==================== block 1
Block 1, routed clock nets over the placement:
Scale bar: 50 µm.
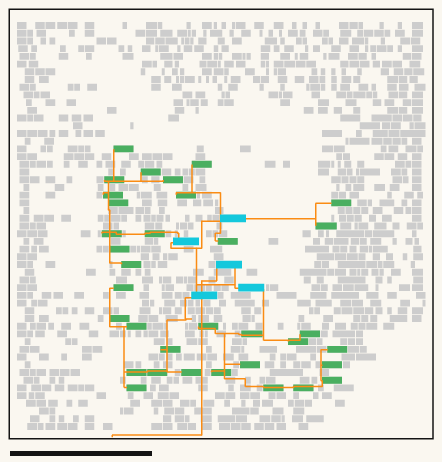

$ cat src/rtl/mem_lsu_if.sv
// Data-bus bundle between the MEM-stage load/store unit and the data memory.
// The LSU is the master: it raises a request and waits for the acknowledge.
interface mem_lsu_if;
  logic        dbus_req;
  logic        dbus_we;
  logic [31:0] dbus_addr;
  logic [3:0]  dbus_sel;
  logic [31:0] dbus_wdata;
  logic        dbus_ack;
  logic [31:0] dbus_rdata;

  modport master (
    output dbus_req, dbus_we, dbus_addr, dbus_sel, dbus_wdata,
    input  dbus_ack, dbus_rdata
  );

  modport slave (
    input  dbus_req, dbus_we, dbus_addr, dbus_sel, dbus_wdata,
    output dbus_ack, dbus_rdata
  );
endinterface

$ cat src/rtl/mem_lsu.sv
// MEM stage of the five-stage pipeline. Non-memory ops pass straight through;
// loads and stores run a req/ack transaction on the data bus and hold the
// front of the pipeline with stallreq until the transaction has completed.
module mem_lsu (
  input  logic             clk,
  input  logic             rst,
  input  logic [4:0]       ex_wd,
  input  logic             ex_wreg,
  input  logic [31:0]      ex_wdata,
  input  logic [31:0]      ex_hi,
  input  logic [31:0]      ex_lo,
  input  logic             ex_whilo,
  input  logic [7:0]       ex_aluop,
  input  logic [31:0]      ex_mem_addr,
  input  logic [31:0]      ex_reg2,
  output logic [4:0]       mem_wd,
  output logic             mem_wreg,
  output logic [31:0]      mem_wdata,
  output logic [31:0]      mem_hi,
  output logic [31:0]      mem_lo,
  output logic             mem_whilo,
  output logic             stallreq,
  output logic             addr_err,
  mem_lsu_if.master        dbus
);

  localparam logic [7:0] OP_LB  = 8'hE0;
  localparam logic [7:0] OP_LH  = 8'hE1;
  localparam logic [7:0] OP_LW  = 8'hE3;
  localparam logic [7:0] OP_LBU = 8'hE4;
  localparam logic [7:0] OP_LHU = 8'hE5;
  localparam logic [7:0] OP_SB  = 8'hE8;
  localparam logic [7:0] OP_SH  = 8'hE9;
  localparam logic [7:0] OP_SW  = 8'hEB;

  typedef enum logic [1:0] {IDLE, WAIT, DONE} state_e;

  state_e      state_q, state_d;
  logic [31:0] rdata_q, rdata_d;

  logic        isLoad, isStore, isMem, misaligned;
  logic        isByte, isHalf;
  logic [3:0]  selBus;
  logic [31:0] storeData;
  logic [31:0] loadData;
  logic [1:0]  lane;

  assign lane = ex_mem_addr[1:0];

  // Decode the opcode into access size, direction, alignment, lane and store data.
  always_comb begin
    isLoad     = 1'b0;
    isStore    = 1'b0;
    isByte     = 1'b0;
    isHalf     = 1'b0;
    misaligned = 1'b0;
    selBus     = 4'b1111;
    storeData  = ex_reg2;
    case (ex_aluop)
      OP_LB, OP_LBU: begin isLoad  = 1'b1; isByte = 1'b1; end
      OP_LH, OP_LHU: begin isLoad  = 1'b1; isHalf = 1'b1; end
      OP_LW:         begin isLoad  = 1'b1; end
      OP_SB:         begin isStore = 1'b1; isByte = 1'b1; end
      OP_SH:         begin isStore = 1'b1; isHalf = 1'b1; end
      OP_SW:         begin isStore = 1'b1; end
      default:       ;
    endcase
    if (isByte) begin
      selBus    = 4'b1000 >> lane;
      storeData = {4{ex_reg2[7:0]}};
    end else if (isHalf) begin
      selBus     = {~lane[1], ~lane[1], lane[1], lane[1]};
      storeData  = {2{ex_reg2[15:0]}};
      misaligned = lane[0];
    end else begin
      misaligned = (lane != 2'b00);
    end
  end

  assign isMem = isLoad | isStore;

  // Extract and extend the addressed lane of the captured big-endian word.
  always_comb begin
    loadData = rdata_q;
    case (ex_aluop)
      OP_LB, OP_LBU: begin
        case (lane)
          2'b00:   loadData = {24'h0, rdata_q[31:24]};
          2'b01:   loadData = {24'h0, rdata_q[23:16]};
          2'b10:   loadData = {24'h0, rdata_q[15:8]};
          default: loadData = {24'h0, rdata_q[7:0]};
        endcase
        if (ex_aluop == OP_LB) loadData[31:8] = {24{loadData[7]}};
      end
      OP_LH, OP_LHU: begin
        loadData = lane[1] ? {16'h0, rdata_q[15:0]} : {16'h0, rdata_q[31:16]};
        if (ex_aluop == OP_LH) loadData[31:16] = {16{loadData[15]}};
      end
      default: ;
    endcase
  end

  // Next-state and output logic; rst forces every output low regardless of state.
  always_comb begin
    state_d         = state_q;
    rdata_d         = rdata_q;
    mem_wd          = ex_wd;
    mem_wreg        = ex_wreg;
    mem_wdata       = ex_wdata;
    mem_hi          = ex_hi;
    mem_lo          = ex_lo;
    mem_whilo       = ex_whilo;
    stallreq        = 1'b0;
    addr_err        = 1'b0;
    dbus.dbus_req   = 1'b0;
    dbus.dbus_we    = 1'b0;
    dbus.dbus_addr  = 32'h0;
    dbus.dbus_sel   = 4'b0000;
    dbus.dbus_wdata = 32'h0;
    case (state_q)
      IDLE, WAIT: begin
        if (isMem && !misaligned) begin
          dbus.dbus_req   = 1'b1;
          dbus.dbus_we    = isStore;
          dbus.dbus_addr  = {ex_mem_addr[31:2], 2'b00};
          dbus.dbus_sel   = selBus;
          dbus.dbus_wdata = storeData;
          stallreq        = 1'b1;
          mem_wreg        = 1'b0;
          if (dbus.dbus_ack) begin
            rdata_d = dbus.dbus_rdata;
            state_d = DONE;
          end else begin
            state_d = WAIT;
          end
        end else begin
          state_d = IDLE;
        end
      end
      DONE: begin
        state_d = IDLE;
        if (isLoad) mem_wdata = loadData;
      end
      default: state_d = IDLE;
    endcase
    if (isMem && misaligned) begin
      addr_err = 1'b1;
      mem_wreg = 1'b0;
    end
    if (isStore) mem_wreg = 1'b0;
    if (rst) begin
      mem_wd          = 5'h0;
      mem_wreg        = 1'b0;
      mem_wdata       = 32'h0;
      mem_hi          = 32'h0;
      mem_lo          = 32'h0;
      mem_whilo       = 1'b0;
      stallreq        = 1'b0;
      addr_err        = 1'b0;
      dbus.dbus_req   = 1'b0;
      dbus.dbus_we    = 1'b0;
      dbus.dbus_addr  = 32'h0;
      dbus.dbus_sel   = 4'b0000;
      dbus.dbus_wdata = 32'h0;
    end
  end

  // State and captured read data; reset abandons any outstanding request.
  always_ff @(posedge clk) begin
    if (rst) begin
      state_q <= IDLE;
      rdata_q <= 32'h0;
    end else begin
      state_q <= state_d;
      rdata_q <= rdata_d;
    end
  end

endmodule

$ cat src/flat_wrapper.sv
// flat-port wrapper written by rule: the top's interface ports become plain ports
module mem_lsu_flat 
  (clk, rst, ex_wd, ex_wreg, ex_wdata, ex_hi, ex_lo, ex_whilo, ex_aluop, ex_mem_addr, ex_reg2, mem_wd, mem_wreg, mem_wdata, mem_hi, mem_lo, mem_whilo, stallreq, addr_err, dbus_dbus_req, dbus_dbus_we, dbus_dbus_addr, dbus_dbus_sel, dbus_dbus_wdata, dbus_dbus_ack, dbus_dbus_rdata);
  mem_lsu_if dbus_i ();
  input  logic clk;
  input  logic rst;
  input  logic [4:0] ex_wd;
  input  logic ex_wreg;
  input  logic [31:0] ex_wdata;
  input  logic [31:0] ex_hi;
  input  logic [31:0] ex_lo;
  input  logic ex_whilo;
  input  logic [7:0] ex_aluop;
  input  logic [31:0] ex_mem_addr;
  input  logic [31:0] ex_reg2;
  output logic [4:0] mem_wd;
  output logic mem_wreg;
  output logic [31:0] mem_wdata;
  output logic [31:0] mem_hi;
  output logic [31:0] mem_lo;
  output logic mem_whilo;
  output logic stallreq;
  output logic addr_err;
  output wire logic [$bits(dbus_i.dbus_req)-1:0] dbus_dbus_req;
  output wire logic [$bits(dbus_i.dbus_we)-1:0] dbus_dbus_we;
  output wire logic [$bits(dbus_i.dbus_addr)-1:0] dbus_dbus_addr;
  output wire logic [$bits(dbus_i.dbus_sel)-1:0] dbus_dbus_sel;
  output wire logic [$bits(dbus_i.dbus_wdata)-1:0] dbus_dbus_wdata;
  input wire logic [$bits(dbus_i.dbus_ack)-1:0] dbus_dbus_ack;
  input wire logic [$bits(dbus_i.dbus_rdata)-1:0] dbus_dbus_rdata;
  assign dbus_dbus_req = dbus_i.dbus_req;
  assign dbus_dbus_we = dbus_i.dbus_we;
  assign dbus_dbus_addr = dbus_i.dbus_addr;
  assign dbus_dbus_sel = dbus_i.dbus_sel;
  assign dbus_dbus_wdata = dbus_i.dbus_wdata;
  assign dbus_i.dbus_ack = dbus_dbus_ack;
  assign dbus_i.dbus_rdata = dbus_dbus_rdata;
  mem_lsu u_core (.clk(clk), .rst(rst), .ex_wd(ex_wd), .ex_wreg(ex_wreg), .ex_wdata(ex_wdata), .ex_hi(ex_hi), .ex_lo(ex_lo), .ex_whilo(ex_whilo), .ex_aluop(ex_aluop), .ex_mem_addr(ex_mem_addr), .ex_reg2(ex_reg2), .mem_wd(mem_wd), .mem_wreg(mem_wreg), .mem_wdata(mem_wdata), .mem_hi(mem_hi), .mem_lo(mem_lo), .mem_whilo(mem_whilo), .stallreq(stallreq), .addr_err(addr_err), .dbus(dbus_i));
endmodule
$ cat config.mk
export PLATFORM = sky130hd
export DESIGN_NAME = mem_lsu_flat
export DESIGN_NICKNAME = d
export VERILOG_FILES = /design/src/rtl/mem_lsu_if.sv /design/src/rtl/mem_lsu.sv /design/src/flat_wrapper.sv
export SDC_FILE = /design/constraint.sdc
export NUM_CORES = 1
export LEC_CHECK = 0
export CORE_AREA = 2 2 147 149
export CTS_CLUSTER_SIZE = 28
export DETAILED_ROUTE_END_ITERATION = 16
export DIE_AREA = 0 0 149 151
export PLACE_DENSITY = 0.64
export SETUP_SLACK_MARGIN = 0.05
export SYNTH_ARGS = -nofsm -noshare
export SYNTH_HDL_FRONTEND = slang
export SYNTH_SLANG_ARGS = --single-unit
$ cat constraint.sdc
create_clock -name clk -period 2.5 [get_ports clk]
set_input_delay 0.5 -clock clk [delete_from_list [all_inputs] [get_ports clk]]
set_output_delay 0.5 -clock clk [all_outputs]
set_load 0.01 [all_outputs]
==================== block 2
<file path="src/rtl/dmem_arb_pkg.sv">
// ----------------------------------------------------------------------------
// dmem_arb_pkg : shared types and constants for the data-memory arbiter.
// Rev 1.0
// ----------------------------------------------------------------------------
`default_nettype none

package dmem_arb_pkg;

  typedef enum logic [1:0] {
    IDLE  = 2'd0,
    ISSUE = 2'd1,
    WAIT  = 2'd2,
    DONE  = 2'd3
  } arb_state_t;

  typedef enum logic {
    GNT_CPU = 1'b0,
    GNT_DMA = 1'b1
  } grant_t;

  localparam logic [2:0] DMA_FUNCT3 = 3'b010;

endpackage

`default_nettype wire

</file>
<file path="src/rtl/dmem_arb_starve_guard.sv">
// ----------------------------------------------------------------------------
// dmem_arb_starve_guard : counts DMA arbitration losses, forces a DMA win at
// STARVE_LIMIT.  Rev 1.0
// ----------------------------------------------------------------------------
`default_nettype none

module dmem_arb_starve_guard #(
  parameter int STARVE_LIMIT = 8
) (
  input  logic clk,
  input  logic rst,
  input  logic dma_lost,
  input  logic dma_granted,
  output logic force_dma
);

  localparam int CNT_W = $clog2(STARVE_LIMIT + 1);

  logic [CNT_W-1:0] loss_cnt;

  always_ff @(posedge clk) begin
    if (!rst) begin
      loss_cnt <= '0;
    end else if (dma_granted) begin
      loss_cnt <= '0;
    end else if (dma_lost && (loss_cnt != CNT_W'(STARVE_LIMIT))) begin
      loss_cnt <= loss_cnt + 1'b1;
    end
  end

  assign force_dma = (loss_cnt == CNT_W'(STARVE_LIMIT));

endmodule

`default_nettype wire

</file>
<file path="src/rtl/dmem_arbiter.sv">
// ----------------------------------------------------------------------------
// dmem_arbiter : shares the data-memory port between CPU M-stage and DMA.
// DMEM_ARB_STARVE_GUARD_EN adds the DMA starvation guard.  Rev 1.0
// ----------------------------------------------------------------------------
`default_nettype none

module dmem_arbiter
  import dmem_arb_pkg::*;
#(
  parameter int DATA_WIDTH   = 32,
  parameter int ADDR_WIDTH   = 32,
  parameter int MEM_LATENCY  = 2,
  parameter int STARVE_LIMIT = 8
) (
  input  logic                  clk,
  input  logic                  rst,
  input  logic                  cpu_req,
  input  logic                  cpu_we,
  input  logic [ADDR_WIDTH-1:0] cpu_addr,
  input  logic [DATA_WIDTH-1:0] cpu_wdata,
  input  logic [2:0]            cpu_funct3,
  output logic [DATA_WIDTH-1:0] cpu_rdata,
  output logic                  cpu_done,
  output logic                  stallM,
  input  logic                  dma_req,
  input  logic                  dma_we,
  input  logic [ADDR_WIDTH-1:0] dma_addr,
  input  logic [DATA_WIDTH-1:0] dma_wdata,
  output logic [DATA_WIDTH-1:0] dma_rdata,
  output logic                  dma_done,
  output logic                  mem_en,
  output logic                  mem_we,
  output logic [ADDR_WIDTH-1:0] mem_addr,
  output logic [DATA_WIDTH-1:0] mem_wdata,
  output logic [2:0]            mem_funct3,
  input  logic [DATA_WIDTH-1:0] mem_rdata
);

  arb_state_t state;
  grant_t     gnt;
  logic [2:0] lat_cnt;
  logic       force_dma;
  logic       arb_now;
  logic       dma_wins;

  assign arb_now  = (state == IDLE) && (cpu_req || dma_req);
  assign dma_wins = dma_req && (force_dma || !cpu_req);
  // Gated by rst so every output reads 0 while reset is asserted.
  assign stallM   = rst & cpu_req & ~cpu_done;

`ifdef DMEM_ARB_STARVE_GUARD_EN
  dmem_arb_starve_guard #(
    .STARVE_LIMIT(STARVE_LIMIT)
  ) u_starve_guard (
    .clk        (clk),
    .rst        (rst),
    .dma_lost   (arb_now && dma_req && !dma_wins),
    .dma_granted(arb_now && dma_wins),
    .force_dma  (force_dma)
  );
`else
  logic unused_starve_limit;
  assign unused_starve_limit = (STARVE_LIMIT != 0);
  assign force_dma           = 1'b0;
`endif

  // The mem_* registers double as the latched request; they only hold it
  // for the single ISSUE cycle and read 0 otherwise.
  always_ff @(posedge clk) begin
    if (!rst) begin
      state      <= IDLE;
      gnt        <= GNT_CPU;
      lat_cnt    <= '0;
      mem_en     <= 1'b0;
      mem_we     <= 1'b0;
      mem_addr   <= '0;
      mem_wdata  <= '0;
      mem_funct3 <= '0;
      cpu_done   <= 1'b0;
      dma_done   <= 1'b0;
      cpu_rdata  <= '0;
      dma_rdata  <= '0;
    end else begin
      mem_en     <= 1'b0;
      mem_we     <= 1'b0;
      mem_addr   <= '0;
      mem_wdata  <= '0;
      mem_funct3 <= '0;
      cpu_done   <= 1'b0;
      dma_done   <= 1'b0;
      case (state)
        IDLE: begin
          if (arb_now) begin
            state  <= ISSUE;
            mem_en <= 1'b1;
            if (dma_wins) begin
              gnt        <= GNT_DMA;
              mem_we     <= dma_we;
              mem_addr   <= dma_addr;
              mem_wdata  <= dma_wdata;
              mem_funct3 <= DMA_FUNCT3;
            end else begin
              gnt        <= GNT_CPU;
              mem_we     <= cpu_we;
              mem_addr   <= cpu_addr;
              mem_wdata  <= cpu_wdata;
              mem_funct3 <= cpu_funct3;
            end
          end
        end
        ISSUE: begin
          if (mem_we) begin
            state    <= DONE;
            cpu_done <= (gnt == GNT_CPU);
            dma_done <= (gnt == GNT_DMA);
          end else begin
            lat_cnt <= 3'(MEM_LATENCY);
            state   <= WAIT;
          end
        end
        WAIT: begin
          lat_cnt <= lat_cnt - 3'd1;
          if (lat_cnt == 3'd1) begin
            if (gnt == GNT_DMA) dma_rdata <= mem_rdata;
            else                cpu_rdata <= mem_rdata;
            cpu_done <= (gnt == GNT_CPU);
            dma_done <= (gnt == GNT_DMA);
            state    <= DONE;
          end
        end
        DONE:    state <= IDLE;
        default: state <= IDLE;
      endcase
    end
  end

endmodule

`default_nettype wire

</file>
<file path="config.mk">
export PLATFORM = sky130hd
export DESIGN_NAME = dmem_arbiter
export DESIGN_NICKNAME = d
export VERILOG_FILES = /design/src/rtl/dmem_arb_pkg.sv /design/src/rtl/dmem_arb_starve_guard.sv /design/src/rtl/dmem_arbiter.sv
export SDC_FILE = /design/constraint.sdc
export NUM_CORES = 1
export LEC_CHECK = 0
export ABC_AREA = 1
export CAP_MARGIN = 20
export CORE_ASPECT_RATIO = 1.5
export CORE_MARGIN = 2
export CORE_UTILIZATION = 33
export DETAILED_ROUTE_END_ITERATION = 7
export GPL_TIMING_DRIVEN = 0
export HOLD_SLACK_MARGIN = 0.03
export PLACE_DENSITY = 0.75
export SLEW_MARGIN = 30
export SYNTH_ARGS = -nofsm -noshare
export SYNTH_HDL_FRONTEND = slang
export SYNTH_HIERARCHICAL = 1
export SYNTH_SLANG_ARGS = --single-unit
</file>
<file path="constraint.sdc">
create_clock -name clk -period 1.5 [get_ports clk]
set_input_delay 0.225 -clock clk [delete_from_list [all_inputs] [get_ports clk]]
set_output_delay 0.225 -clock clk [all_outputs]
set_load 0.02 [all_outputs]
</file>
==================== block 3
### src/rtl/sigmoid_backward_if.sv
// Streaming bus for sigmoid_backward: input beats (y, gradient, last) and
// output beats (input gradient, last) with valid/ready, plus the beat counter.
interface sigmoid_backward_if #(
   parameter int Y_W    = 8,
   parameter int GRAD_W = 8,
   parameter int CNT_W  = 16
);
   logic                     in_valid;
   logic                     in_ready;
   logic        [Y_W-1:0]    y_in;
   logic signed [GRAD_W-1:0] grad_in;
   logic                     in_last;
   logic                     out_valid;
   logic                     out_ready;
   logic signed [GRAD_W-1:0] grad_out;
   logic                     out_last;
   logic        [CNT_W-1:0]  out_count;

   modport master (
      output in_valid, y_in, grad_in, in_last, out_ready,
      input  in_ready, out_valid, grad_out, out_last, out_count
   );

   modport slave (
      input  in_valid, y_in, grad_in, in_last, out_ready,
      output in_ready, out_valid, grad_out, out_last, out_count
   );
endinterface

### src/rtl/sigmoid_backward.sv
// Sigmoid backward pass: grad_out = round(g * y * (1 - y)) as a 3-stage
// valid/ready pipeline with full backpressure and an output beat counter.
module sigmoid_backward #(
   parameter int Y_W    = 8,
   parameter int GRAD_W = 8,
   parameter int CNT_W  = 16
) (
   input  logic               clk,
   input  logic               reset,
   sigmoid_backward_if.slave  s_if
);
   localparam int D_W = 2 * Y_W;
   localparam int P_W = GRAD_W + 2 * Y_W + 1;
   localparam logic signed [P_W-1:0] HALF_LSB = P_W'(1) <<< (D_W - 1);

   // Stage registers
   logic                     r_v1, r_v2, r_v3;
   logic        [D_W-1:0]    r1_d;
   logic signed [GRAD_W-1:0] r1_g;
   logic                     r1_last;
   logic signed [P_W-1:0]    r2_p;
   logic                     r2_last;
   logic signed [GRAD_W-1:0] r3_g;
   logic                     r3_last;
   logic        [CNT_W-1:0]  r_count;

   logic                     w_ld1, w_ld2, w_ld3;
   logic                     w_out_hs;
   logic        [Y_W:0]      w_one_minus_y;
   logic        [D_W-1:0]    w_d;
   logic signed [P_W-1:0]    w_g_ext, w_d_ext, w_p, w_rnd;
   logic signed [GRAD_W-1:0] w_grad;

   // A stage may load when it is empty or its contents move on this cycle;
   // the chain starts at out_ready so in_ready never depends on in_valid.
   assign w_ld3    = !r_v3 || s_if.out_ready;
   assign w_ld2    = !r_v2 || w_ld3;
   assign w_ld1    = !r_v1 || w_ld2;
   assign w_out_hs = r_v3 && s_if.out_ready;

   // d = y * (2^Y_W - y); the peak 2^(2*Y_W-2) fits comfortably in D_W bits
   assign w_one_minus_y = {1'b1, {Y_W{1'b0}}} - {1'b0, s_if.y_in};
   assign w_d           = D_W'(s_if.y_in) * D_W'(w_one_minus_y);

   assign w_g_ext = P_W'(r1_g);
   assign w_d_ext = P_W'(r1_d);
   assign w_p     = w_g_ext * w_d_ext;

   // Adding half an output LSB before the arithmetic shift rounds half toward +inf
   assign w_rnd  = r2_p + HALF_LSB;
   assign w_grad = GRAD_W'(w_rnd >>> D_W);

   always_ff @(posedge clk or posedge reset) begin
      if (reset) begin
         r_v1    <= 1'b0;
         r_v2    <= 1'b0;
         r_v3    <= 1'b0;
         r1_d    <= '0;
         r1_g    <= '0;
         r1_last <= 1'b0;
         r2_p    <= '0;
         r2_last <= 1'b0;
         r3_g    <= '0;
         r3_last <= 1'b0;
         r_count <= '0;
      end else begin
         // NOTE: non-blocking assignments let every stage read the previous
         // cycle's neighbour values regardless of statement order.
         if (w_ld1) begin
            r_v1 <= s_if.in_valid;
            if (s_if.in_valid) begin
               r1_d    <= w_d;
               r1_g    <= s_if.grad_in;
               r1_last <= s_if.in_last;
            end
         end
         if (w_ld2) begin
            r_v2 <= r_v1;
            if (r_v1) begin
               r2_p    <= w_p;
               r2_last <= r1_last;
            end
         end
         if (w_ld3) begin
            r_v3 <= r_v2;
            if (r_v2) begin
               r3_g    <= w_grad;
               r3_last <= r2_last;
            end
         end
         if (w_out_hs) r_count <= r_count + CNT_W'(1);
      end
   end

   assign s_if.in_ready  = w_ld1;
   assign s_if.out_valid = r_v3;
   assign s_if.grad_out  = r3_g;
   assign s_if.out_last  = r3_last;
   assign s_if.out_count = r_count;
endmodule

### src/flat_wrapper.sv
// flat-port wrapper written by rule: the top's interface ports become plain ports
module sigmoid_backward_flat 
#(
   parameter int Y_W    = 8,
   parameter int GRAD_W = 8,
   parameter int CNT_W  = 16
)
  (clk, reset, s_if_in_valid, s_if_y_in, s_if_grad_in, s_if_in_last, s_if_out_ready, s_if_in_ready, s_if_out_valid, s_if_grad_out, s_if_out_last, s_if_out_count);
  sigmoid_backward_if #(.Y_W(Y_W), .GRAD_W(GRAD_W), .CNT_W(CNT_W)) s_if_i ();
  input  logic clk;
  input  logic reset;
  input wire logic [$bits(s_if_i.in_valid)-1:0] s_if_in_valid;
  input wire logic [$bits(s_if_i.y_in)-1:0] s_if_y_in;
  input wire logic [$bits(s_if_i.grad_in)-1:0] s_if_grad_in;
  input wire logic [$bits(s_if_i.in_last)-1:0] s_if_in_last;
  input wire logic [$bits(s_if_i.out_ready)-1:0] s_if_out_ready;
  output wire logic [$bits(s_if_i.in_ready)-1:0] s_if_in_ready;
  output wire logic [$bits(s_if_i.out_valid)-1:0] s_if_out_valid;
  output wire logic [$bits(s_if_i.grad_out)-1:0] s_if_grad_out;
  output wire logic [$bits(s_if_i.out_last)-1:0] s_if_out_last;
  output wire logic [$bits(s_if_i.out_count)-1:0] s_if_out_count;
  assign s_if_i.in_valid = s_if_in_valid;
  assign s_if_i.y_in = s_if_y_in;
  assign s_if_i.grad_in = s_if_grad_in;
  assign s_if_i.in_last = s_if_in_last;
  assign s_if_i.out_ready = s_if_out_ready;
  assign s_if_in_ready = s_if_i.in_ready;
  assign s_if_out_valid = s_if_i.out_valid;
  assign s_if_grad_out = s_if_i.grad_out;
  assign s_if_out_last = s_if_i.out_last;
  assign s_if_out_count = s_if_i.out_count;
  sigmoid_backward #(.Y_W(Y_W), .GRAD_W(GRAD_W), .CNT_W(CNT_W)) u_core (.clk(clk), .reset(reset), .s_if(s_if_i));
endmodule
### config.mk
export PLATFORM = sky130hd
export DESIGN_NAME = sigmoid_backward_flat
export DESIGN_NICKNAME = d
export VERILOG_FILES = /design/src/rtl/sigmoid_backward_if.sv /design/src/rtl/sigmoid_backward.sv /design/src/flat_wrapper.sv
export SDC_FILE = /design/constraint.sdc
export NUM_CORES = 1
export LEC_CHECK = 0
export ABC_AREA = 0
export CAP_MARGIN = 30
export CORE_ASPECT_RATIO = 0.75
export CORE_UTILIZATION = 41
export CTS_CLUSTER_DIAMETER = 200
export CTS_CLUSTER_SIZE = 24
export DETAILED_ROUTE_END_ITERATION = 16
export PLACE_DENSITY = 0.65
export SLEW_MARGIN = 5
export SYNTH_ARGS = -nofsm -noshare
export SYNTH_HDL_FRONTEND = slang
export SYNTH_SLANG_ARGS = --single-unit
export TNS_END_PERCENT = 1
### constraint.sdc
create_clock -name clk -period 4.3 [get_ports clk]
set_input_delay 0.645 -clock clk [delete_from_list [all_inputs] [get_ports clk]]
set_output_delay 0.645 -clock clk [all_outputs]
set_load 0.01 [all_outputs]
Block 1, routing congestion map:
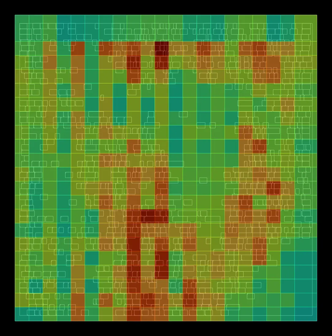
Total GRT Usage: 19.2%
global routing met1 resource utilization: 23.0%

Notes on 'routed clock nets over the placement' of block 1 above:
- green: flip-flops (count 34)
- orange: clock wires (length 621 µm)
- cyan: clock drivers (count 5)
- routed clock nets: 6

==> commit_impl_results.txt, block 1 <==
Add synthesis and place-and-route results

* Synth-to-Final Area Change: 131%
- Simple-gate area share of the yosys netlist: 39.4%
* Ant diodes: 3
- The fraction of cell area in sequential cells is reported as 7.26%.
* Initial antenna violation count: 2
- Final setup slack of the worst path: -0.365 ns
- Die Ht: 151 µm
- The finished layout holds 1266 standard cells, fillers aside.
- Critical Setup Path Class: input port to output pin
* Status: complete, but fails checks
* DR top layer: met4
- Number of global-route vias before repair: 5569
- Per the finish-stage timing summary, setup violations number 99.
* Adder-cell area share of the yosys netlist: 0%
* Crit path time final: 2.86 ns
- Violated checks: setup timing
## block 1: metrics by stage
step	setup WS, ns	setup TNS [ns]	cell area [µm²]
floorplan	-0.104	-0.938	4130
global route	-0.420	-26.94	9410
CTS	-0.341	-23.34	9240
global placement	-1.01	-101.45	8700
finish	-0.365	-20.47	9410
detailed placement	-1.00	-99.43	8700
## block 1: metal layers
layer,track usage (%),vias to the layer above
met3,4.04,21
met5,0,-
met1,23.0,2637
met2,35.5,239
li1,-,2760
met4,3.81,0
Block 3, placed cells, one color a class:
Scale bar: 50 µm.
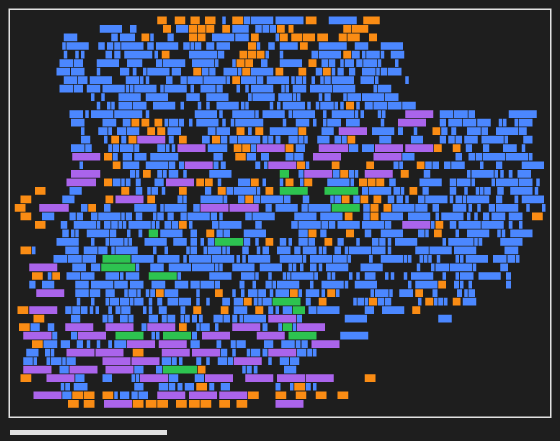
- orange: remaining buffers and delay cells (cells 159)
- blue: combinational and other logic (cells 873)
- green: clock drivers and dummy loads (cells 16)
- purple: sequential cells (cells 63)

==> commit_impl_results.txt, block 3 <==
Add synthesis and place-and-route results

- Die Ht: 130 µm
- Met3 Resource Use GR: 1.85%
* Flip-flop cell with the highest count after synthesis: sky130_fd_sc_hd__dfrtp_1
- CTS H-tree depth: 3
- Share of flip-flops with an asynchronous set or reset: 100%
* Count of placed standard cells including taps: 1378
* Cell count after synthesis: 955
* # setup viols final: 17
- Crit path time final: 4.79 ns
* OpenROAD warning count: 32
* Number of placement rows: 46
- Pin count of the biggest net entering global routing: 39
* End of the worst register-to-register path: u_core.r2_p[19]$_DFFE_PP0P_
* Final Instance Count excl. Fillers: 1399
- Port Buffer Count: 47
- The flow ran to the end, but the final reports show violations.
- Signal nets in the final route climb as high as met4.
* Final setup slack of the worst path: -0.493 ns
* Max Cap Viol: 0
- After detailed routing, the met2 layer carries 8630 µm of wire.
* Violated checks: setup timing
- Met2 usage in global routing: 27.7%
- Sequential cell area: 0.00158 mm²
* RSZ-0062 raised after global routing: yes
- TritonCTS Buffers: 9
* Final sum of negative setup slack: -3.48 ns
- For this run, the share of the core covered by cells in the final layout is 52.6%.
==> block 3: area by class of cell <==
type	instances	area share, %
clock buffers	9	2.01
clock inverters	7	1.14
inverters	179	6.09
multi-input cells	694	61.6
flip-flops and latches	63	14.2
well taps	288	3.22
repair buffers	159	11.8
Block 2, signal wires by layer:
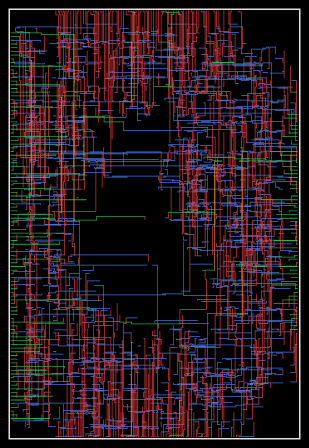
- blue: metal 1 (wire length 6040 µm)
- red: metal 2 (wire length 9380 µm)
- orange: metal 4 (wire length 419 µm)
- green: metal 3 (wire length 1230 µm)
vias post-DR: 5262
Total GRT Usage: 20.0%
Post-Route WL: 17100 µm
routed length per placed instance: 14.6 µm

Block 2, routed clock nets over the placement:
Scale bar: 20 µm.
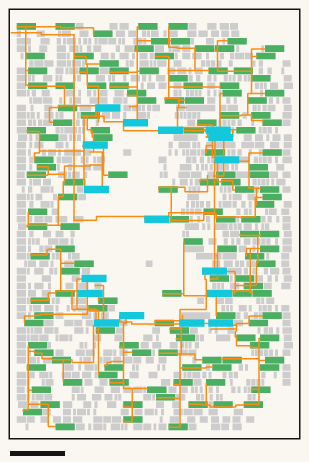
- orange: clock wires (length 1920 µm)
- green: flip-flops (count 141)
- cyan: clock drivers (count 17)
- routed clock nets: 18
- flops lie: all over the die

==> commit_impl_results.txt, block 2 <==
Add synthesis and place-and-route results

- Synth-to-Final Area Change: 76.2%
- The transition time recorded at the tightest slew-check pin is 0.526 ns.
- Looking at the global route congestion table, the highest-usage layer is met2.
* Capturing instance or port of the critical path: cpu_rdata[3]$_SDFFE_PN0P_
* Crit-path max FO: 10
- Clock skew: 0.0125 ns
- Fraction of area in registers: 31.2%
- Sorting the Yosys area breakdown by cell type puts at the top sky130_fd_sc_hd__dfxtp_1.
- Counting endpoints that fail hold in the final report gives 0.
- Ant diodes: 0
- The initialized floorplan defines 55 standard-cell rows.
* Post-CTS Setup Repair Bufs: 0
- Met2 usage in global routing: 39.0%
- The first detailed-routing pass took 4 iterations.
- Post-CTS sizing: 172
- Met3 Resource Use GR: 6.71%
- Count of placed standard cells including taps: 1139
- Hold slack final: 0.225 ns
- The run finished with clean final reports.
- Die Ht: 157 µm
[block 2: logic make-up (layout without fill, tap and decap cells)]
kind of cell | count (synthesis) | after routing | share of synthesized area (%)
buf+inv | 89 | 426 | 7.58
simple gates | 226 | 227 | 16.9
compound gates | 174 | 174 | 19.2
fa+ha+maj | 6 | 6 | 1.46
flops | 141 | 141 | 54.8
[block 2: worst min-delay path, cell delays in order]
cell and delay, ns:
sky130_fd_sc_hd__dlymetal6s2s_1 0.18, sky130_fd_sc_hd__nand3_1 0.14, sky130_fd_sc_hd__nor2_1 0.05

==================== block 4
Block 4, supply network:
Scale bar: 50 µm. Pins as bars on the die edge.
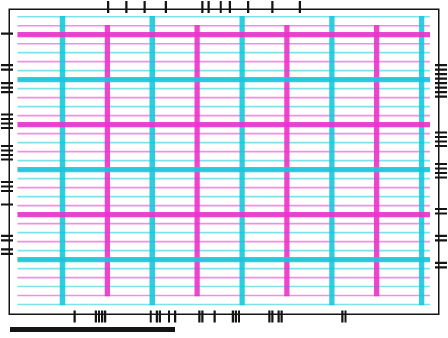

===== src/rtl/dal_sched_pkg.sv =====
// Shared types and constants for the stage-2 DAL stage sequencer.
package dal_sched_pkg;
    localparam int PARA       = 8;
    localparam int NUM_STAGES = 7;
    localparam int STAGE_W    = $clog2(NUM_STAGES + 1);

    localparam logic [STAGE_W-1:0] STAGE_FIN   = STAGE_W'(NUM_STAGES);
    localparam logic [STAGE_W-1:0] STAGE_MATCH = STAGE_W'(1);

    typedef enum logic [1:0] {
        IDLE = 2'd0,
        RUN  = 2'd1,
        DONE = 2'd2
    } sched_state_e;

    typedef logic [PARA-1:0] stage_len_t;
    typedef stage_len_t [NUM_STAGES-1:0] stage_cfg_t;
endpackage


===== src/rtl/pipe_stage_sched_if.sv =====
// Controller/datapath bundle of the stage sequencer.
// STAGE_PERF_CNT_EN adds the per-stage stall counters.
interface pipe_stage_sched_if;
    import dal_sched_pkg::*;

    logic               start_i;
    stage_cfg_t         cfg_len_i;
    logic               adv_i;
    logic               busy_o;
    logic [STAGE_W-1:0] stage_o;
    stage_len_t         step_o;
    logic               stage_first_o;
    logic               stage_last_o;
    logic               mode_o;
    logic               finished_o;
    logic               done_o;
`ifdef STAGE_PERF_CNT_EN
    logic [NUM_STAGES-1:0][15:0] stall_cnt_o;

    modport master (
        output start_i, cfg_len_i, adv_i,
        input  busy_o, stage_o, step_o, stage_first_o, stage_last_o,
        input  mode_o, finished_o, done_o, stall_cnt_o
    );
    modport slave (
        input  start_i, cfg_len_i, adv_i,
        output busy_o, stage_o, step_o, stage_first_o, stage_last_o,
        output mode_o, finished_o, done_o, stall_cnt_o
    );
`else
    modport master (
        output start_i, cfg_len_i, adv_i,
        input  busy_o, stage_o, step_o, stage_first_o, stage_last_o,
        input  mode_o, finished_o, done_o
    );
    modport slave (
        input  start_i, cfg_len_i, adv_i,
        output busy_o, stage_o, step_o, stage_first_o, stage_last_o,
        output mode_o, finished_o, done_o
    );
`endif
endinterface


===== src/rtl/stage_skip_enc.sv =====
// Finds the lowest nonzero-length stage at/above a base stage.
module stage_skip_enc
    import dal_sched_pkg::*;
(
    input  logic [NUM_STAGES-1:0] mask,
    input  logic [STAGE_W-1:0]    cur,
    input  logic                  incl,
    output logic [STAGE_W-1:0]    nxt,
    output logic                  none
);
    logic [NUM_STAGES-1:0] cand;

    // incl selects the start entry (cur itself eligible) vs. advance
    always_comb begin
        cand = '0;
        nxt  = STAGE_FIN;
        for (int i = 0; i < NUM_STAGES; i++) begin
            cand[i] = mask[i] &&
                ((STAGE_W'(i) > cur) || (incl && STAGE_W'(i) == cur));
        end
        for (int i = NUM_STAGES - 1; i >= 0; i--) begin
            if (cand[i]) nxt = STAGE_W'(i);
        end
        none = ~|cand;
    end
endmodule


===== src/rtl/pipe_stage_sched.sv =====
// Handshaked stage sequencer with per-stage beat budgets.
// Optional STAGE_PERF_CNT_EN: per-stage saturating stall counters.
module pipe_stage_sched
    import dal_sched_pkg::*;
(
    input logic               clk,
    input logic               rst,
    pipe_stage_sched_if.slave bus
);
    sched_state_e          state;
    logic [STAGE_W-1:0]    stage_q;
    stage_len_t            step_q;
    stage_cfg_t            len_q;
    logic                  done_q;
    logic [NUM_STAGES-1:0] run_mask;
    logic [NUM_STAGES-1:0] start_mask;
    logic [NUM_STAGES-1:0] enc_mask;
    logic [STAGE_W-1:0]    enc_cur;
    logic [STAGE_W-1:0]    enc_nxt;
    logic                  enc_none;
    stage_len_t            cur_len;
    logic                  is_idle;
    logic                  is_run;
    logic                  is_last;

    always_comb begin
        run_mask   = '0;
        start_mask = '0;
        cur_len    = '0;
        for (int i = 0; i < NUM_STAGES; i++) begin
            run_mask[i]   = |len_q[i];
            start_mask[i] = |bus.cfg_len_i[i];
            if (stage_q == STAGE_W'(i)) cur_len = len_q[i];
        end
    end

    assign is_idle  = (state == IDLE);
    assign is_run   = (state == RUN);
    assign is_last  = (step_q == cur_len - PARA'(1));
    assign enc_mask = is_idle ? start_mask : run_mask;
    assign enc_cur  = is_idle ? '0 : stage_q;

    // One encoder serves both the start entry and the stage advance
    stage_skip_enc u_enc (
        .mask (enc_mask),
        .cur  (enc_cur),
        .incl (is_idle),
        .nxt  (enc_nxt),
        .none (enc_none)
    );

    always_ff @(posedge clk or posedge rst) begin
        if (rst) begin
            state   <= IDLE;
            stage_q <= '0;
            step_q  <= '0;
            len_q   <= '0;
            done_q  <= 1'b0;
        end else begin
            done_q <= (state == DONE);
            unique case (state)
                IDLE: if (bus.start_i) begin
                    len_q   <= bus.cfg_len_i;
                    step_q  <= '0;
                    stage_q <= enc_nxt;
                    state   <= enc_none ? DONE : RUN;
                end
                RUN: if (bus.adv_i) begin
                    if (is_last) begin
                        step_q  <= '0;
                        stage_q <= enc_nxt;
                        if (enc_none) state <= DONE;
                    end else begin
                        step_q <= step_q + PARA'(1);
                    end
                end
                DONE: state <= IDLE;
                default: state <= IDLE;
            endcase
        end
    end

    assign bus.busy_o        = !is_idle;
    assign bus.stage_o       = stage_q;
    assign bus.step_o        = step_q;
    assign bus.stage_first_o = is_run && (step_q == '0);
    assign bus.stage_last_o  = is_run && is_last;
    assign bus.mode_o        = !(is_run && stage_q == STAGE_MATCH);
    assign bus.finished_o    = (state == DONE);
    assign bus.done_o        = done_q;

`ifdef STAGE_PERF_CNT_EN
    logic [NUM_STAGES-1:0][15:0] stall_q;

    always_ff @(posedge clk or posedge rst) begin
        if (rst) begin
            stall_q <= '0;
        end else if (is_idle && bus.start_i) begin
            stall_q <= '0;
        end else if (is_run && !bus.adv_i) begin
            for (int i = 0; i < NUM_STAGES; i++) begin
                if (stage_q == STAGE_W'(i) && stall_q[i] != 16'hFFFF)
                    stall_q[i] <= stall_q[i] + 16'd1;
            end
        end
    end

    assign bus.stall_cnt_o = stall_q;
`endif
endmodule


===== src/flat_wrapper.sv =====
// flat-port wrapper written by rule: the top's interface ports become plain ports
module pipe_stage_sched_flat import dal_sched_pkg::*;
  (clk, rst, bus_start_i, bus_cfg_len_i, bus_adv_i, bus_busy_o, bus_stage_o, bus_step_o, bus_stage_first_o, bus_stage_last_o, bus_mode_o, bus_finished_o, bus_done_o);
  pipe_stage_sched_if bus_i ();
  input logic clk;
  input logic rst;
  input wire logic [$bits(bus_i.start_i)-1:0] bus_start_i;
  input wire logic [$bits(bus_i.cfg_len_i)-1:0] bus_cfg_len_i;
  input wire logic [$bits(bus_i.adv_i)-1:0] bus_adv_i;
  output wire logic [$bits(bus_i.busy_o)-1:0] bus_busy_o;
  output wire logic [$bits(bus_i.stage_o)-1:0] bus_stage_o;
  output wire logic [$bits(bus_i.step_o)-1:0] bus_step_o;
  output wire logic [$bits(bus_i.stage_first_o)-1:0] bus_stage_first_o;
  output wire logic [$bits(bus_i.stage_last_o)-1:0] bus_stage_last_o;
  output wire logic [$bits(bus_i.mode_o)-1:0] bus_mode_o;
  output wire logic [$bits(bus_i.finished_o)-1:0] bus_finished_o;
  output wire logic [$bits(bus_i.done_o)-1:0] bus_done_o;
  assign bus_i.start_i = bus_start_i;
  assign bus_i.cfg_len_i = bus_cfg_len_i;
  assign bus_i.adv_i = bus_adv_i;
  assign bus_busy_o = bus_i.busy_o;
  assign bus_stage_o = bus_i.stage_o;
  assign bus_step_o = bus_i.step_o;
  assign bus_stage_first_o = bus_i.stage_first_o;
  assign bus_stage_last_o = bus_i.stage_last_o;
  assign bus_mode_o = bus_i.mode_o;
  assign bus_finished_o = bus_i.finished_o;
  assign bus_done_o = bus_i.done_o;
  pipe_stage_sched u_core (.clk(clk), .rst(rst), .bus(bus_i));
endmodule

===== config.mk =====
export PLATFORM = sky130hd
export DESIGN_NAME = pipe_stage_sched_flat
export DESIGN_NICKNAME = d
export VERILOG_FILES = /design/src/rtl/dal_sched_pkg.sv /design/src/rtl/pipe_stage_sched_if.sv /design/src/rtl/stage_skip_enc.sv /design/src/rtl/pipe_stage_sched.sv /design/src/flat_wrapper.sv
export SDC_FILE = /design/constraint.sdc
export NUM_CORES = 1
export LEC_CHECK = 0
export ABC_AREA = 1
export CAP_MARGIN = 5
export CELL_PAD_IN_SITES_DETAIL_PLACEMENT = 0
export CELL_PAD_IN_SITES_GLOBAL_PLACEMENT = 1
export CORE_ASPECT_RATIO = 0.7
export CORE_MARGIN = 2
export CORE_UTILIZATION = 38
export CTS_CLUSTER_SIZE = 25
export DETAILED_ROUTE_END_ITERATION = 12
export GPL_TIMING_DRIVEN = 0
export PLACE_DENSITY_LB_ADDON = 0.1
export SYNTH_ARGS = -nofsm -noshare
export SYNTH_HDL_FRONTEND = slang
export SYNTH_SLANG_ARGS = --single-unit

===== constraint.sdc =====
create_clock -name clk -period 2.8 [get_ports clk]
set_input_delay 0.56 -clock clk [delete_from_list [all_inputs] [get_ports clk]]
set_output_delay 0.56 -clock clk [all_outputs]
set_load 0.02 [all_outputs]

==================== block 5
### config.mk
export PLATFORM = sky130hd
export DESIGN_NAME = sc_shift_engine
export DESIGN_NICKNAME = d
export VERILOG_FILES = /design/src/rtl/sc_shift_engine_pkg.sv /design/src/rtl/sc_shift_engine_step.sv /design/src/rtl/sc_shift_engine.sv
export SDC_FILE = /design/constraint.sdc
export NUM_CORES = 1
export LEC_CHECK = 0
export CAP_MARGIN = 40
export CORE_ASPECT_RATIO = 1.5
export CORE_MARGIN = 3
export CORE_UTILIZATION = 46
export DETAILED_ROUTE_END_ITERATION = 6
export GPL_TIMING_DRIVEN = 0
export HOLD_SLACK_MARGIN = 0.05
export PLACE_DENSITY = 0.81
export SETUP_SLACK_MARGIN = 0.05
export SLEW_MARGIN = 10
export SYNTH_ARGS = -nofsm -noshare
export SYNTH_HDL_FRONTEND = slang
export SYNTH_SLANG_ARGS = --single-unit
### constraint.sdc
create_clock -name sc_shift_engine_CLOCK_50 -period 1.8 [get_ports sc_shift_engine_CLOCK_50]
set_clock_uncertainty 0.15 [all_clocks]
set_input_delay 0.18 -clock sc_shift_engine_CLOCK_50 [delete_from_list [all_inputs] [get_ports sc_shift_engine_CLOCK_50]]
set_output_delay 0.18 -clock sc_shift_engine_CLOCK_50 [all_outputs]
set_load 0.02 [all_outputs]
### src/rtl/sc_shift_engine_pkg.sv
// Op codes, FSM state encoding and op-classification helpers shared by the shift engine
// and its single-position step shifter.
package sc_shift_engine_pkg;

    localparam logic [2:0] OP_NOP  = 3'd0;
    localparam logic [2:0] OP_LOAD = 3'd1;
    localparam logic [2:0] OP_SHL  = 3'd2;
    localparam logic [2:0] OP_SHR  = 3'd3;
    localparam logic [2:0] OP_SRA  = 3'd4;
    localparam logic [2:0] OP_ROL  = 3'd5;
    localparam logic [2:0] OP_ROR  = 3'd6;
    localparam logic [2:0] OP_CLR  = 3'd7;

    typedef enum logic [1:0] {
        ST_IDLE  = 2'd0,
        ST_SHIFT = 2'd1,
        ST_DONE  = 2'd2
    } state_t;

    // True for the five ops that move bits one position per step.
    function automatic logic opIsShift(input logic [2:0] op);
        logic isShift;
        case (op)
            OP_SHL, OP_SHR, OP_SRA, OP_ROL, OP_ROR: isShift = 1'b1;
            default:                                isShift = 1'b0;
        endcase
        return isShift;
    endfunction

    // True when the bit leaving the register is the MSB (left-moving ops).
    function automatic logic opExitsMsb(input logic [2:0] op);
        logic exitsMsb;
        case (op)
            OP_SHL, OP_ROL: exitsMsb = 1'b1;
            default:        exitsMsb = 1'b0;
        endcase
        return exitsMsb;
    endfunction

endpackage

### src/rtl/sc_shift_engine_step.sv
// Combinational single-position shifter/rotator; non-shift ops pass the data through.
module sc_shift_engine_step
    import sc_shift_engine_pkg::*;
#(
    parameter int DATAWIDTH = 8
) (
    input  logic [DATAWIDTH-1:0] data,
    input  logic [2:0]           op,
    input  logic                 serialBit,
    output logic [DATAWIDTH-1:0] nextData,
    output logic                 outBit
);

    // One-position move selected by op, plus the bit that falls off the end.
    always_comb begin
        nextData = data;
        outBit   = 1'b0;
        case (op)
            OP_SHL: nextData = {data[DATAWIDTH-2:0], serialBit};
            OP_SHR: nextData = {serialBit, data[DATAWIDTH-1:1]};
            OP_SRA: nextData = {data[DATAWIDTH-1], data[DATAWIDTH-1:1]};
            OP_ROL: nextData = {data[DATAWIDTH-2:0], data[DATAWIDTH-1]};
            OP_ROR: nextData = {data[0], data[DATAWIDTH-1:1]};
            default: nextData = data;
        endcase
        if (opIsShift(op)) begin
            outBit = opExitsMsb(op) ? data[DATAWIDTH-1] : data[0];
        end else begin
            outBit = 1'b0;
        end
    end

endmodule

### src/rtl/sc_shift_engine.sv
// Command-driven DATAWIDTH-bit shift register: load/clear/shift/rotate via valid/ready,
// multi-position shifts stepped one position per clock with busy/done status.
module sc_shift_engine
    import sc_shift_engine_pkg::*;
#(
    parameter int DATAWIDTH = 8,
    parameter int AMT_W     = $clog2(DATAWIDTH)
) (
    input  logic                 sc_shift_engine_CLOCK_50,
    input  logic                 sc_shift_engine_RESET_InLow,
    input  logic                 sc_shift_engine_clear_InLow,
    input  logic                 sc_shift_engine_cmd_valid_In,
    output logic                 sc_shift_engine_cmd_ready_Out,
    input  logic [2:0]           sc_shift_engine_op_In,
    input  logic [AMT_W-1:0]     sc_shift_engine_amount_In,
    input  logic                 sc_shift_engine_serial_In,
    input  logic [DATAWIDTH-1:0] sc_shift_engine_data_InBUS,
    output logic [DATAWIDTH-1:0] sc_shift_engine_data_OutBUS,
    output logic                 sc_shift_engine_serial_Out,
    output logic                 sc_shift_engine_busy_Out,
    output logic                 sc_shift_engine_done_Out
);

    state_t               state_r;
    state_t               nextState_s;
    logic [DATAWIDTH-1:0] data_r;
    logic [DATAWIDTH-1:0] nextData_s;
    logic                 serialOut_r;
    logic                 nextSerialOut_s;
    logic                 done_r;
    logic                 nextDone_s;
    logic [AMT_W-1:0]     count_r;
    logic [AMT_W-1:0]     nextCount_s;
    logic [2:0]           opHold_r;
    logic [2:0]           nextOpHold_s;
    logic                 serialHold_r;
    logic                 nextSerialHold_s;

    logic                 cmdReady_s;
    logic                 accept_s;
    logic [2:0]           stepOp_s;
    logic                 stepSerial_s;
    logic [DATAWIDTH-1:0] stepData_s;
    logic                 stepOut_s;

    assign cmdReady_s = (state_r == ST_IDLE) && sc_shift_engine_clear_InLow
                        && sc_shift_engine_RESET_InLow;
    assign accept_s   = sc_shift_engine_cmd_valid_In && cmdReady_s;

    // In IDLE the step shifter sees the live command so the first position lands on acceptance.
    always_comb begin
        if (state_r == ST_IDLE) begin
            stepOp_s     = sc_shift_engine_op_In;
            stepSerial_s = sc_shift_engine_serial_In;
        end else begin
            stepOp_s     = opHold_r;
            stepSerial_s = serialHold_r;
        end
    end

    sc_shift_engine_step #(
        .DATAWIDTH (DATAWIDTH)
    ) u_step (
        .data      (data_r),
        .op        (stepOp_s),
        .serialBit (stepSerial_s),
        .nextData  (stepData_s),
        .outBit    (stepOut_s)
    );

    // Next-state, datapath and status decode; the synchronous clear overrides everything last.
    always_comb begin
        nextState_s      = state_r;
        nextData_s       = data_r;
        nextSerialOut_s  = serialOut_r;
        nextDone_s       = 1'b0;
        nextCount_s      = count_r;
        nextOpHold_s     = opHold_r;
        nextSerialHold_s = serialHold_r;

        case (state_r)
            ST_IDLE: begin
                if (accept_s) begin
                    nextOpHold_s     = sc_shift_engine_op_In;
                    nextSerialHold_s = sc_shift_engine_serial_In;
                    nextState_s      = ST_DONE;
                    nextDone_s       = 1'b1;
                    case (sc_shift_engine_op_In)
                        OP_LOAD: nextData_s = sc_shift_engine_data_InBUS;
                        OP_CLR: begin
                            nextData_s      = {DATAWIDTH{1'b0}};
                            nextSerialOut_s = 1'b0;
                        end
                        OP_NOP: nextData_s = data_r;
                        default: begin
                            if (sc_shift_engine_amount_In != {AMT_W{1'b0}}) begin
                                nextData_s      = stepData_s;
                                nextSerialOut_s = stepOut_s;
                                nextCount_s     = sc_shift_engine_amount_In - {{(AMT_W-1){1'b0}}, 1'b1};
                                if (sc_shift_engine_amount_In > {{(AMT_W-1){1'b0}}, 1'b1}) begin
                                    nextState_s = ST_SHIFT;
                                    nextDone_s  = 1'b0;
                                end else begin
                                    nextState_s = ST_DONE;
                                end
                            end else begin
                                nextData_s = data_r;
                            end
                        end
                    endcase
                end else begin
                    nextState_s = ST_IDLE;
                end
            end
            ST_SHIFT: begin
                // count_r holds the positions still to go, so count_r==1 is the final step.
                nextData_s      = stepData_s;
                nextSerialOut_s = stepOut_s;
                nextCount_s     = count_r - {{(AMT_W-1){1'b0}}, 1'b1};
                if (count_r <= {{(AMT_W-1){1'b0}}, 1'b1}) begin
                    nextState_s = ST_DONE;
                    nextDone_s  = 1'b1;
                end else begin
                    nextState_s = ST_SHIFT;
                end
            end
            ST_DONE: nextState_s = ST_IDLE;
            default: nextState_s = ST_IDLE;
        endcase

        if (!sc_shift_engine_clear_InLow) begin
            nextState_s     = ST_IDLE;
            nextData_s      = {DATAWIDTH{1'b0}};
            nextSerialOut_s = 1'b0;
            nextCount_s     = {AMT_W{1'b0}};
            nextDone_s      = 1'b0;
        end else begin
            nextDone_s = nextDone_s;
        end
    end

    // State, datapath and status registers with asynchronous active-low reset.
    always_ff @(posedge sc_shift_engine_CLOCK_50 or negedge sc_shift_engine_RESET_InLow) begin
        if (!sc_shift_engine_RESET_InLow) begin
            state_r      <= ST_IDLE;
            data_r       <= {DATAWIDTH{1'b0}};
            serialOut_r  <= 1'b0;
            done_r       <= 1'b0;
            count_r      <= {AMT_W{1'b0}};
            opHold_r     <= OP_NOP;
            serialHold_r <= 1'b0;
        end else begin
            state_r      <= nextState_s;
            data_r       <= nextData_s;
            serialOut_r  <= nextSerialOut_s;
            done_r       <= nextDone_s;
            count_r      <= nextCount_s;
            opHold_r     <= nextOpHold_s;
            serialHold_r <= nextSerialHold_s;
        end
    end

    assign sc_shift_engine_cmd_ready_Out = cmdReady_s;
    assign sc_shift_engine_busy_Out      = (state_r == ST_SHIFT);
    assign sc_shift_engine_data_OutBUS   = data_r;
    assign sc_shift_engine_serial_Out    = serialOut_r;
    assign sc_shift_engine_done_Out      = done_r;

endmodule

Block 4, placed cells, one color a class:
Scale bar: 50 µm.
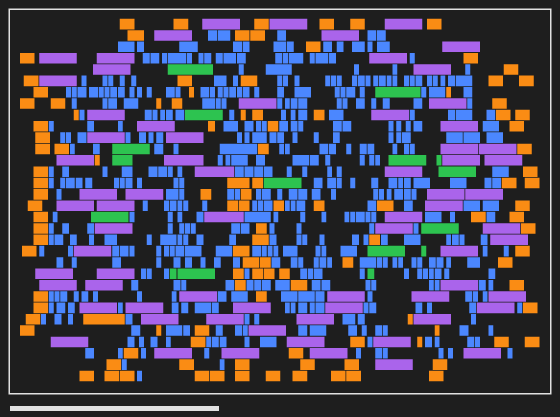
- green: clock drivers and dummy loads (cells 16)
- blue: combinational and other logic (cells 484)
- orange: remaining buffers and delay cells (cells 117)
- purple: sequential cells (cells 70)

Block 4, routing congestion map:
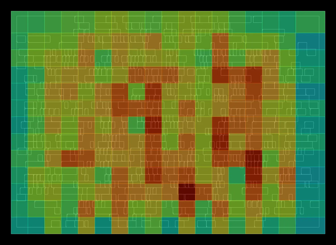
routed length per placed instance: 16.3 µm
Total GRT Usage: 24.2%

Notes on 'supply network' of block 4 above:
- cyan: VSS
- magenta: VDD
- signal pins: 77
- met5 straps: 6
- rows: 32
- met1 rails: 33
floorplan core area: 0.0109 mm²
Die W: 129 µm
Die Ht: 91.8 µm

==> commit_impl_results.txt, block 4 <==
Add synthesis and place-and-route results

- The run finished, with violations left.
* Violated checks: setup timing
- Sequential power share: 31.2%
* Dominant kind of cell by area: multi-input combinational cells
- The overall die size recorded for this design is 0.0119 mm².
- Routability-driven placement congestion ratio: 0.909
- In this run the worst hold path is classified as input port to async pin.
- # Taps: 153
- On the critical path the largest part of the delay comes from simple AND/OR/NAND/NOR gates.
* End of the worst register-to-register path: u_core.state[1]$_DFFE_PP0P_
- Sequential element share of the synthesized area: 41.9%
- Per the layout area report, the sequential fraction of cell area is 29.9%.
* Logic share of the area: 37.2%
- Summing all non-filler instances in the final layout gives an area of 0.00587 mm².
* Top cell excl fill/tap: sky130_fd_sc_hd__nand2_1
- Summed over all instances, the cell type with the most area after synthesis is sky130_fd_sc_hd__dfrtp_1.
* Final setup slack of the worst path: -0.349 ns
- Sw Ratio: 43.4%
* Worst Reg-to-Reg Cells: 11
* I/O pin cnt: 77
- Number of hold buffers added after CTS: 0
* Port Buffer Count: 76
- Effective utilization at floorplan: 38.5%
- # setup viols final: 1
- Once placement completed, the tool counted placed cells totaling 800.
- Layout buffering overhead excluding clock cells: 18.4%
- Per the final timing report, the hold violations number 0.
* Synthesized area: 0.00418 mm²
[block 4: sequential cells by signal, indices dropped and copies added (netlist names)]
register and flops:
u_core.bus.stage_o 3, u_core.bus.step_o 8, u_core.state 2, u_core.bus.done_o 1, u_core.len_q 56
[block 4: through the flow]
step | TNS (ns) | worst slack [ns]
after floorplan | 0 | 0.00242
after global placement | -60.23 | -0.892
after detailed placement | -1.75 | -0.901
after CTS | -0.399 | -0.399
after global routing | -0.490 | -0.490
final | -0.349 | -0.349
Block 5, supply network:
Scale bar: 20 µm. Pins as bars on the die edge.
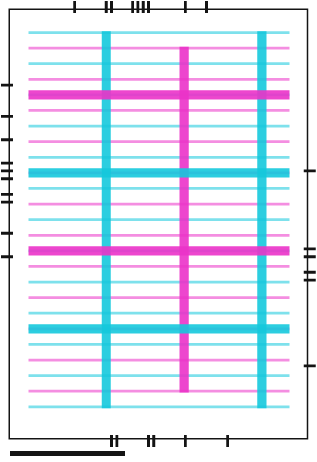
- cyan: VSS
- magenta: VDD
- signal pins: 31
- rows: 24
Die W: 51.8 µm
IR Drop Worst-Case VDD: 0.702 mV
floorplan core area: 0.00297 mm²
Die Ht: 74.6 µm

Block 5, placed cells, one color a class:
Scale bar: 20 µm.
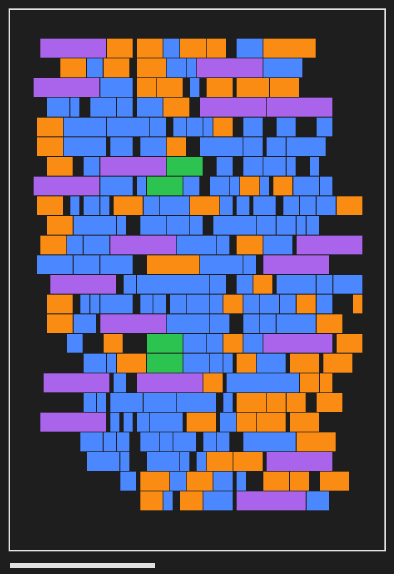
- purple: sequential cells (cells 18)
- blue: combinational and other logic (cells 143)
- green: clock drivers and dummy loads (cells 4)
- orange: remaining buffers and delay cells (cells 64)
fraction of area in registers: 19.3%
post-route core utilization: 79.0%
number of placement rows: 24

==> commit_impl_results.txt, block 5 <==
Add synthesis and place-and-route results

- The root buffer cell chosen for the clock tree is sky130_fd_sc_hd__clkbuf_8.
* Routed vias/inst: 6.41
* Sinks on the clock net: 18
* Post-Route WL: 5390 µm
- Slowest stage delay, CP: 0.52 ns
* Clock group share of total power: 22.7%
- Across all setup checks in the final design, the least slack found is -0.253 ns.
- Flip-flop count of the largest register after layout: 8
- Multiplexer share: 7.88%
* Pin count of the biggest net entering global routing: 11
- The critical path in this run is classified as flop to flop.
- Simple-gate area share of the yosys netlist: 21.5%
* TritonCTS Buffers: 3
- Looking at the hold checks, the worst path lands on opHold_r[0]$_DFFE_PN0P_.
- Non-clock buffers make up 26.7% of the layout cell area.
* CTS H-tree depth: 1
- Post-layout power: 1.52 mW
- # setup viols final: 17
- The flow ran to the end, but the final reports show violations.
- Multi-input combinational cell count: 135
- Share of flip-flops with an asynchronous set or reset: 100%
* Leading area contributor after synthesis: sky130_fd_sc_hd__dfrtp_1
- FILL cells: 166
* Logic share of the area: 48.0%
- The checks that failed: setup timing.
- Per the synth stats, the flop cell with the highest instance count is sky130_fd_sc_hd__dfrtp_1.
- Number of remaining DRC errors: 0
- Synthesized area: 0.00145 mm²
- The largest individual stage delay along the critical path comes from the cell sky130_fd_sc_hd__or4_1.
- Per the timing report, the achievable frequency comes out to 0.487 GHz.
## block 5: stage by stage
stage	setup TNS [ns]	area, µm²	hold WS (ns)
2_1_floorplan	-0.251	1490	-0.266
3_3_place_gp	-14.71	1820	0.316
3_5_place_dp	-10.47	1830	0.329
4_1_cts	-1.27	2080	0.160
5_1_grt	-3.58	2350	0.213
6_report	-2.54	2350	0.178
## block 5: per-layer routing
layer | vias to the layer above | track usage, % | wire length [µm]
met5 | - | 0 | 0
met3 | 23 | 4.95 | 325
met4 | 0 | 11.7 | 182
li1 | 752 | - | -
met2 | 96 | 47.2 | 2880
met1 | 846 | 31.5 | 2000

==================== block 6
Block 6, supply network:
Scale bar: 20 µm. Pins as bars on the die edge.
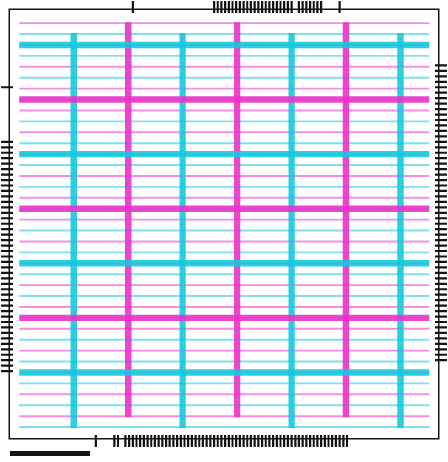

## src/rtl/div_arbiter_if.sv

```systemverilog
// Requester, response and divider-side signals of the shared divider arbiter.
// slave is the arbiter's view; master is the environment (requesters + divider).
interface div_arbiter_if #(
   parameter int unsigned DIVIDEND_W = 32,
   parameter int unsigned DIVISOR_W  = 16,
   parameter int unsigned RESULT_W   = 17
);
   logic                  rq0_valid;
   logic                  rq0_ready;
   logic [DIVIDEND_W-1:0] rq0_dividend;
   logic [DIVISOR_W-1:0]  rq0_divisor;
   logic                  rq0_mode;

   logic                  rq1_valid;
   logic                  rq1_ready;
   logic [DIVIDEND_W-1:0] rq1_dividend;
   logic [DIVISOR_W-1:0]  rq1_divisor;
   logic                  rq1_mode;

   logic                  rsp0_valid;
   logic                  rsp1_valid;
   logic [RESULT_W-1:0]   rsp_result;
   logic [1:0]            rsp_status;

   logic [DIVIDEND_W-1:0] div_dividend;
   logic [DIVISOR_W-1:0]  div_divisor;
   logic                  div_mode;
   logic                  div_valid_input;
   logic                  div_valid_output;
   logic [RESULT_W-1:0]   div_final_output;

   logic                  busy;

   modport slave (
      input  rq0_valid, rq0_dividend, rq0_divisor, rq0_mode,
      input  rq1_valid, rq1_dividend, rq1_divisor, rq1_mode,
      input  div_valid_output, div_final_output,
      output rq0_ready, rq1_ready, rsp0_valid, rsp1_valid, rsp_result, rsp_status,
      output div_dividend, div_divisor, div_mode, div_valid_input, busy
   );

   modport master (
      output rq0_valid, rq0_dividend, rq0_divisor, rq0_mode,
      output rq1_valid, rq1_dividend, rq1_divisor, rq1_mode,
      output div_valid_output, div_final_output,
      input  rq0_ready, rq1_ready, rsp0_valid, rsp1_valid, rsp_result, rsp_status,
      input  div_dividend, div_divisor, div_mode, div_valid_input, busy
   );
endinterface

```

## src/rtl/div_arbiter.sv

```systemverilog
// Round-robin arbiter sharing one divider between two requesters, one operation
// in flight; short-circuits divide-by-zero and reports divider timeouts.
module div_arbiter #(
   parameter int unsigned DIVIDEND_W     = 32,
   parameter int unsigned DIVISOR_W      = 16,
   parameter int unsigned RESULT_W       = 17,
   parameter int unsigned TIMEOUT_CYCLES = 64
) (
   input  logic          clk,
   input  logic          reset,
   div_arbiter_if.slave  bus
);
   localparam int unsigned     CNT_W    = $clog2(TIMEOUT_CYCLES);
   localparam logic [CNT_W-1:0] CNT_LAST = CNT_W'(TIMEOUT_CYCLES - 1);
   localparam logic [1:0]      ST_OK    = 2'b00;
   localparam logic [1:0]      ST_DBZ   = 2'b01;
   localparam logic [1:0]      ST_TMO   = 2'b10;

   typedef enum logic [1:0] {IDLE = 2'd0, ISSUE = 2'd1, WAIT = 2'd2, RESP = 2'd3} state_t;

   state_t                state_q, state_d;
   logic                  ptr_q, ptr_d;
   logic                  gnt_q, gnt_d;
   logic [DIVIDEND_W-1:0] dividend_q, dividend_d;
   logic [DIVISOR_W-1:0]  divisor_q, divisor_d;
   logic                  mode_q, mode_d;
   logic [CNT_W-1:0]      cnt_q, cnt_d;
   logic [RESULT_W-1:0]   result_q, result_d;
   logic [1:0]            status_q, status_d;
   logic                  rsp0_q, rsp0_d, rsp1_q, rsp1_d;
   logic                  issue_q, issue_d;
   logic                  busy_q, busy_d;

   logic                  pick_c;
   logic [DIVISOR_W-1:0]  pick_divisor_c;
   logic                  ready0_c, ready1_c;

   // Pointer requester wins if valid, otherwise the other one.
   assign pick_c         = ptr_q ? bus.rq1_valid : ~bus.rq0_valid;
   assign pick_divisor_c = pick_c ? bus.rq1_divisor : bus.rq0_divisor;

   always_comb begin
      state_d    = state_q;
      ptr_d      = ptr_q;
      gnt_d      = gnt_q;
      dividend_d = dividend_q;
      divisor_d  = divisor_q;
      mode_d     = mode_q;
      cnt_d      = cnt_q;
      result_d   = '0;
      status_d   = ST_OK;
      rsp0_d     = 1'b0;
      rsp1_d     = 1'b0;
      issue_d    = 1'b0;
      ready0_c   = 1'b0;
      ready1_c   = 1'b0;

      case (state_q)
         IDLE: begin
            if (bus.rq0_valid || bus.rq1_valid) begin
               ready0_c   = ~pick_c;
               ready1_c   = pick_c;
               gnt_d      = pick_c;
               ptr_d      = ~pick_c;
               dividend_d = pick_c ? bus.rq1_dividend : bus.rq0_dividend;
               divisor_d  = pick_divisor_c;
               mode_d     = pick_c ? bus.rq1_mode : bus.rq0_mode;
               if (pick_divisor_c == '0) begin
                  state_d  = RESP;
                  status_d = ST_DBZ;
                  rsp0_d   = ~pick_c;
                  rsp1_d   = pick_c;
               end else begin
                  state_d = ISSUE;
                  issue_d = 1'b1;
               end
            end
         end
         ISSUE: begin
            state_d = WAIT;
            cnt_d   = '0;
         end
         WAIT: begin
            if (bus.div_valid_output) begin
               state_d  = RESP;
               result_d = bus.div_final_output;
               rsp0_d   = ~gnt_q;
               rsp1_d   = gnt_q;
            end else if (cnt_q == CNT_LAST) begin
               state_d  = RESP;
               status_d = ST_TMO;
               rsp0_d   = ~gnt_q;
               rsp1_d   = gnt_q;
            end else begin
               cnt_d = cnt_q + CNT_W'(1);
            end
         end
         RESP:    state_d = IDLE;
         default: state_d = IDLE;
      endcase

      busy_d = (state_d != IDLE);
   end

   always_ff @(posedge clk or negedge reset) begin
      if (!reset) begin
         state_q    <= IDLE;
         ptr_q      <= 1'b0;
         gnt_q      <= 1'b0;
         dividend_q <= '0;
         divisor_q  <= '0;
         mode_q     <= 1'b0;
         cnt_q      <= '0;
         result_q   <= '0;
         status_q   <= ST_OK;
         rsp0_q     <= 1'b0;
         rsp1_q     <= 1'b0;
         issue_q    <= 1'b0;
         busy_q     <= 1'b0;
      end else begin
         state_q    <= state_d;
         ptr_q      <= ptr_d;
         gnt_q      <= gnt_d;
         dividend_q <= dividend_d;
         divisor_q  <= divisor_d;
         mode_q     <= mode_d;
         cnt_q      <= cnt_d;
         result_q   <= result_d;
         status_q   <= status_d;
         rsp0_q     <= rsp0_d;
         rsp1_q     <= rsp1_d;
         issue_q    <= issue_d;
         busy_q     <= busy_d;
      end
   end

   // Ready is the only combinational output; held low while reset is asserted.
   assign bus.rq0_ready       = ready0_c & reset;
   assign bus.rq1_ready       = ready1_c & reset;
   assign bus.rsp0_valid      = rsp0_q;
   assign bus.rsp1_valid      = rsp1_q;
   assign bus.rsp_result      = result_q;
   assign bus.rsp_status      = status_q;
   assign bus.div_dividend    = dividend_q;
   assign bus.div_divisor     = divisor_q;
   assign bus.div_mode        = mode_q;
   assign bus.div_valid_input = issue_q;
   assign bus.busy            = busy_q;
endmodule

```

## src/flat_wrapper.sv

```systemverilog
// flat-port wrapper written by rule: the top's interface ports become plain ports
module div_arbiter_flat 
#(
   parameter int unsigned DIVIDEND_W     = 32,
   parameter int unsigned DIVISOR_W      = 16,
   parameter int unsigned RESULT_W       = 17,
   parameter int unsigned TIMEOUT_CYCLES = 64
)
  (clk, reset, bus_rq0_valid, bus_rq0_dividend, bus_rq0_divisor, bus_rq0_mode, bus_rq1_valid, bus_rq1_dividend, bus_rq1_divisor, bus_rq1_mode, bus_div_valid_output, bus_div_final_output, bus_rq0_ready, bus_rq1_ready, bus_rsp0_valid, bus_rsp1_valid, bus_rsp_result, bus_rsp_status, bus_div_dividend, bus_div_divisor, bus_div_mode, bus_div_valid_input, bus_busy);
  div_arbiter_if #(.DIVIDEND_W(DIVIDEND_W), .DIVISOR_W(DIVISOR_W), .RESULT_W(RESULT_W)) bus_i ();
  input  logic clk;
  input  logic reset;
  input wire logic [$bits(bus_i.rq0_valid)-1:0] bus_rq0_valid;
  input wire logic [$bits(bus_i.rq0_dividend)-1:0] bus_rq0_dividend;
  input wire logic [$bits(bus_i.rq0_divisor)-1:0] bus_rq0_divisor;
  input wire logic [$bits(bus_i.rq0_mode)-1:0] bus_rq0_mode;
  input wire logic [$bits(bus_i.rq1_valid)-1:0] bus_rq1_valid;
  input wire logic [$bits(bus_i.rq1_dividend)-1:0] bus_rq1_dividend;
  input wire logic [$bits(bus_i.rq1_divisor)-1:0] bus_rq1_divisor;
  input wire logic [$bits(bus_i.rq1_mode)-1:0] bus_rq1_mode;
  input wire logic [$bits(bus_i.div_valid_output)-1:0] bus_div_valid_output;
  input wire logic [$bits(bus_i.div_final_output)-1:0] bus_div_final_output;
  output wire logic [$bits(bus_i.rq0_ready)-1:0] bus_rq0_ready;
  output wire logic [$bits(bus_i.rq1_ready)-1:0] bus_rq1_ready;
  output wire logic [$bits(bus_i.rsp0_valid)-1:0] bus_rsp0_valid;
  output wire logic [$bits(bus_i.rsp1_valid)-1:0] bus_rsp1_valid;
  output wire logic [$bits(bus_i.rsp_result)-1:0] bus_rsp_result;
  output wire logic [$bits(bus_i.rsp_status)-1:0] bus_rsp_status;
  output wire logic [$bits(bus_i.div_dividend)-1:0] bus_div_dividend;
  output wire logic [$bits(bus_i.div_divisor)-1:0] bus_div_divisor;
  output wire logic [$bits(bus_i.div_mode)-1:0] bus_div_mode;
  output wire logic [$bits(bus_i.div_valid_input)-1:0] bus_div_valid_input;
  output wire logic [$bits(bus_i.busy)-1:0] bus_busy;
  assign bus_i.rq0_valid = bus_rq0_valid;
  assign bus_i.rq0_dividend = bus_rq0_dividend;
  assign bus_i.rq0_divisor = bus_rq0_divisor;
  assign bus_i.rq0_mode = bus_rq0_mode;
  assign bus_i.rq1_valid = bus_rq1_valid;
  assign bus_i.rq1_dividend = bus_rq1_dividend;
  assign bus_i.rq1_divisor = bus_rq1_divisor;
  assign bus_i.rq1_mode = bus_rq1_mode;
  assign bus_i.div_valid_output = bus_div_valid_output;
  assign bus_i.div_final_output = bus_div_final_output;
  assign bus_rq0_ready = bus_i.rq0_ready;
  assign bus_rq1_ready = bus_i.rq1_ready;
  assign bus_rsp0_valid = bus_i.rsp0_valid;
  assign bus_rsp1_valid = bus_i.rsp1_valid;
  assign bus_rsp_result = bus_i.rsp_result;
  assign bus_rsp_status = bus_i.rsp_status;
  assign bus_div_dividend = bus_i.div_dividend;
  assign bus_div_divisor = bus_i.div_divisor;
  assign bus_div_mode = bus_i.div_mode;
  assign bus_div_valid_input = bus_i.div_valid_input;
  assign bus_busy = bus_i.busy;
  div_arbiter #(.DIVIDEND_W(DIVIDEND_W), .DIVISOR_W(DIVISOR_W), .RESULT_W(RESULT_W), .TIMEOUT_CYCLES(TIMEOUT_CYCLES)) u_core (.clk(clk), .reset(reset), .bus(bus_i));
endmodule
```

## config.mk

```make
export PLATFORM = sky130hd
export DESIGN_NAME = div_arbiter_flat
export DESIGN_NICKNAME = d
export VERILOG_FILES = /design/src/rtl/div_arbiter_if.sv /design/src/rtl/div_arbiter.sv /design/src/flat_wrapper.sv
export SDC_FILE = /design/constraint.sdc
export NUM_CORES = 1
export LEC_CHECK = 0
export CORE_MARGIN = 2
export CORE_UTILIZATION = 35
export CTS_CLUSTER_DIAMETER = 50
export DETAILED_ROUTE_END_ITERATION = 10
export PLACE_DENSITY = 0.73
export REMOVE_ABC_BUFFERS = 1
export SYNTH_ARGS = -nofsm -noshare
export SYNTH_HDL_FRONTEND = slang
export SYNTH_SLANG_ARGS = --single-unit
export TNS_END_PERCENT = 5
```

## constraint.sdc

```tcl
create_clock -name clk -period 1.85 [get_ports clk]
set_input_delay 0.185 -clock clk [delete_from_list [all_inputs] [get_ports clk]]
set_output_delay 0.185 -clock clk [all_outputs]
set_load 0.01 [all_outputs]
```

==================== block 7
## src/rtl/divu_seq.sv

```systemverilog
// Sequential unsigned restoring divider: one quotient bit per clock, start/rdy/valid handshake.
// Optional result self-check (chk_err port) enabled by defining DIVU_SELFCHECK_EN.
module divu_seq #(
  parameter int X_WIDTH = 4,
  parameter int Y_WIDTH = 2
) (
  input  logic               clk,
  input  logic               rst,
  input  logic               start,
  input  logic [X_WIDTH-1:0] x,
  input  logic [Y_WIDTH-1:0] y,
  output logic               rdy,
  output logic               valid,
  output logic [X_WIDTH-1:0] q,
  output logic [Y_WIDTH-1:0] r,
  output logic               dbz
`ifdef DIVU_SELFCHECK_EN
  ,
  output logic               chk_err
`endif
);

  localparam int CW = $clog2(X_WIDTH + 1);

  typedef enum logic [1:0] {S_IDLE, S_RUN, S_DONE} state_t;

  state_t             state_q, state_d;
  logic [X_WIDTH-1:0] xs_q, xs_d;
  logic [Y_WIDTH-1:0] ys_q, ys_d;
  logic [Y_WIDTH:0]   pr_q, pr_d;
  logic [X_WIDTH-1:0] quo_q, quo_d;
  logic [Y_WIDTH-1:0] rem_q, rem_d;
  logic               dbz_q, dbz_d;
  logic [CW-1:0]      cnt_q, cnt_d;

  logic [Y_WIDTH:0]   pr_sh, pr_nx;
  logic [X_WIDTH-1:0] quo_nx;
  logic               ge;

`ifdef DIVU_SELFCHECK_EN
  localparam int XY = X_WIDTH + Y_WIDTH;
  logic [X_WIDTH-1:0] xl_q, xl_d;
  logic               chk_q, chk_d;
  logic [XY-1:0]      prod;
`endif

  // One restoring step: bring in the next dividend bit, subtract divisor if it fits.
  always_comb begin
    pr_sh  = {pr_q[Y_WIDTH-1:0], xs_q[X_WIDTH-1]};
    ge     = (pr_sh >= {1'b0, ys_q});
    pr_nx  = ge ? (pr_sh - {1'b0, ys_q}) : pr_sh;
    quo_nx = {quo_q[X_WIDTH-2:0], ge};
  end

  always_comb begin
    state_d = state_q;
    xs_d    = xs_q;
    ys_d    = ys_q;
    pr_d    = pr_q;
    quo_d   = quo_q;
    rem_d   = rem_q;
    dbz_d   = dbz_q;
    cnt_d   = cnt_q;
`ifdef DIVU_SELFCHECK_EN
    xl_d    = xl_q;
    chk_d   = chk_q;
    prod    = XY'(quo_nx) * XY'(ys_q) + XY'(pr_nx[Y_WIDTH-1:0]);
`endif
    case (state_q)
      S_IDLE, S_DONE: begin
        if (start) begin
`ifdef DIVU_SELFCHECK_EN
          xl_d  = x;
          chk_d = 1'b0;
`endif
          if (y != '0) begin
            state_d = S_RUN;
            xs_d    = x;
            ys_d    = y;
            pr_d    = '0;
            quo_d   = '0;
            rem_d   = '0;
            dbz_d   = 1'b0;
            cnt_d   = CW'(X_WIDTH);
          end else begin
            state_d = S_DONE;
            quo_d   = '1;
            rem_d   = '0;
            dbz_d   = 1'b1;
          end
        end
      end
      S_RUN: begin
        xs_d  = {xs_q[X_WIDTH-2:0], 1'b0};
        pr_d  = pr_nx;
        quo_d = quo_nx;
        cnt_d = cnt_q - CW'(1);
        if (cnt_q == CW'(1)) begin
          state_d = S_DONE;
          rem_d   = pr_nx[Y_WIDTH-1:0];
          dbz_d   = 1'b0;
`ifdef DIVU_SELFCHECK_EN
          chk_d   = (prod != XY'(xl_q));
`endif
        end
      end
      default: state_d = S_IDLE;
    endcase
  end

  always_ff @(posedge clk) begin
    if (rst) begin
      state_q <= S_IDLE;
      xs_q    <= '0;
      ys_q    <= '0;
      pr_q    <= '0;
      quo_q   <= '0;
      rem_q   <= '0;
      dbz_q   <= 1'b0;
      cnt_q   <= '0;
`ifdef DIVU_SELFCHECK_EN
      xl_q    <= '0;
      chk_q   <= 1'b0;
`endif
    end else begin
      state_q <= state_d;
      xs_q    <= xs_d;
      ys_q    <= ys_d;
      pr_q    <= pr_d;
      quo_q   <= quo_d;
      rem_q   <= rem_d;
      dbz_q   <= dbz_d;
      cnt_q   <= cnt_d;
`ifdef DIVU_SELFCHECK_EN
      xl_q    <= xl_d;
      chk_q   <= chk_d;
`endif
    end
  end

  assign rdy   = (state_q != S_RUN);
  assign valid = (state_q == S_DONE);
  assign q     = quo_q;
  assign r     = rem_q;
  assign dbz   = dbz_q;
`ifdef DIVU_SELFCHECK_EN
  assign chk_err = chk_q;
`endif

endmodule

```

## config.mk

```make
export PLATFORM = sky130hd
export DESIGN_NAME = divu_seq
export DESIGN_NICKNAME = d
export VERILOG_FILES = /design/src/rtl/divu_seq.sv
export SDC_FILE = /design/constraint.sdc
export NUM_CORES = 1
export LEC_CHECK = 0
export ABC_CLOCK_PERIOD_IN_PS = 2500
export CORE_MARGIN = 2
export CORE_UTILIZATION = 45
export DETAILED_ROUTE_END_ITERATION = 8
export PLACE_DENSITY_LB_ADDON = 0.08
export REMOVE_ABC_BUFFERS = 1
export SYNTH_ARGS = -nofsm -noshare
export SYNTH_HDL_FRONTEND = slang
export SYNTH_SLANG_ARGS = --single-unit
```

## constraint.sdc

```tcl
create_clock -name clk -period 2.5 [get_ports clk]
set_clock_uncertainty 0.05 [all_clocks]
set_input_delay 0.375 -clock clk [delete_from_list [all_inputs] [get_ports clk]]
set_output_delay 0.375 -clock clk [all_outputs]
set_load 0.02 [all_outputs]
```

==================== block 8
$ cat config.mk
export PLATFORM = sky130hd
export DESIGN_NAME = array_loader
export DESIGN_NICKNAME = d
export VERILOG_FILES = /design/src/rtl/array_loader_pkg.sv /design/src/rtl/array_loader_ctrl.sv /design/src/rtl/array_loader.sv
export SDC_FILE = /design/constraint.sdc
export NUM_CORES = 1
export LEC_CHECK = 0
export CORE_AREA = 2 2 216 218
export CTS_CLUSTER_SIZE = 14
export DETAILED_ROUTE_END_ITERATION = 6
export DIE_AREA = 0 0 218 220
export GPL_TIMING_DRIVEN = 0
export PLACE_DENSITY = 0.68
export SLEW_MARGIN = 20
export SYNTH_ARGS = -nofsm -noshare
export SYNTH_HDL_FRONTEND = slang
export SYNTH_SLANG_ARGS = --single-unit
$ cat constraint.sdc
create_clock -name Clock -period 6.2 [get_ports Clock]
set_clock_uncertainty 0.2 [all_clocks]
set_input_delay 1.24 -clock Clock [delete_from_list [all_inputs] [get_ports Clock]]
set_output_delay 1.24 -clock Clock [all_outputs]
set_load 0.05 [all_outputs]
$ cat src/rtl/array_loader_pkg.sv
// ============================================================================
// array_loader_pkg : shared widths and state type for the frame loader
// Rev 1.0
// ============================================================================
`default_nettype none

package array_loader_pkg;

  localparam int WORD_W  = 32;
  localparam int WORDS   = 16;
  localparam int FRAME_W = 512;
  localparam int CNT_W   = $clog2(WORDS);

  typedef enum logic [1:0] {
    ST_IDLE = 2'd0,
    ST_FILL = 2'd1,
    ST_HOLD = 2'd2
  } ldr_state_t;

  // In_par is chosen so that the word plus its parity bit has even weight.
  function automatic logic even_par_ok(input logic [WORD_W-1:0] data, input logic par);
    return (^data) == par;
  endfunction

endpackage

`default_nettype wire

$ cat src/rtl/array_loader_ctrl.sv
// ============================================================================
// array_loader_ctrl : IDLE/FILL/HOLD sequencer and word counter for the loader
// Rev 1.0
// ============================================================================
`default_nettype none

module array_loader_ctrl
  import array_loader_pkg::*;
(
  input  logic             Clock,
  input  logic             Resetn,
  input  logic             In_valid,
  input  logic             Flush,
  input  logic             Out_ready,
  output logic             In_ready,
  output logic             Out_valid,
  output logic             beat_o,
  output logic             first_beat_o,
  output logic [CNT_W-1:0] word_idx_o
);

  localparam logic [CNT_W-1:0] LAST_IDX = CNT_W'(WORDS - 1);

  ldr_state_t       state_q, state_d;
  logic [CNT_W-1:0] count_q, count_d;
  logic             beat;

  // Ready is a pure state decode so Out_ready never reaches In_ready.
  assign In_ready     = Resetn & (state_q != ST_HOLD);
  assign Out_valid    = (state_q == ST_HOLD);
  assign beat         = In_valid & In_ready & ~Flush;
  assign beat_o       = beat;
  assign first_beat_o = beat & (state_q == ST_IDLE);
  assign word_idx_o   = count_q;

  always_ff @(posedge Clock) begin
    if (!Resetn) begin
      state_q <= ST_IDLE;
      count_q <= '0;
    end else begin
      state_q <= state_d;
      count_q <= count_d;
    end
  end

  always_comb begin
    state_d = state_q;
    count_d = count_q;
    if (Flush) begin
      state_d = ST_IDLE;
      count_d = '0;
    end else begin
      case (state_q)
        ST_IDLE: begin
          if (beat) begin
            state_d = ST_FILL;
            count_d = CNT_W'(1);
          end
        end
        ST_FILL: begin
          if (beat) begin
            // The counter wraps to zero on the last word, ready for the next frame.
            count_d = count_q + 1'b1;
            if (count_q == LAST_IDX) begin
              state_d = ST_HOLD;
            end
          end
        end
        ST_HOLD: begin
          if (Out_ready) begin
            state_d = ST_IDLE;
          end
        end
        default: begin
          state_d = ST_IDLE;
          count_d = '0;
        end
      endcase
    end
  end

endmodule

`default_nettype wire

$ cat src/rtl/array_loader.sv
// ============================================================================
// array_loader : packs 16 x 32-bit beats into a 512-bit frame for the mux bank
// Optional parity checking is built when ARRAY_LOADER_PARITY_EN is defined. Rev 1.0
// ============================================================================
`default_nettype none

module array_loader
  import array_loader_pkg::*;
(
  input  logic               Clock,
  input  logic               Resetn,
  input  logic               In_valid,
  output logic               In_ready,
  input  logic [WORD_W-1:0]  In_data,
  input  logic               In_sel,
  input  logic               Flush,
  output logic [FRAME_W-1:0] Out_Input,
  output logic               Out_Sel,
  output logic               Out_valid,
  input  logic               Out_ready
`ifdef ARRAY_LOADER_PARITY_EN
  ,
  input  logic               In_par,
  output logic               Par_err
`endif
);

  logic             beat;
  logic             first_beat;
  logic [CNT_W-1:0] word_idx;
  logic             sel_q;

  array_loader_ctrl u_ctrl (
    .Clock        (Clock),
    .Resetn       (Resetn),
    .In_valid     (In_valid),
    .Flush        (Flush),
    .Out_ready    (Out_ready),
    .In_ready     (In_ready),
    .Out_valid    (Out_valid),
    .beat_o       (beat),
    .first_beat_o (first_beat),
    .word_idx_o   (word_idx)
  );

  // Words are only ever overwritten by a new beat, never cleared between frames.
  generate
    for (genvar w = 0; w < WORDS; w++) begin : g_word
      localparam logic [CNT_W-1:0] IDX = CNT_W'(w);
      logic [WORD_W-1:0] word_q;

      always_ff @(posedge Clock) begin
        if (!Resetn) begin
          word_q <= '0;
        end else if (beat && (word_idx == IDX)) begin
          word_q <= In_data;
        end
      end

      assign Out_Input[w*WORD_W +: WORD_W] = word_q;
    end
  endgenerate

  always_ff @(posedge Clock) begin
    if (!Resetn) begin
      sel_q <= 1'b0;
    end else if (first_beat) begin
      sel_q <= In_sel;
    end
  end

  assign Out_Sel = sel_q;

`ifdef ARRAY_LOADER_PARITY_EN
  logic par_err_q;

  always_ff @(posedge Clock) begin
    if (!Resetn || Flush) begin
      par_err_q <= 1'b0;
    end else if (beat && !even_par_ok(In_data, In_par)) begin
      par_err_q <= 1'b1;
    end
  end

  assign Par_err = par_err_q;
`endif

endmodule

`default_nettype wire

==================== block 9
$ cat config.mk
export PLATFORM = sky130hd
export DESIGN_NAME = branch_target_buffer
export DESIGN_NICKNAME = d
export VERILOG_FILES = /design/src/rtl/branch_target_buffer_pkg.sv /design/src/rtl/bpred_sat_counter.sv /design/src/rtl/branch_target_buffer.sv
export SDC_FILE = /design/constraint.sdc
export NUM_CORES = 2
export LEC_CHECK = 0
export ABC_CLOCK_PERIOD_IN_PS = 7800
export CORE_ASPECT_RATIO = 1.5
export CORE_UTILIZATION = 50
export DETAILED_ROUTE_END_ITERATION = 6
export PLACE_DENSITY = 0.69
export SYNTH_ARGS = -nofsm -noshare
export SYNTH_HDL_FRONTEND = slang
export SYNTH_SLANG_ARGS = --single-unit
$ cat constraint.sdc
create_clock -name clk -period 7.8 [get_ports clk]
set_clock_uncertainty 0.2 [all_clocks]
set_input_delay 2.34 -clock clk [delete_from_list [all_inputs] [get_ports clk]]
set_output_delay 2.34 -clock clk [all_outputs]
set_load 0.02 [all_outputs]
$ cat src/rtl/branch_target_buffer_pkg.sv
// rtl/branch_target_buffer_pkg.sv - shared widths, entry layout and counter encodings for the BTB
package branch_target_buffer_pkg;

   localparam int DATA_WIDTH = 32;

   localparam logic [1:0] CTR_SNT = 2'b00;
   localparam logic [1:0] CTR_WNT = 2'b01;
   localparam logic [1:0] CTR_WT  = 2'b10;
   localparam logic [1:0] CTR_ST  = 2'b11;

   // Tag is held zero-extended to full width so the layout is independent of ENTRIES.
   typedef struct packed {
      logic                  valid;
      logic [DATA_WIDTH-1:0] tag;
      logic [DATA_WIDTH-1:0] target;
      logic [1:0]            ctr;
   } btb_entry_t;

endpackage

$ cat src/rtl/bpred_sat_counter.sv
// rtl/bpred_sat_counter.sv - combinational 2-bit saturating direction counter next-state
module bpred_sat_counter
   import branch_target_buffer_pkg::*;
(
   input  logic [1:0] ctr,
   input  logic       taken,
   input  logic       force_st,
   output logic [1:0] ctr_next
);

   always_comb begin
      ctr_next = ctr;
      if (force_st) begin
         ctr_next = CTR_ST;
      end else if (taken) begin
         if (ctr != CTR_ST) ctr_next = ctr + 2'd1;
      end else begin
         if (ctr != CTR_SNT) ctr_next = ctr - 2'd1;
      end
   end

endmodule

$ cat src/rtl/branch_target_buffer.sv
// rtl/branch_target_buffer.sv - direct-mapped BTB, async lookup for fetch, clocked update from decode
module branch_target_buffer
   import branch_target_buffer_pkg::*;
#(
   parameter int ENTRIES = 16
) (
   input  logic                  clk,
   input  logic                  rst_n,
   input  logic [DATA_WIDTH-1:0] pc_i,
   output logic                  hit_o,
   output logic                  pred_taken_o,
   output logic [DATA_WIDTH-1:0] pred_target_o,
   input  logic                  upd_valid_i,
   input  logic [DATA_WIDTH-1:0] upd_pc_i,
   input  logic [DATA_WIDTH-1:0] upd_imm_i,
   input  logic                  upd_taken_i,
   input  logic                  upd_jump_i,
   input  logic                  flush_i
);

   localparam int IDX_W = $clog2(ENTRIES);
   localparam int TAG_W = DATA_WIDTH - IDX_W - 2;

   btb_entry_t tbl [ENTRIES];

   logic [IDX_W-1:0]      lk_idx;
   logic [TAG_W-1:0]      lk_tag;
   btb_entry_t            lk_e;
   logic [IDX_W-1:0]      up_idx;
   logic [TAG_W-1:0]      up_tag;
   btb_entry_t            up_e;
   logic                  up_hit;
   logic                  up_tk;
   logic [1:0]            ctr_base;
   logic [1:0]            ctr_next;
   logic [DATA_WIDTH-1:0] up_target;

   assign lk_idx = pc_i[IDX_W+1:2];
   assign lk_tag = pc_i[DATA_WIDTH-1:IDX_W+2];
   assign lk_e   = tbl[lk_idx];

   // Valid gates everything so uninitialised tag/target never reach the outputs.
   assign hit_o         = lk_e.valid && (lk_e.tag == {{(IDX_W+2){1'b0}}, lk_tag});
   assign pred_taken_o  = hit_o && lk_e.ctr[1];
   assign pred_target_o = pred_taken_o ? lk_e.target : pc_i + DATA_WIDTH'(4);

   assign up_idx    = upd_pc_i[IDX_W+1:2];
   assign up_tag    = upd_pc_i[DATA_WIDTH-1:IDX_W+2];
   assign up_e      = tbl[up_idx];
   assign up_hit    = up_e.valid && (up_e.tag == {{(IDX_W+2){1'b0}}, up_tag});
   assign up_tk     = upd_taken_i || upd_jump_i;
   assign up_target = upd_pc_i + upd_imm_i;

   // Allocation steps a weakly-not-taken seed once, landing on weakly taken.
   assign ctr_base = up_hit ? up_e.ctr : CTR_WNT;

   bpred_sat_counter u_ctr (
      .ctr      (ctr_base),
      .taken    (up_tk),
      .force_st (upd_jump_i),
      .ctr_next (ctr_next)
   );

   always_ff @(posedge clk) begin
      if (!rst_n) begin
         for (int i = 0; i < ENTRIES; i++) begin
            tbl[i].valid <= 1'b0;
            tbl[i].ctr   <= CTR_WNT;
         end
      end else if (flush_i) begin
         for (int i = 0; i < ENTRIES; i++) begin
            tbl[i].valid <= 1'b0;
         end
      end else if (upd_valid_i && (up_hit || up_tk)) begin
         tbl[up_idx].valid <= 1'b1;
         tbl[up_idx].tag   <= {{(IDX_W+2){1'b0}}, up_tag};
         tbl[up_idx].ctr   <= ctr_next;
         if (up_tk) tbl[up_idx].target <= up_target;
      end
   end

endmodule


==> screenshots <==
Signal wires by layer.
Plate I
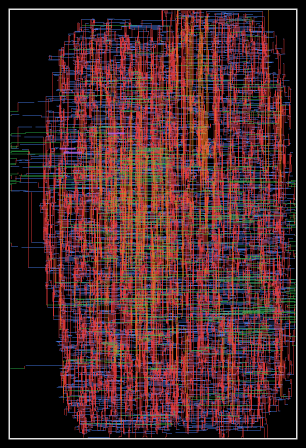
Plate II
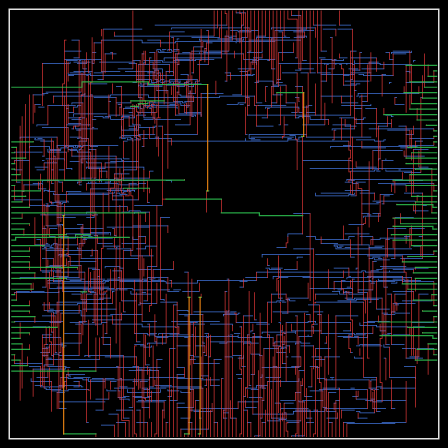
Plate III
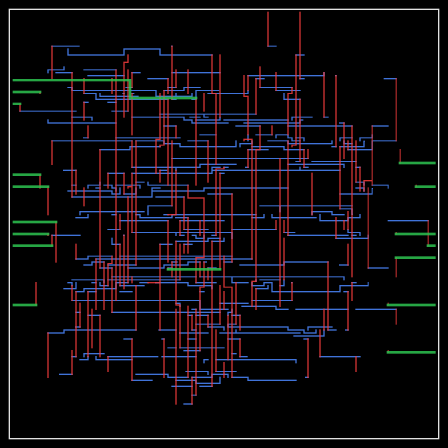
Plate IV
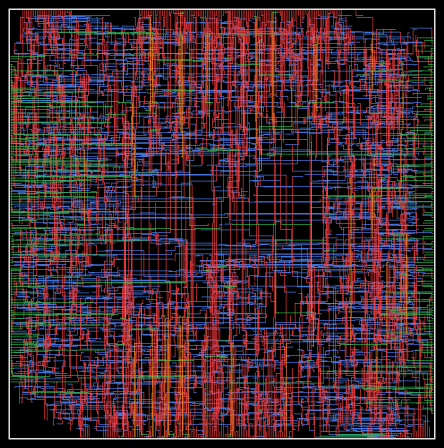
- block 9 = Plate I
- block 8 = Plate IV
- block 6 = Plate II
- block 7 = Plate III

Block 7, routing congestion map:
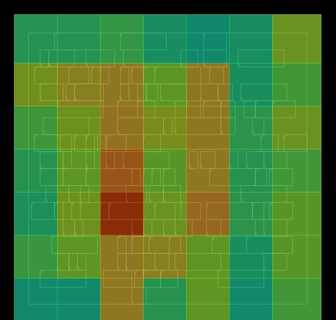
routed length per placed instance: 11.6 µm
met3 Resource Use GR: 3.68%
post-route core utilization: 58.1%
GRT busiest layer: met2
met2 usage in global routing: 27.0%

==> commit_impl_results.txt, block 7 <==
Add synthesis and place-and-route results

- Sequential element share of the synthesized area: 43.5%
* Met3 layer wire length in the routed design: 81 µm
* Total power per unit cell area: 583 mW/mm²
- Combinational cells consume a total of 0.153 mW.
- The net count of the finished layout is 139.
- Max Cap Viol: 0
- The routed layout reports a DRC error count of 0.
- The wire-length estimate of the detail-placed layout is 1290 µm.
- Floorplan core area: 0.00194 mm²
- Sinks on the clock net: 20
- Per the detailed-route log, wirelength across all metal layers totals 1760 µm.
* Hold path startpoint: dbz$_SDFFE_PP0P_
- The later pin in the worst-skew pair is clocked with a latency of 0.29 ns.
* Status: finished, final reports clean
- The synthesized netlist has a Yosys-reported chip area of 920 µm².
* Post-detailed-route count of antenna-violating nets: 0
- Area share, top type: 43.5%
- Counting flops with an async set or reset pin after synthesis yields a share of 0%.
- Final sum of negative setup slack: 0 ns
* Routed length on met1: 900 µm
- Summing over every cut layer, the via total after detailed routing is 786.
* Max Clk Rate: 0.433 GHz
* Top cell excl fill/tap: sky130_fd_sc_hd__dfxtp_1
- The flow reports that the clock network draws 22.2% of the design power.
## block 7: area by class of cell
class | count | area (µm²) | area share (%)
clock buffer | 3 | 22.5 | 2.00
timing repair buffer | 17 | 170 | 15.1
multi-input combinational | 77 | 475 | 42.1
sequential | 20 | 400 | 35.5
inverter | 7 | 26.3 | 2.33
tap | 27 | 33.8 | 2.99
## block 7: critical path, cell delays in order, from the launching register on
cell,delay [ns]
sky130_fd_sc_hd__dfxtp_1,0.39
sky130_fd_sc_hd__and2b_1,0.33
sky130_fd_sc_hd__inv_2,0.23
sky130_fd_sc_hd__clkdlybuf4s50_1,0.64
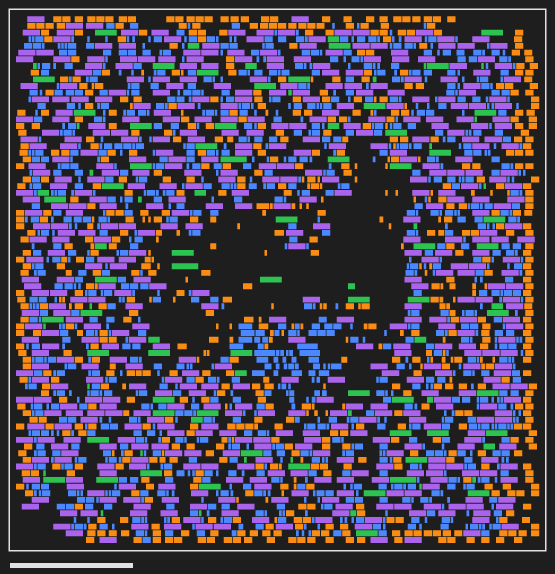
Block 8: placed cells, one color a class
Scale bar: 50 µm.
- orange: remaining buffers and delay cells (cells 706)
- blue: combinational and other logic (cells 1119)
- green: clock drivers and dummy loads (cells 100)
- purple: sequential cells (cells 519)

Block 8, routed clock nets over the placement:
Scale bar: 50 µm.
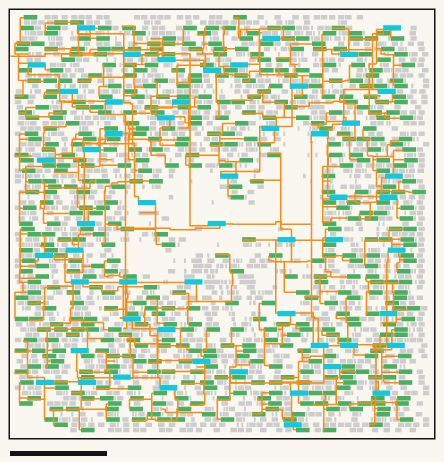
- orange: clock wires (length 6590 µm)
- green: flip-flops (count 519)
- cyan: clock drivers (count 54)
- routed clock nets: 55

==> commit_impl_results.txt, block 8 <==
Add synthesis and place-and-route results

* Floorplan Nets: 1833
- For the pin with the worst max-slew slack, the measured transition is 0.930 ns.
- Power in combinational cells: 0.299 mW
- The leakage power in the latest report is 10.0 nW.
- Hold path startpoint: g_word[15].word_q[30]$_SDFFE_PN0P_
* Heaviest power group: sequential cells
- Die outline area: 0.0480 mm²
- Global routing met1 resource utilization: 33.1%
- The count of nets left with antenna violations once routing finished came out at 0.
- Status: finished, final reports clean
- For reference, the final report shows the max-slew violation count at 0.
* FF-to-FF setup slack: 3.53 ns
- Final setup slack of the worst path: 0.904 ns
- Routed length per placed instance: 22.8 µm
- Between the synthesized netlist and the finished layout, the area growth was recorded as 43.0%.
- DRC marker count from the first detailed-route iteration: 733
- Total power per unit cell area: 258 mW/mm²
- Post-route core utilization: 58.9%
- For this run, the final setup violation count is recorded as 0.
-- block 8: state kept, by name, summed over array words and instances, names as in the netlist --
name and cells:
u_ctrl.word_idx_o 4, u_ctrl.state_q 2, Out_Sel 1, g_word.word_q 512
-- block 8: worst max-delay path by stage --
stage / start / to / slack [ns] / cells past startpoint
6_report: Resetn / In_ready / 0.90 / 6
5_1_grt: Resetn / In_ready / 0.74 / 6
4_1_cts: Resetn / In_ready / 0.83 / 6
3_5_place_dp: Resetn / In_ready / 0.84 / 6
3_3_place_gp: Resetn / In_ready / 0.85 / 6
2_1_floorplan: Resetn / In_ready / 2.05 / 4
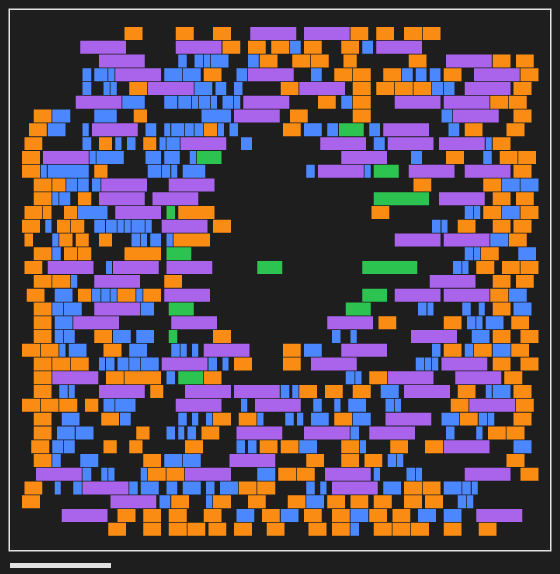
Block 6: placed cells, one color a class
Scale bar: 20 µm.
- blue: combinational and other logic (cells 238)
- purple: sequential cells (cells 82)
- green: clock drivers and dummy loads (cells 13)
- orange: remaining buffers and delay cells (cells 218)
floorplan core area: 0.0103 mm²
fraction of area in registers: 33.7%
Final Instance Area: 0.00609 mm²

## Picture notes: 'supply network' of block 6
- cyan: VSS
- magenta: VDD
- signal pins: 194
- met5 straps: 7
- met4 straps: 7
IR Drop Worst-Case VDD: 0.731 mV
Die Ht: 107 µm
Die W: 107 µm

==> commit_impl_results.txt, block 6 <==
Add synthesis and place-and-route results

- Status: finished, final reports clean
- On the final layout, the worst clock skew is 0.00998 ns.
* Launch point of the critical path: u_core.state_q[1]$_DFF_PN0_
* Effective utilization at floorplan: 35.9%
- For this design, Yosys synthesis ends with a cell count of 341.
- Routed vias/inst: 4.84
- In the final routed layout, each cell accounts on average for 15.0 µm.
- In this design, the stage delay of the slowest critical-path cell is 0.41 ns.
- Pin count of the biggest net entering global routing: 83
- TritonCTS Buffers: 9
- The count of buffers added on input and output ports is 193.
- STA classifies the critical path endpoint as an output pin.
- Measured in cells, the most critical reg-to-reg path has a length of 5.
- Max Cap Viol: 0
* Ant diodes: 0
* Initial antenna violation count: 0
- Buffers added to address setup during post-CTS repair amount to 0.
- TritonCTS built the clock tree.
* Critical Setup Path Class: flop to output pin
* Final setup slack of the worst path: 0.148 ns
- Measured on the finished design, the core utilization comes to 59.3%.
- The final report lists the setup-violating endpoint count as 0.
* Logic share of the area: 24.5%
- The top cell type by area accounts for 55.7% of the synthesized area.
- The tightest hold path in the finished design has a slack of 0.120 ns.
- Leakage component of the power: 2.76 nW
- Pins over their slew limit: 0
- Yosys stat chip area: 0.00369 mm²
block 6: power groups by stage:
| stage | Combinational [mW] | Clock [mW] | Sequential [mW] |
|---|---|---|---|
| floorplan | 1.45 | 0 | 3.11 |
| global placement | 3.72 | 0 | 2.82 |
| detailed placement | 3.79 | 0 | 2.86 |
| CTS | 3.81 | 1.38 | 2.83 |
| global route | 4.16 | 1.46 | 2.91 |
| finish | 3.81 | 1.34 | 2.82 |
block 6: metal layers:
layer	share of wire, %	global-route usage, %
met1	41	21.7
met5	0	0
met3	7.2	4.98
met2	51	32.9
met4	1.5	6.68
Block 9, routed clock nets over the placement:
Scale bar: 100 µm.
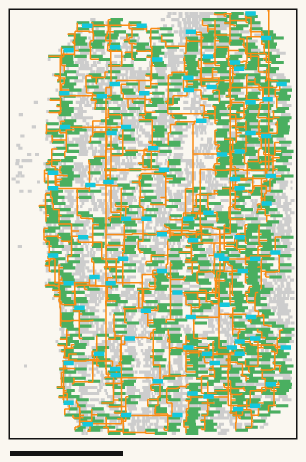
- orange: clock wires (length 10900 µm)
- cyan: clock drivers (count 87)
- green: flip-flops (count 976)
- routed clock nets: 88
power in the clock group: 4.31 mW
clock group share of total power: 37.9%

Block 9, placed cells, one color a class:
Scale bar: 100 µm.
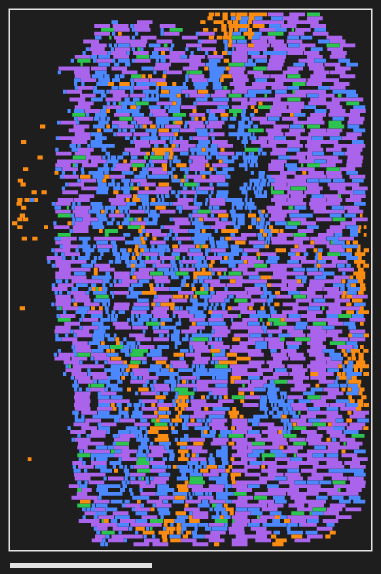
- orange: remaining buffers and delay cells (cells 457)
- green: clock drivers and dummy loads (cells 160)
- purple: sequential cells (cells 976)
- blue: combinational and other logic (cells 1635)

==> commit_impl_results.txt, block 9 <==
Add synthesis and place-and-route results

* Status: complete, but fails checks
* Violated checks: setup timing
* Number of hold violations in the final report: 0
- The final layout report lists a non-clock inverter count of 24.
* # setup viols final: 34
- Yosys instantiated no cell more often than sky130_fd_sc_hd__edfxtp_1.
- Setup slack on the critical path of the routed design comes to -0.624 ns.
- Yosys xor share: 2.08%
- Flip-flop count of the largest register after layout: 976
- The sequential cells in the finished layout cover a total of 0.0291 mm².
- Synth area leaders: sky130_fd_sc_hd__edfxtp_1 61%, sky130_fd_sc_hd__mux4_2 18%, sky130_fd_sc_hd__and2_1 5.2%
- Per Yosys stat, the portion of area used by sequential elements is 61.3%.
- The layout report gives the multi-input gate share of total cell area as 31.8%.
- The top cell type in the final layout, fill and taps aside, is sky130_fd_sc_hd__edfxtp_1.
- The leakage power in the latest report is 17.8 nW.
- The capture point of the critical path was reported as pred_target_o[21].
* Master of the slowest instance on the critical path: sky130_fd_sc_hd__mux4_2
* Initial antenna violation count: 4
- In this run the worst setup path begins at pc_i[2].
- Summing every instance area after synthesis gives 0.0476 mm².
[block 9: power groups by stage]
stage | Sequential [mW] | Combinational (mW) | Clock, mW
2_1_floorplan | 6.02 | 0.630 | 0
3_3_place_gp | 6.03 | 1.05 | 0
3_5_place_dp | 6.03 | 1.08 | 0
4_1_cts | 5.92 | 1.11 | 4.35
5_1_grt | 5.92 | 1.20 | 4.52
6_report | 5.92 | 1.14 | 4.31
[block 9: critical path, delay by kind of cell]
family	cells	cell delay, ns
multiplexers	2	0.80
AND/OR/NAND/NOR	4	1.14
buffers and inverters	6	0.92
AND-OR/OR-AND	2	0.34
XOR/XNOR	1	0.29

==================== block 10
Block 10, supply network:
Scale bar: 200 µm. Pins as bars on the die edge.
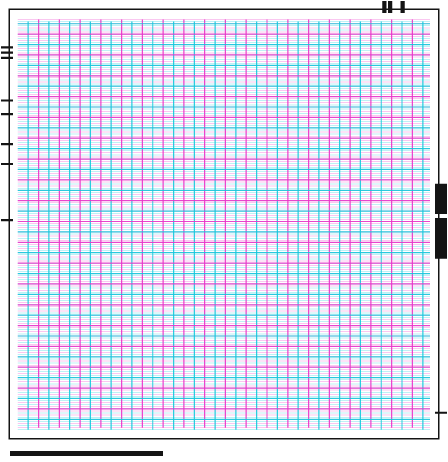
Block 10, placed cells, one color a class:
Scale bar: 200 µm.
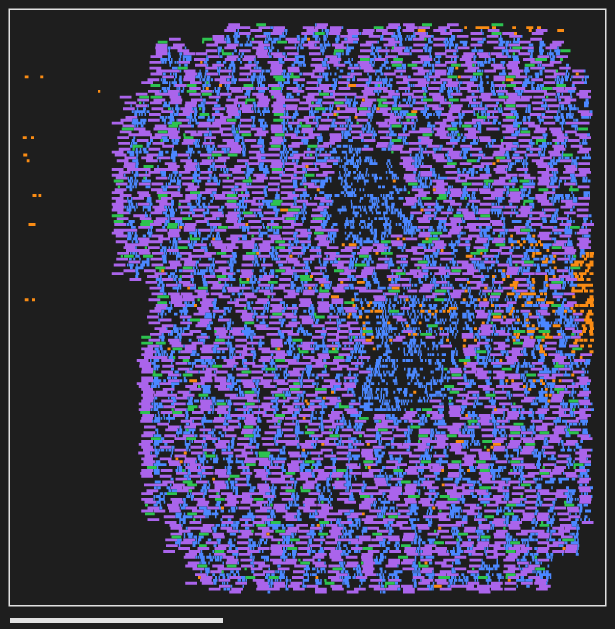
**config.mk**
```make
export PLATFORM = sky130hd
export DESIGN_NAME = cepstral_delta_engine_flat
export DESIGN_NICKNAME = d
export VERILOG_FILES = /design/src/rtl/cepstral_delta_pkg.sv /design/src/rtl/cepstral_delta_engine_if.sv /design/src/rtl/frame_ring3.sv /design/src/rtl/cepstral_delta_engine.sv /design/src/flat_wrapper.sv
export SDC_FILE = /design/constraint.sdc
export NUM_CORES = 2
export LEC_CHECK = 0
export ABC_AREA = 1
export CAP_MARGIN = 15
export CORE_MARGIN = 10
export CORE_UTILIZATION = 42
export DETAILED_ROUTE_END_ITERATION = 16
export GPL_ROUTABILITY_DRIVEN = 1
export HOLD_SLACK_MARGIN = 0.12
export SLEW_MARGIN = 20
export SYNTH_ARGS = -nofsm -noshare
export SYNTH_HDL_FRONTEND = slang
export SYNTH_SLANG_ARGS = --single-unit
```
**constraint.sdc**
```tcl
create_clock -name clk -period 13.7 [get_ports clk]
set_input_delay 4.11 -clock clk [delete_from_list [all_inputs] [get_ports clk]]
set_output_delay 4.11 -clock clk [all_outputs]
set_load 0.02 [all_outputs]
```
**src/rtl/cepstral_delta_pkg.sv**
```systemverilog
// Shared definitions for the cepstral delta engine.
//   - output kind encodings carried on out_kind
//   - FSM state enum (CEP -> DELTA -> DDELTA)
//   - frames_seen thresholds that gate the warm-up zeros
//   - slot_inc: 3-slot ring pointer increment
//   - sat_sub: signed subtract, saturating or wrapping, at a runtime width
package cepstral_delta_pkg;

    localparam logic [1:0] KIND_CEP    = 2'd0;
    localparam logic [1:0] KIND_DELTA  = 2'd1;
    localparam logic [1:0] KIND_DDELTA = 2'd2;

    // frames_seen saturates at FS_MAX; deltas need c[t-2], delta-deltas need d[t-2]
    localparam logic [2:0] FS_MAX    = 3'd5;
    localparam logic [2:0] FS_DELTA  = 3'd3;
    localparam logic [2:0] FS_DDELTA = 3'd5;

    // Widest coefficient sat_sub can handle
    localparam int unsigned MAX_W = 64;

    typedef enum logic [1:0] {
        CEP    = 2'd0,
        DELTA  = 2'd1,
        DDELTA = 2'd2
    } state_e;

    function automatic logic [1:0] slot_inc(input logic [1:0] s);
        return (s == 2'd2) ? 2'd0 : s + 2'd1;
    endfunction

    // a and b are w-bit values already sign-extended to MAX_W. The caller keeps the
    // low w bits of the result, so the non-saturating path wraps modulo 2^w.
    function automatic logic [MAX_W-1:0] sat_sub(input logic signed [MAX_W-1:0] a,
                                                 input logic signed [MAX_W-1:0] b,
                                                 input logic                    sat,
                                                 input int unsigned             w);
        logic signed [MAX_W:0] diff;
        logic signed [MAX_W:0] one;
        logic signed [MAX_W:0] max_v;
        logic signed [MAX_W:0] min_v;
        one     = '0;
        one[0]  = 1'b1;
        diff    = $signed({a[MAX_W-1], a}) - $signed({b[MAX_W-1], b});
        max_v   = (one <<< (w - 1)) - one;
        min_v   = -(one <<< (w - 1));
        if (sat && (diff > max_v)) begin
            return max_v[MAX_W-1:0];
        end
        if (sat && (diff < min_v)) begin
            return min_v[MAX_W-1:0];
        end
        return diff[MAX_W-1:0];
    endfunction

endpackage

```
**src/rtl/cepstral_delta_engine_if.sv**
```systemverilog
// Stream interface of the cepstral delta engine.
//   flush                         sync drop of history and partial frame
//   in_data/in_valid/in_ready     coefficient input, index order 0..N_COEF-1
//   out_data/out_kind/out_last    output word, its kind and end-of-frame flag
//   out_valid/out_ready           output handshake
//   frames_seen                   saturating frame count (debug)
// master: the surrounding environment; slave: the engine.
interface cepstral_delta_engine_if #(
    parameter int unsigned DATA_W = 32
);
    import cepstral_delta_pkg::*;

    logic              flush;
    logic [DATA_W-1:0] in_data;
    logic              in_valid;
    logic              in_ready;
    logic [DATA_W-1:0] out_data;
    logic [1:0]        out_kind;
    logic              out_last;
    logic              out_valid;
    logic              out_ready;
    logic [2:0]        frames_seen;

    modport master (
        output flush, in_data, in_valid, out_ready,
        input  in_ready, out_data, out_kind, out_last, out_valid, frames_seen
    );

    modport slave (
        input  flush, in_data, in_valid, out_ready,
        output in_ready, out_data, out_kind, out_last, out_valid, frames_seen
    );

endinterface

```
**src/rtl/frame_ring3.sv**
```systemverilog
// Three-frame history store: 3 slots x N_COEF words.
//   clk_i          clock
//   we_i           write enable
//   wr_slot_i      slot written (0..2)
//   wr_idx_i       coefficient index written
//   wr_data_i      write data
//   rd_slot_t_i    slot of frame t
//   rd_slot_t2_i   slot of frame t-2
//   rd_idx_i       coefficient index read from both slots
//   rd_t_o         combinational read of [rd_slot_t_i][rd_idx_i]
//   rd_t2_o        combinational read of [rd_slot_t2_i][rd_idx_i]
// Contents are deliberately not reset; the owner masks stale data.
module frame_ring3 #(
    parameter int unsigned DATA_W = 32,
    parameter int unsigned N_COEF = 13,
    localparam int unsigned IdxW  = $clog2(N_COEF)
) (
    input  logic              clk_i,
    input  logic              we_i,
    input  logic [1:0]        wr_slot_i,
    input  logic [IdxW-1:0]   wr_idx_i,
    input  logic [DATA_W-1:0] wr_data_i,
    input  logic [1:0]        rd_slot_t_i,
    input  logic [1:0]        rd_slot_t2_i,
    input  logic [IdxW-1:0]   rd_idx_i,
    output logic [DATA_W-1:0] rd_t_o,
    output logic [DATA_W-1:0] rd_t2_o
);

    logic [DATA_W-1:0] mem_q [3][N_COEF];

    always_ff @(posedge clk_i) begin
        if (we_i) begin
            mem_q[wr_slot_i][wr_idx_i] <= wr_data_i;
        end
    end

    assign rd_t_o  = mem_q[rd_slot_t_i][rd_idx_i];
    assign rd_t2_o = mem_q[rd_slot_t2_i][rd_idx_i];

endmodule

```
**src/rtl/cepstral_delta_engine.sv**
```systemverilog
// Cepstral delta engine: passes each frame of N_COEF coefficients through, then appends
// per-coefficient deltas d[t]=c[t]-c[t-2] and delta-deltas dd[t]=d[t]-d[t-2] (per MODE).
//   clk       clock
//   rst_n     asynchronous active-low reset
//   eng_io    stream interface (slave): flush, input/output handshakes, frames_seen
// Output frames are always N_COEF*(MODE+1) words; warm-up words are zero, not dropped.
module cepstral_delta_engine
    import cepstral_delta_pkg::*;
#(
    parameter int unsigned DATA_W   = 32,
    parameter int unsigned N_COEF   = 13,
    parameter int unsigned MODE     = 2,
    parameter int unsigned SATURATE = 1
) (
    input  logic                    clk,
    input  logic                    rst_n,
    cepstral_delta_engine_if.slave  eng_io
);

    localparam int unsigned     IdxW    = $clog2(N_COEF);
    localparam logic [IdxW-1:0] LastIdx = IdxW'(N_COEF - 1);
    localparam logic            SatEn   = (SATURATE != 0);

    state_e            state_q, state_d;
    logic [IdxW-1:0]   idx_q, idx_d;
    logic [1:0]        wr_frame_q, wr_frame_d;
    logic [2:0]        frames_seen_q, frames_seen_d;
    logic              out_valid_q, out_valid_d;
    logic              out_last_q, out_last_d;
    logic [1:0]        out_kind_q, out_kind_d;
    logic [DATA_W-1:0] out_data_q, out_data_d;

    logic              slot_free;
    logic              accept;
    logic              cep_we;
    logic              dlt_we;
    logic [1:0]        t2_slot;
    logic [DATA_W-1:0] cep_t, cep_t2;
    logic [DATA_W-1:0] dlt_t, dlt_t2;
    logic [DATA_W-1:0] delta_val, ddelta_val;

    // The output register can take a new word when empty or when its word leaves now
    assign slot_free       = !out_valid_q || eng_io.out_ready;
    assign eng_io.in_ready = (state_q == CEP) && slot_free && !eng_io.flush;
    assign accept          = eng_io.in_ready && eng_io.in_valid;

    // wr_frame holds frame t until its whole output frame is emitted, so t-2 is the next slot
    assign t2_slot = slot_inc(wr_frame_q);

    assign delta_val  = (frames_seen_q >= FS_DELTA)
                      ? DATA_W'(sat_sub(MAX_W'($signed(cep_t)), MAX_W'($signed(cep_t2)),
                                        SatEn, DATA_W))
                      : '0;
    assign ddelta_val = (frames_seen_q >= FS_DDELTA)
                      ? DATA_W'(sat_sub(MAX_W'($signed(dlt_t)), MAX_W'($signed(dlt_t2)),
                                        SatEn, DATA_W))
                      : '0;

    frame_ring3 #(
        .DATA_W (DATA_W),
        .N_COEF (N_COEF)
    ) u_cep_ring (
        .clk_i        (clk),
        .we_i         (cep_we),
        .wr_slot_i    (wr_frame_q),
        .wr_idx_i     (idx_q),
        .wr_data_i    (eng_io.in_data),
        .rd_slot_t_i  (wr_frame_q),
        .rd_slot_t2_i (t2_slot),
        .rd_idx_i     (idx_q),
        .rd_t_o       (cep_t),
        .rd_t2_o      (cep_t2)
    );

    frame_ring3 #(
        .DATA_W (DATA_W),
        .N_COEF (N_COEF)
    ) u_dlt_ring (
        .clk_i        (clk),
        .we_i         (dlt_we),
        .wr_slot_i    (wr_frame_q),
        .wr_idx_i     (idx_q),
        .wr_data_i    (delta_val),
        .rd_slot_t_i  (wr_frame_q),
        .rd_slot_t2_i (t2_slot),
        .rd_idx_i     (idx_q),
        .rd_t_o       (dlt_t),
        .rd_t2_o      (dlt_t2)
    );

    always_comb begin
        state_d       = state_q;
        idx_d         = idx_q;
        wr_frame_d    = wr_frame_q;
        frames_seen_d = frames_seen_q;
        out_valid_d   = out_valid_q && !eng_io.out_ready;
        out_last_d    = out_last_q;
        out_kind_d    = out_kind_q;
        out_data_d    = out_data_q;
        cep_we        = 1'b0;
        dlt_we        = 1'b0;

        unique case (state_q)
            CEP: begin
                if (accept) begin
                    out_valid_d = 1'b1;
                    out_data_d  = eng_io.in_data;
                    out_kind_d  = KIND_CEP;
                    out_last_d  = 1'b0;
                    cep_we      = 1'b1;
                    if (idx_q == LastIdx) begin
                        idx_d = '0;
                        if (frames_seen_q != FS_MAX) begin
                            frames_seen_d = frames_seen_q + 3'd1;
                        end
                        if (MODE == 0) begin
                            out_last_d = 1'b1;
                            wr_frame_d = slot_inc(wr_frame_q);
                        end else begin
                            state_d = DELTA;
                        end
                    end else begin
                        idx_d = idx_q + IdxW'(1);
                    end
                end
            end
            DELTA: begin
                if (slot_free) begin
                    out_valid_d = 1'b1;
                    out_data_d  = delta_val;
                    out_kind_d  = KIND_DELTA;
                    out_last_d  = 1'b0;
                    dlt_we      = 1'b1;
                    if (idx_q == LastIdx) begin
                        idx_d = '0;
                        if (MODE == 1) begin
                            out_last_d = 1'b1;
                            state_d    = CEP;
                            wr_frame_d = slot_inc(wr_frame_q);
                        end else begin
                            state_d = DDELTA;
                        end
                    end else begin
                        idx_d = idx_q + IdxW'(1);
                    end
                end
            end
            DDELTA: begin
                if (slot_free) begin
                    out_valid_d = 1'b1;
                    out_data_d  = ddelta_val;
                    out_kind_d  = KIND_DDELTA;
                    out_last_d  = 1'b0;
                    if (idx_q == LastIdx) begin
                        idx_d      = '0;
                        out_last_d = 1'b1;
                        state_d    = CEP;
                        wr_frame_d = slot_inc(wr_frame_q);
                    end else begin
                        idx_d = idx_q + IdxW'(1);
                    end
                end
            end
            default: begin
                state_d = CEP;
            end
        endcase

        // Flush wins over everything, including a word that is still waiting downstream
        if (eng_io.flush) begin
            state_d       = CEP;
            idx_d         = '0;
            frames_seen_d = '0;
            out_valid_d   = 1'b0;
            dlt_we        = 1'b0;
        end
    end

    always_ff @(posedge clk or negedge rst_n) begin
        if (!rst_n) begin
            state_q       <= CEP;
            idx_q         <= '0;
            wr_frame_q    <= '0;
            frames_seen_q <= '0;
            out_valid_q   <= 1'b0;
            out_last_q    <= 1'b0;
            out_kind_q    <= KIND_CEP;
            out_data_q    <= '0;
        end else begin
            state_q       <= state_d;
            idx_q         <= idx_d;
            wr_frame_q    <= wr_frame_d;
            frames_seen_q <= frames_seen_d;
            out_valid_q   <= out_valid_d;
            out_last_q    <= out_last_d;
            out_kind_q    <= out_kind_d;
            out_data_q    <= out_data_d;
        end
    end

    assign eng_io.out_valid   = out_valid_q;
    assign eng_io.out_last    = out_last_q;
    assign eng_io.out_kind    = out_kind_q;
    assign eng_io.out_data    = out_data_q;
    assign eng_io.frames_seen = frames_seen_q;

endmodule
```
**src/flat_wrapper.sv**
```systemverilog
// flat-port wrapper written by rule: the top's interface ports become plain ports
module cepstral_delta_engine_flat import cepstral_delta_pkg::*;
#(
    parameter int unsigned DATA_W   = 32,
    parameter int unsigned N_COEF   = 13,
    parameter int unsigned MODE     = 2,
    parameter int unsigned SATURATE = 1
)
  (clk, rst_n, eng_io_flush, eng_io_in_data, eng_io_in_valid, eng_io_out_ready, eng_io_in_ready, eng_io_out_data, eng_io_out_kind, eng_io_out_last, eng_io_out_valid, eng_io_frames_seen);
  cepstral_delta_engine_if #(.DATA_W(DATA_W)) eng_io_i ();
  input  logic clk;
  input  logic rst_n;
  input wire logic [$bits(eng_io_i.flush)-1:0] eng_io_flush;
  input wire logic [$bits(eng_io_i.in_data)-1:0] eng_io_in_data;
  input wire logic [$bits(eng_io_i.in_valid)-1:0] eng_io_in_valid;
  input wire logic [$bits(eng_io_i.out_ready)-1:0] eng_io_out_ready;
  output wire logic [$bits(eng_io_i.in_ready)-1:0] eng_io_in_ready;
  output wire logic [$bits(eng_io_i.out_data)-1:0] eng_io_out_data;
  output wire logic [$bits(eng_io_i.out_kind)-1:0] eng_io_out_kind;
  output wire logic [$bits(eng_io_i.out_last)-1:0] eng_io_out_last;
  output wire logic [$bits(eng_io_i.out_valid)-1:0] eng_io_out_valid;
  output wire logic [$bits(eng_io_i.frames_seen)-1:0] eng_io_frames_seen;
  assign eng_io_i.flush = eng_io_flush;
  assign eng_io_i.in_data = eng_io_in_data;
  assign eng_io_i.in_valid = eng_io_in_valid;
  assign eng_io_i.out_ready = eng_io_out_ready;
  assign eng_io_in_ready = eng_io_i.in_ready;
  assign eng_io_out_data = eng_io_i.out_data;
  assign eng_io_out_kind = eng_io_i.out_kind;
  assign eng_io_out_last = eng_io_i.out_last;
  assign eng_io_out_valid = eng_io_i.out_valid;
  assign eng_io_frames_seen = eng_io_i.frames_seen;
  cepstral_delta_engine #(.DATA_W(DATA_W), .N_COEF(N_COEF), .MODE(MODE), .SATURATE(SATURATE)) u_core (.clk(clk), .rst_n(rst_n), .eng_io(eng_io_i));
endmodule
```
==> commit_impl_results.txt <==
Add synthesis and place-and-route results

- The run finished with clean final reports.
- The number of setup buffers added after CTS is 0.
* Post-CTS sizing: 0
* Routed length per placed instance: 29.1 µm
- Number of flops mapped to enable cells by yosys: 2496
- CTS H-tree depth: 5
- Hold Crit Endpoint: u_core.eng_io.out_kind[0]$_DFFE_PN0P_
* GRT busiest layer: met2
- Number of remaining DRC errors: 0
- The share of the core area taken by cells at floorplan is 42.3%.
- Yosys reports the multiplexer fraction of the synthesized area as 0%.
- Die outline area: 0.313 mm²
- Derived from the worst setup path, the maximum achievable clock frequency is 0.101 GHz.
* Floorplan Nets: 11735
- The final timing report lists a hold violation count of 0.
* Post-Route WL: 450000 µm
* Max Cap Viol: 0
- Per the Yosys statistics, synthesis produced 11620 cells.
- Number of global-route vias before repair: 92298
- Endpoints with negative setup slack in the final report add up to 0.
- Mean Syn Cell Area: 10.5 µm²
- Of the combinational cells, the family taking the most area is AND-OR/OR-AND gates.
* GR Overflow Total: 0
- The analysis attributes to net switching a power of 10.6 mW.
- Area share, top type: 61.4%
- Post-layout power: 26.1 mW
- Crit-path max FO: 8
- The synthesized design contains 2543 register bits.
* Clock root cell: sky130_fd_sc_hd__clkbuf_16
- The startpoint identified for the worst register-to-register timing path is u_core.wr_frame_q[1]$_DFFE_PN0P_.
Notes on 'supply network' of block 10 above:
- magenta: VDD
- cyan: VSS
- met4 straps: 39
- rows: 197
- met5 straps: 39
floorplan core area: 0.289 mm²
IR Drop Worst-Case VDD: 0.290 mV
Die Ht: 559 µm
Die W: 559 µm

Notes on 'placed cells, one color a class' of block 10 above:
- orange: remaining buffers and delay cells (cells 334)
- purple: sequential cells (cells 2543)
- green: clock drivers and dummy loads (cells 472)
- blue: combinational and other logic (cells 8249)
Final Instance Area: 0.136 mm²
number of placement rows: 197
post-route core utilization: 47.1%
fraction of area in registers: 56.0%

worst max-delay path: stages:
cell and delay (ns):
sky130_fd_sc_hd__clkdlybuf4s50_1 0.57, sky130_fd_sc_hd__nor2_1 0.23, sky130_fd_sc_hd__inv_1 0.11, sky130_fd_sc_hd__nor2_1 0.14, sky130_fd_sc_hd__clkdlybuf4s50_1 0.63
cell type report:
class,count,area [µm²]
flip-flops and latches,2543,76100
well taps,3880,4850
inverters,990,3760
clock buffers,344,7420
repair buffers,334,3000
fillers,25728,153000
multi-input cells,7259,39600
clock inverters,128,1190
diodes,3,7.51


==> screenshots <==
Supply network.
picture 1
Scale bar: 50 µm. Pins as bars on the die edge.
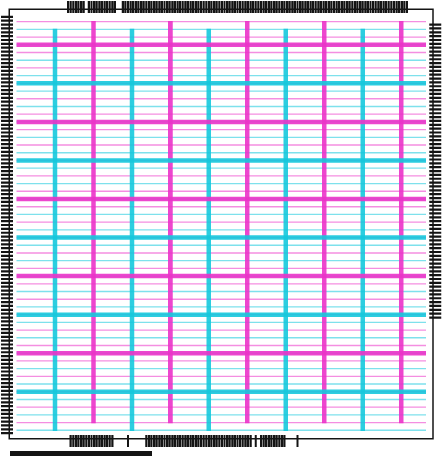
picture 2
Scale bar: 20 µm. Pins as bars on the die edge.
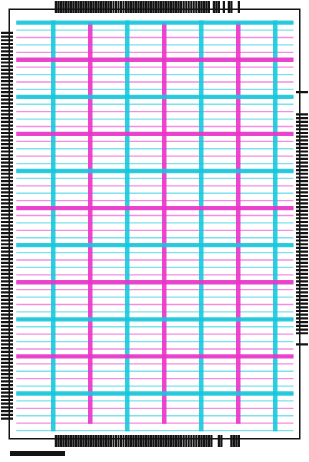
picture 3
Scale bar: 100 µm. Pins as bars on the die edge.
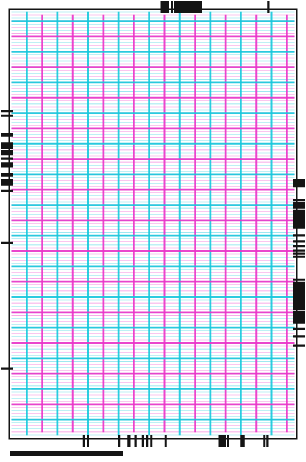
picture 4
Scale bar: 50 µm. Pins as bars on the die edge.
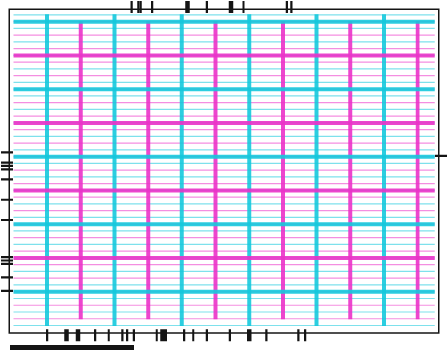
picture 5
Scale bar: 10 µm. Pins as bars on the die edge.
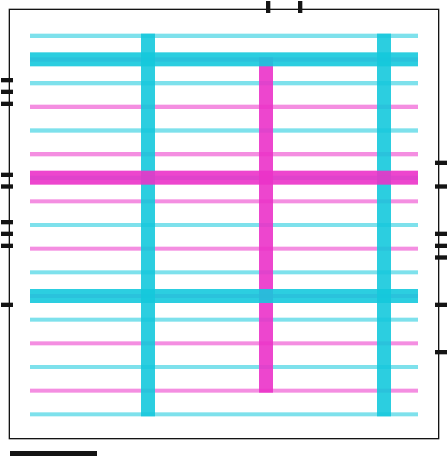
picture 6
Scale bar: 50 µm. Pins as bars on the die edge.
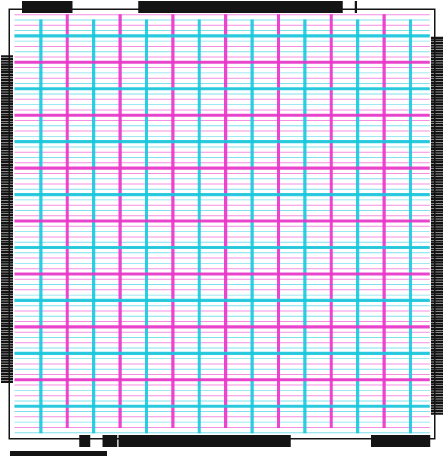
- fewest pins: picture 5
- block 7 = picture 5
- block 1 = picture 1
- block 8 = picture 6
- block 9 = picture 3
- block 3 = picture 4
- block 2 = picture 2

Key to picture 2:
- magenta: VDD
- cyan: VSS
- signal pins: 305
- met4 straps: 7
- met5 straps: 11
- rows: 55


==> layout pictures side by side <==
Routing congestion map.
image #1
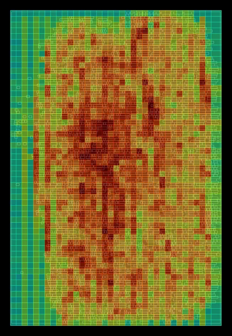
image #2
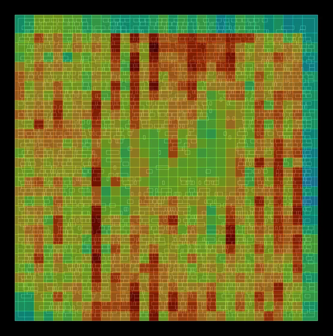
image #3
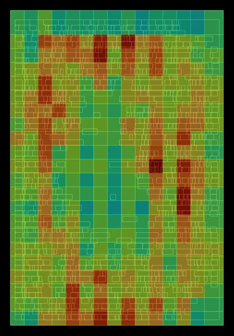
image #4
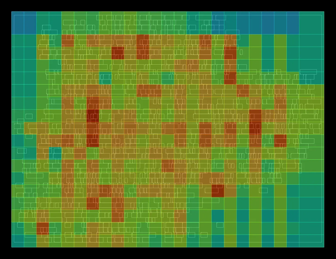
image #5
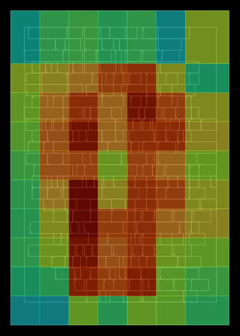
image #6
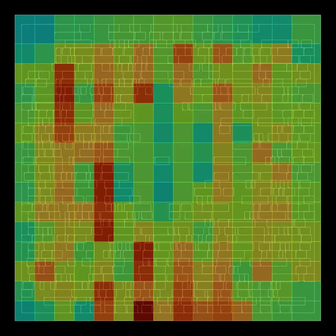
| from | picture |
|---|---|
| block 3 | image #4 |
| block 8 | image #2 |
| block 9 | image #1 |
| block 2 | image #3 |
| block 6 | image #6 |
| block 5 | image #5 |
Of these, highest utilization: image #5
Of these, most wire per cell: image #1

Power figures rest on the tool's default switching activity, not on a simulated workload.
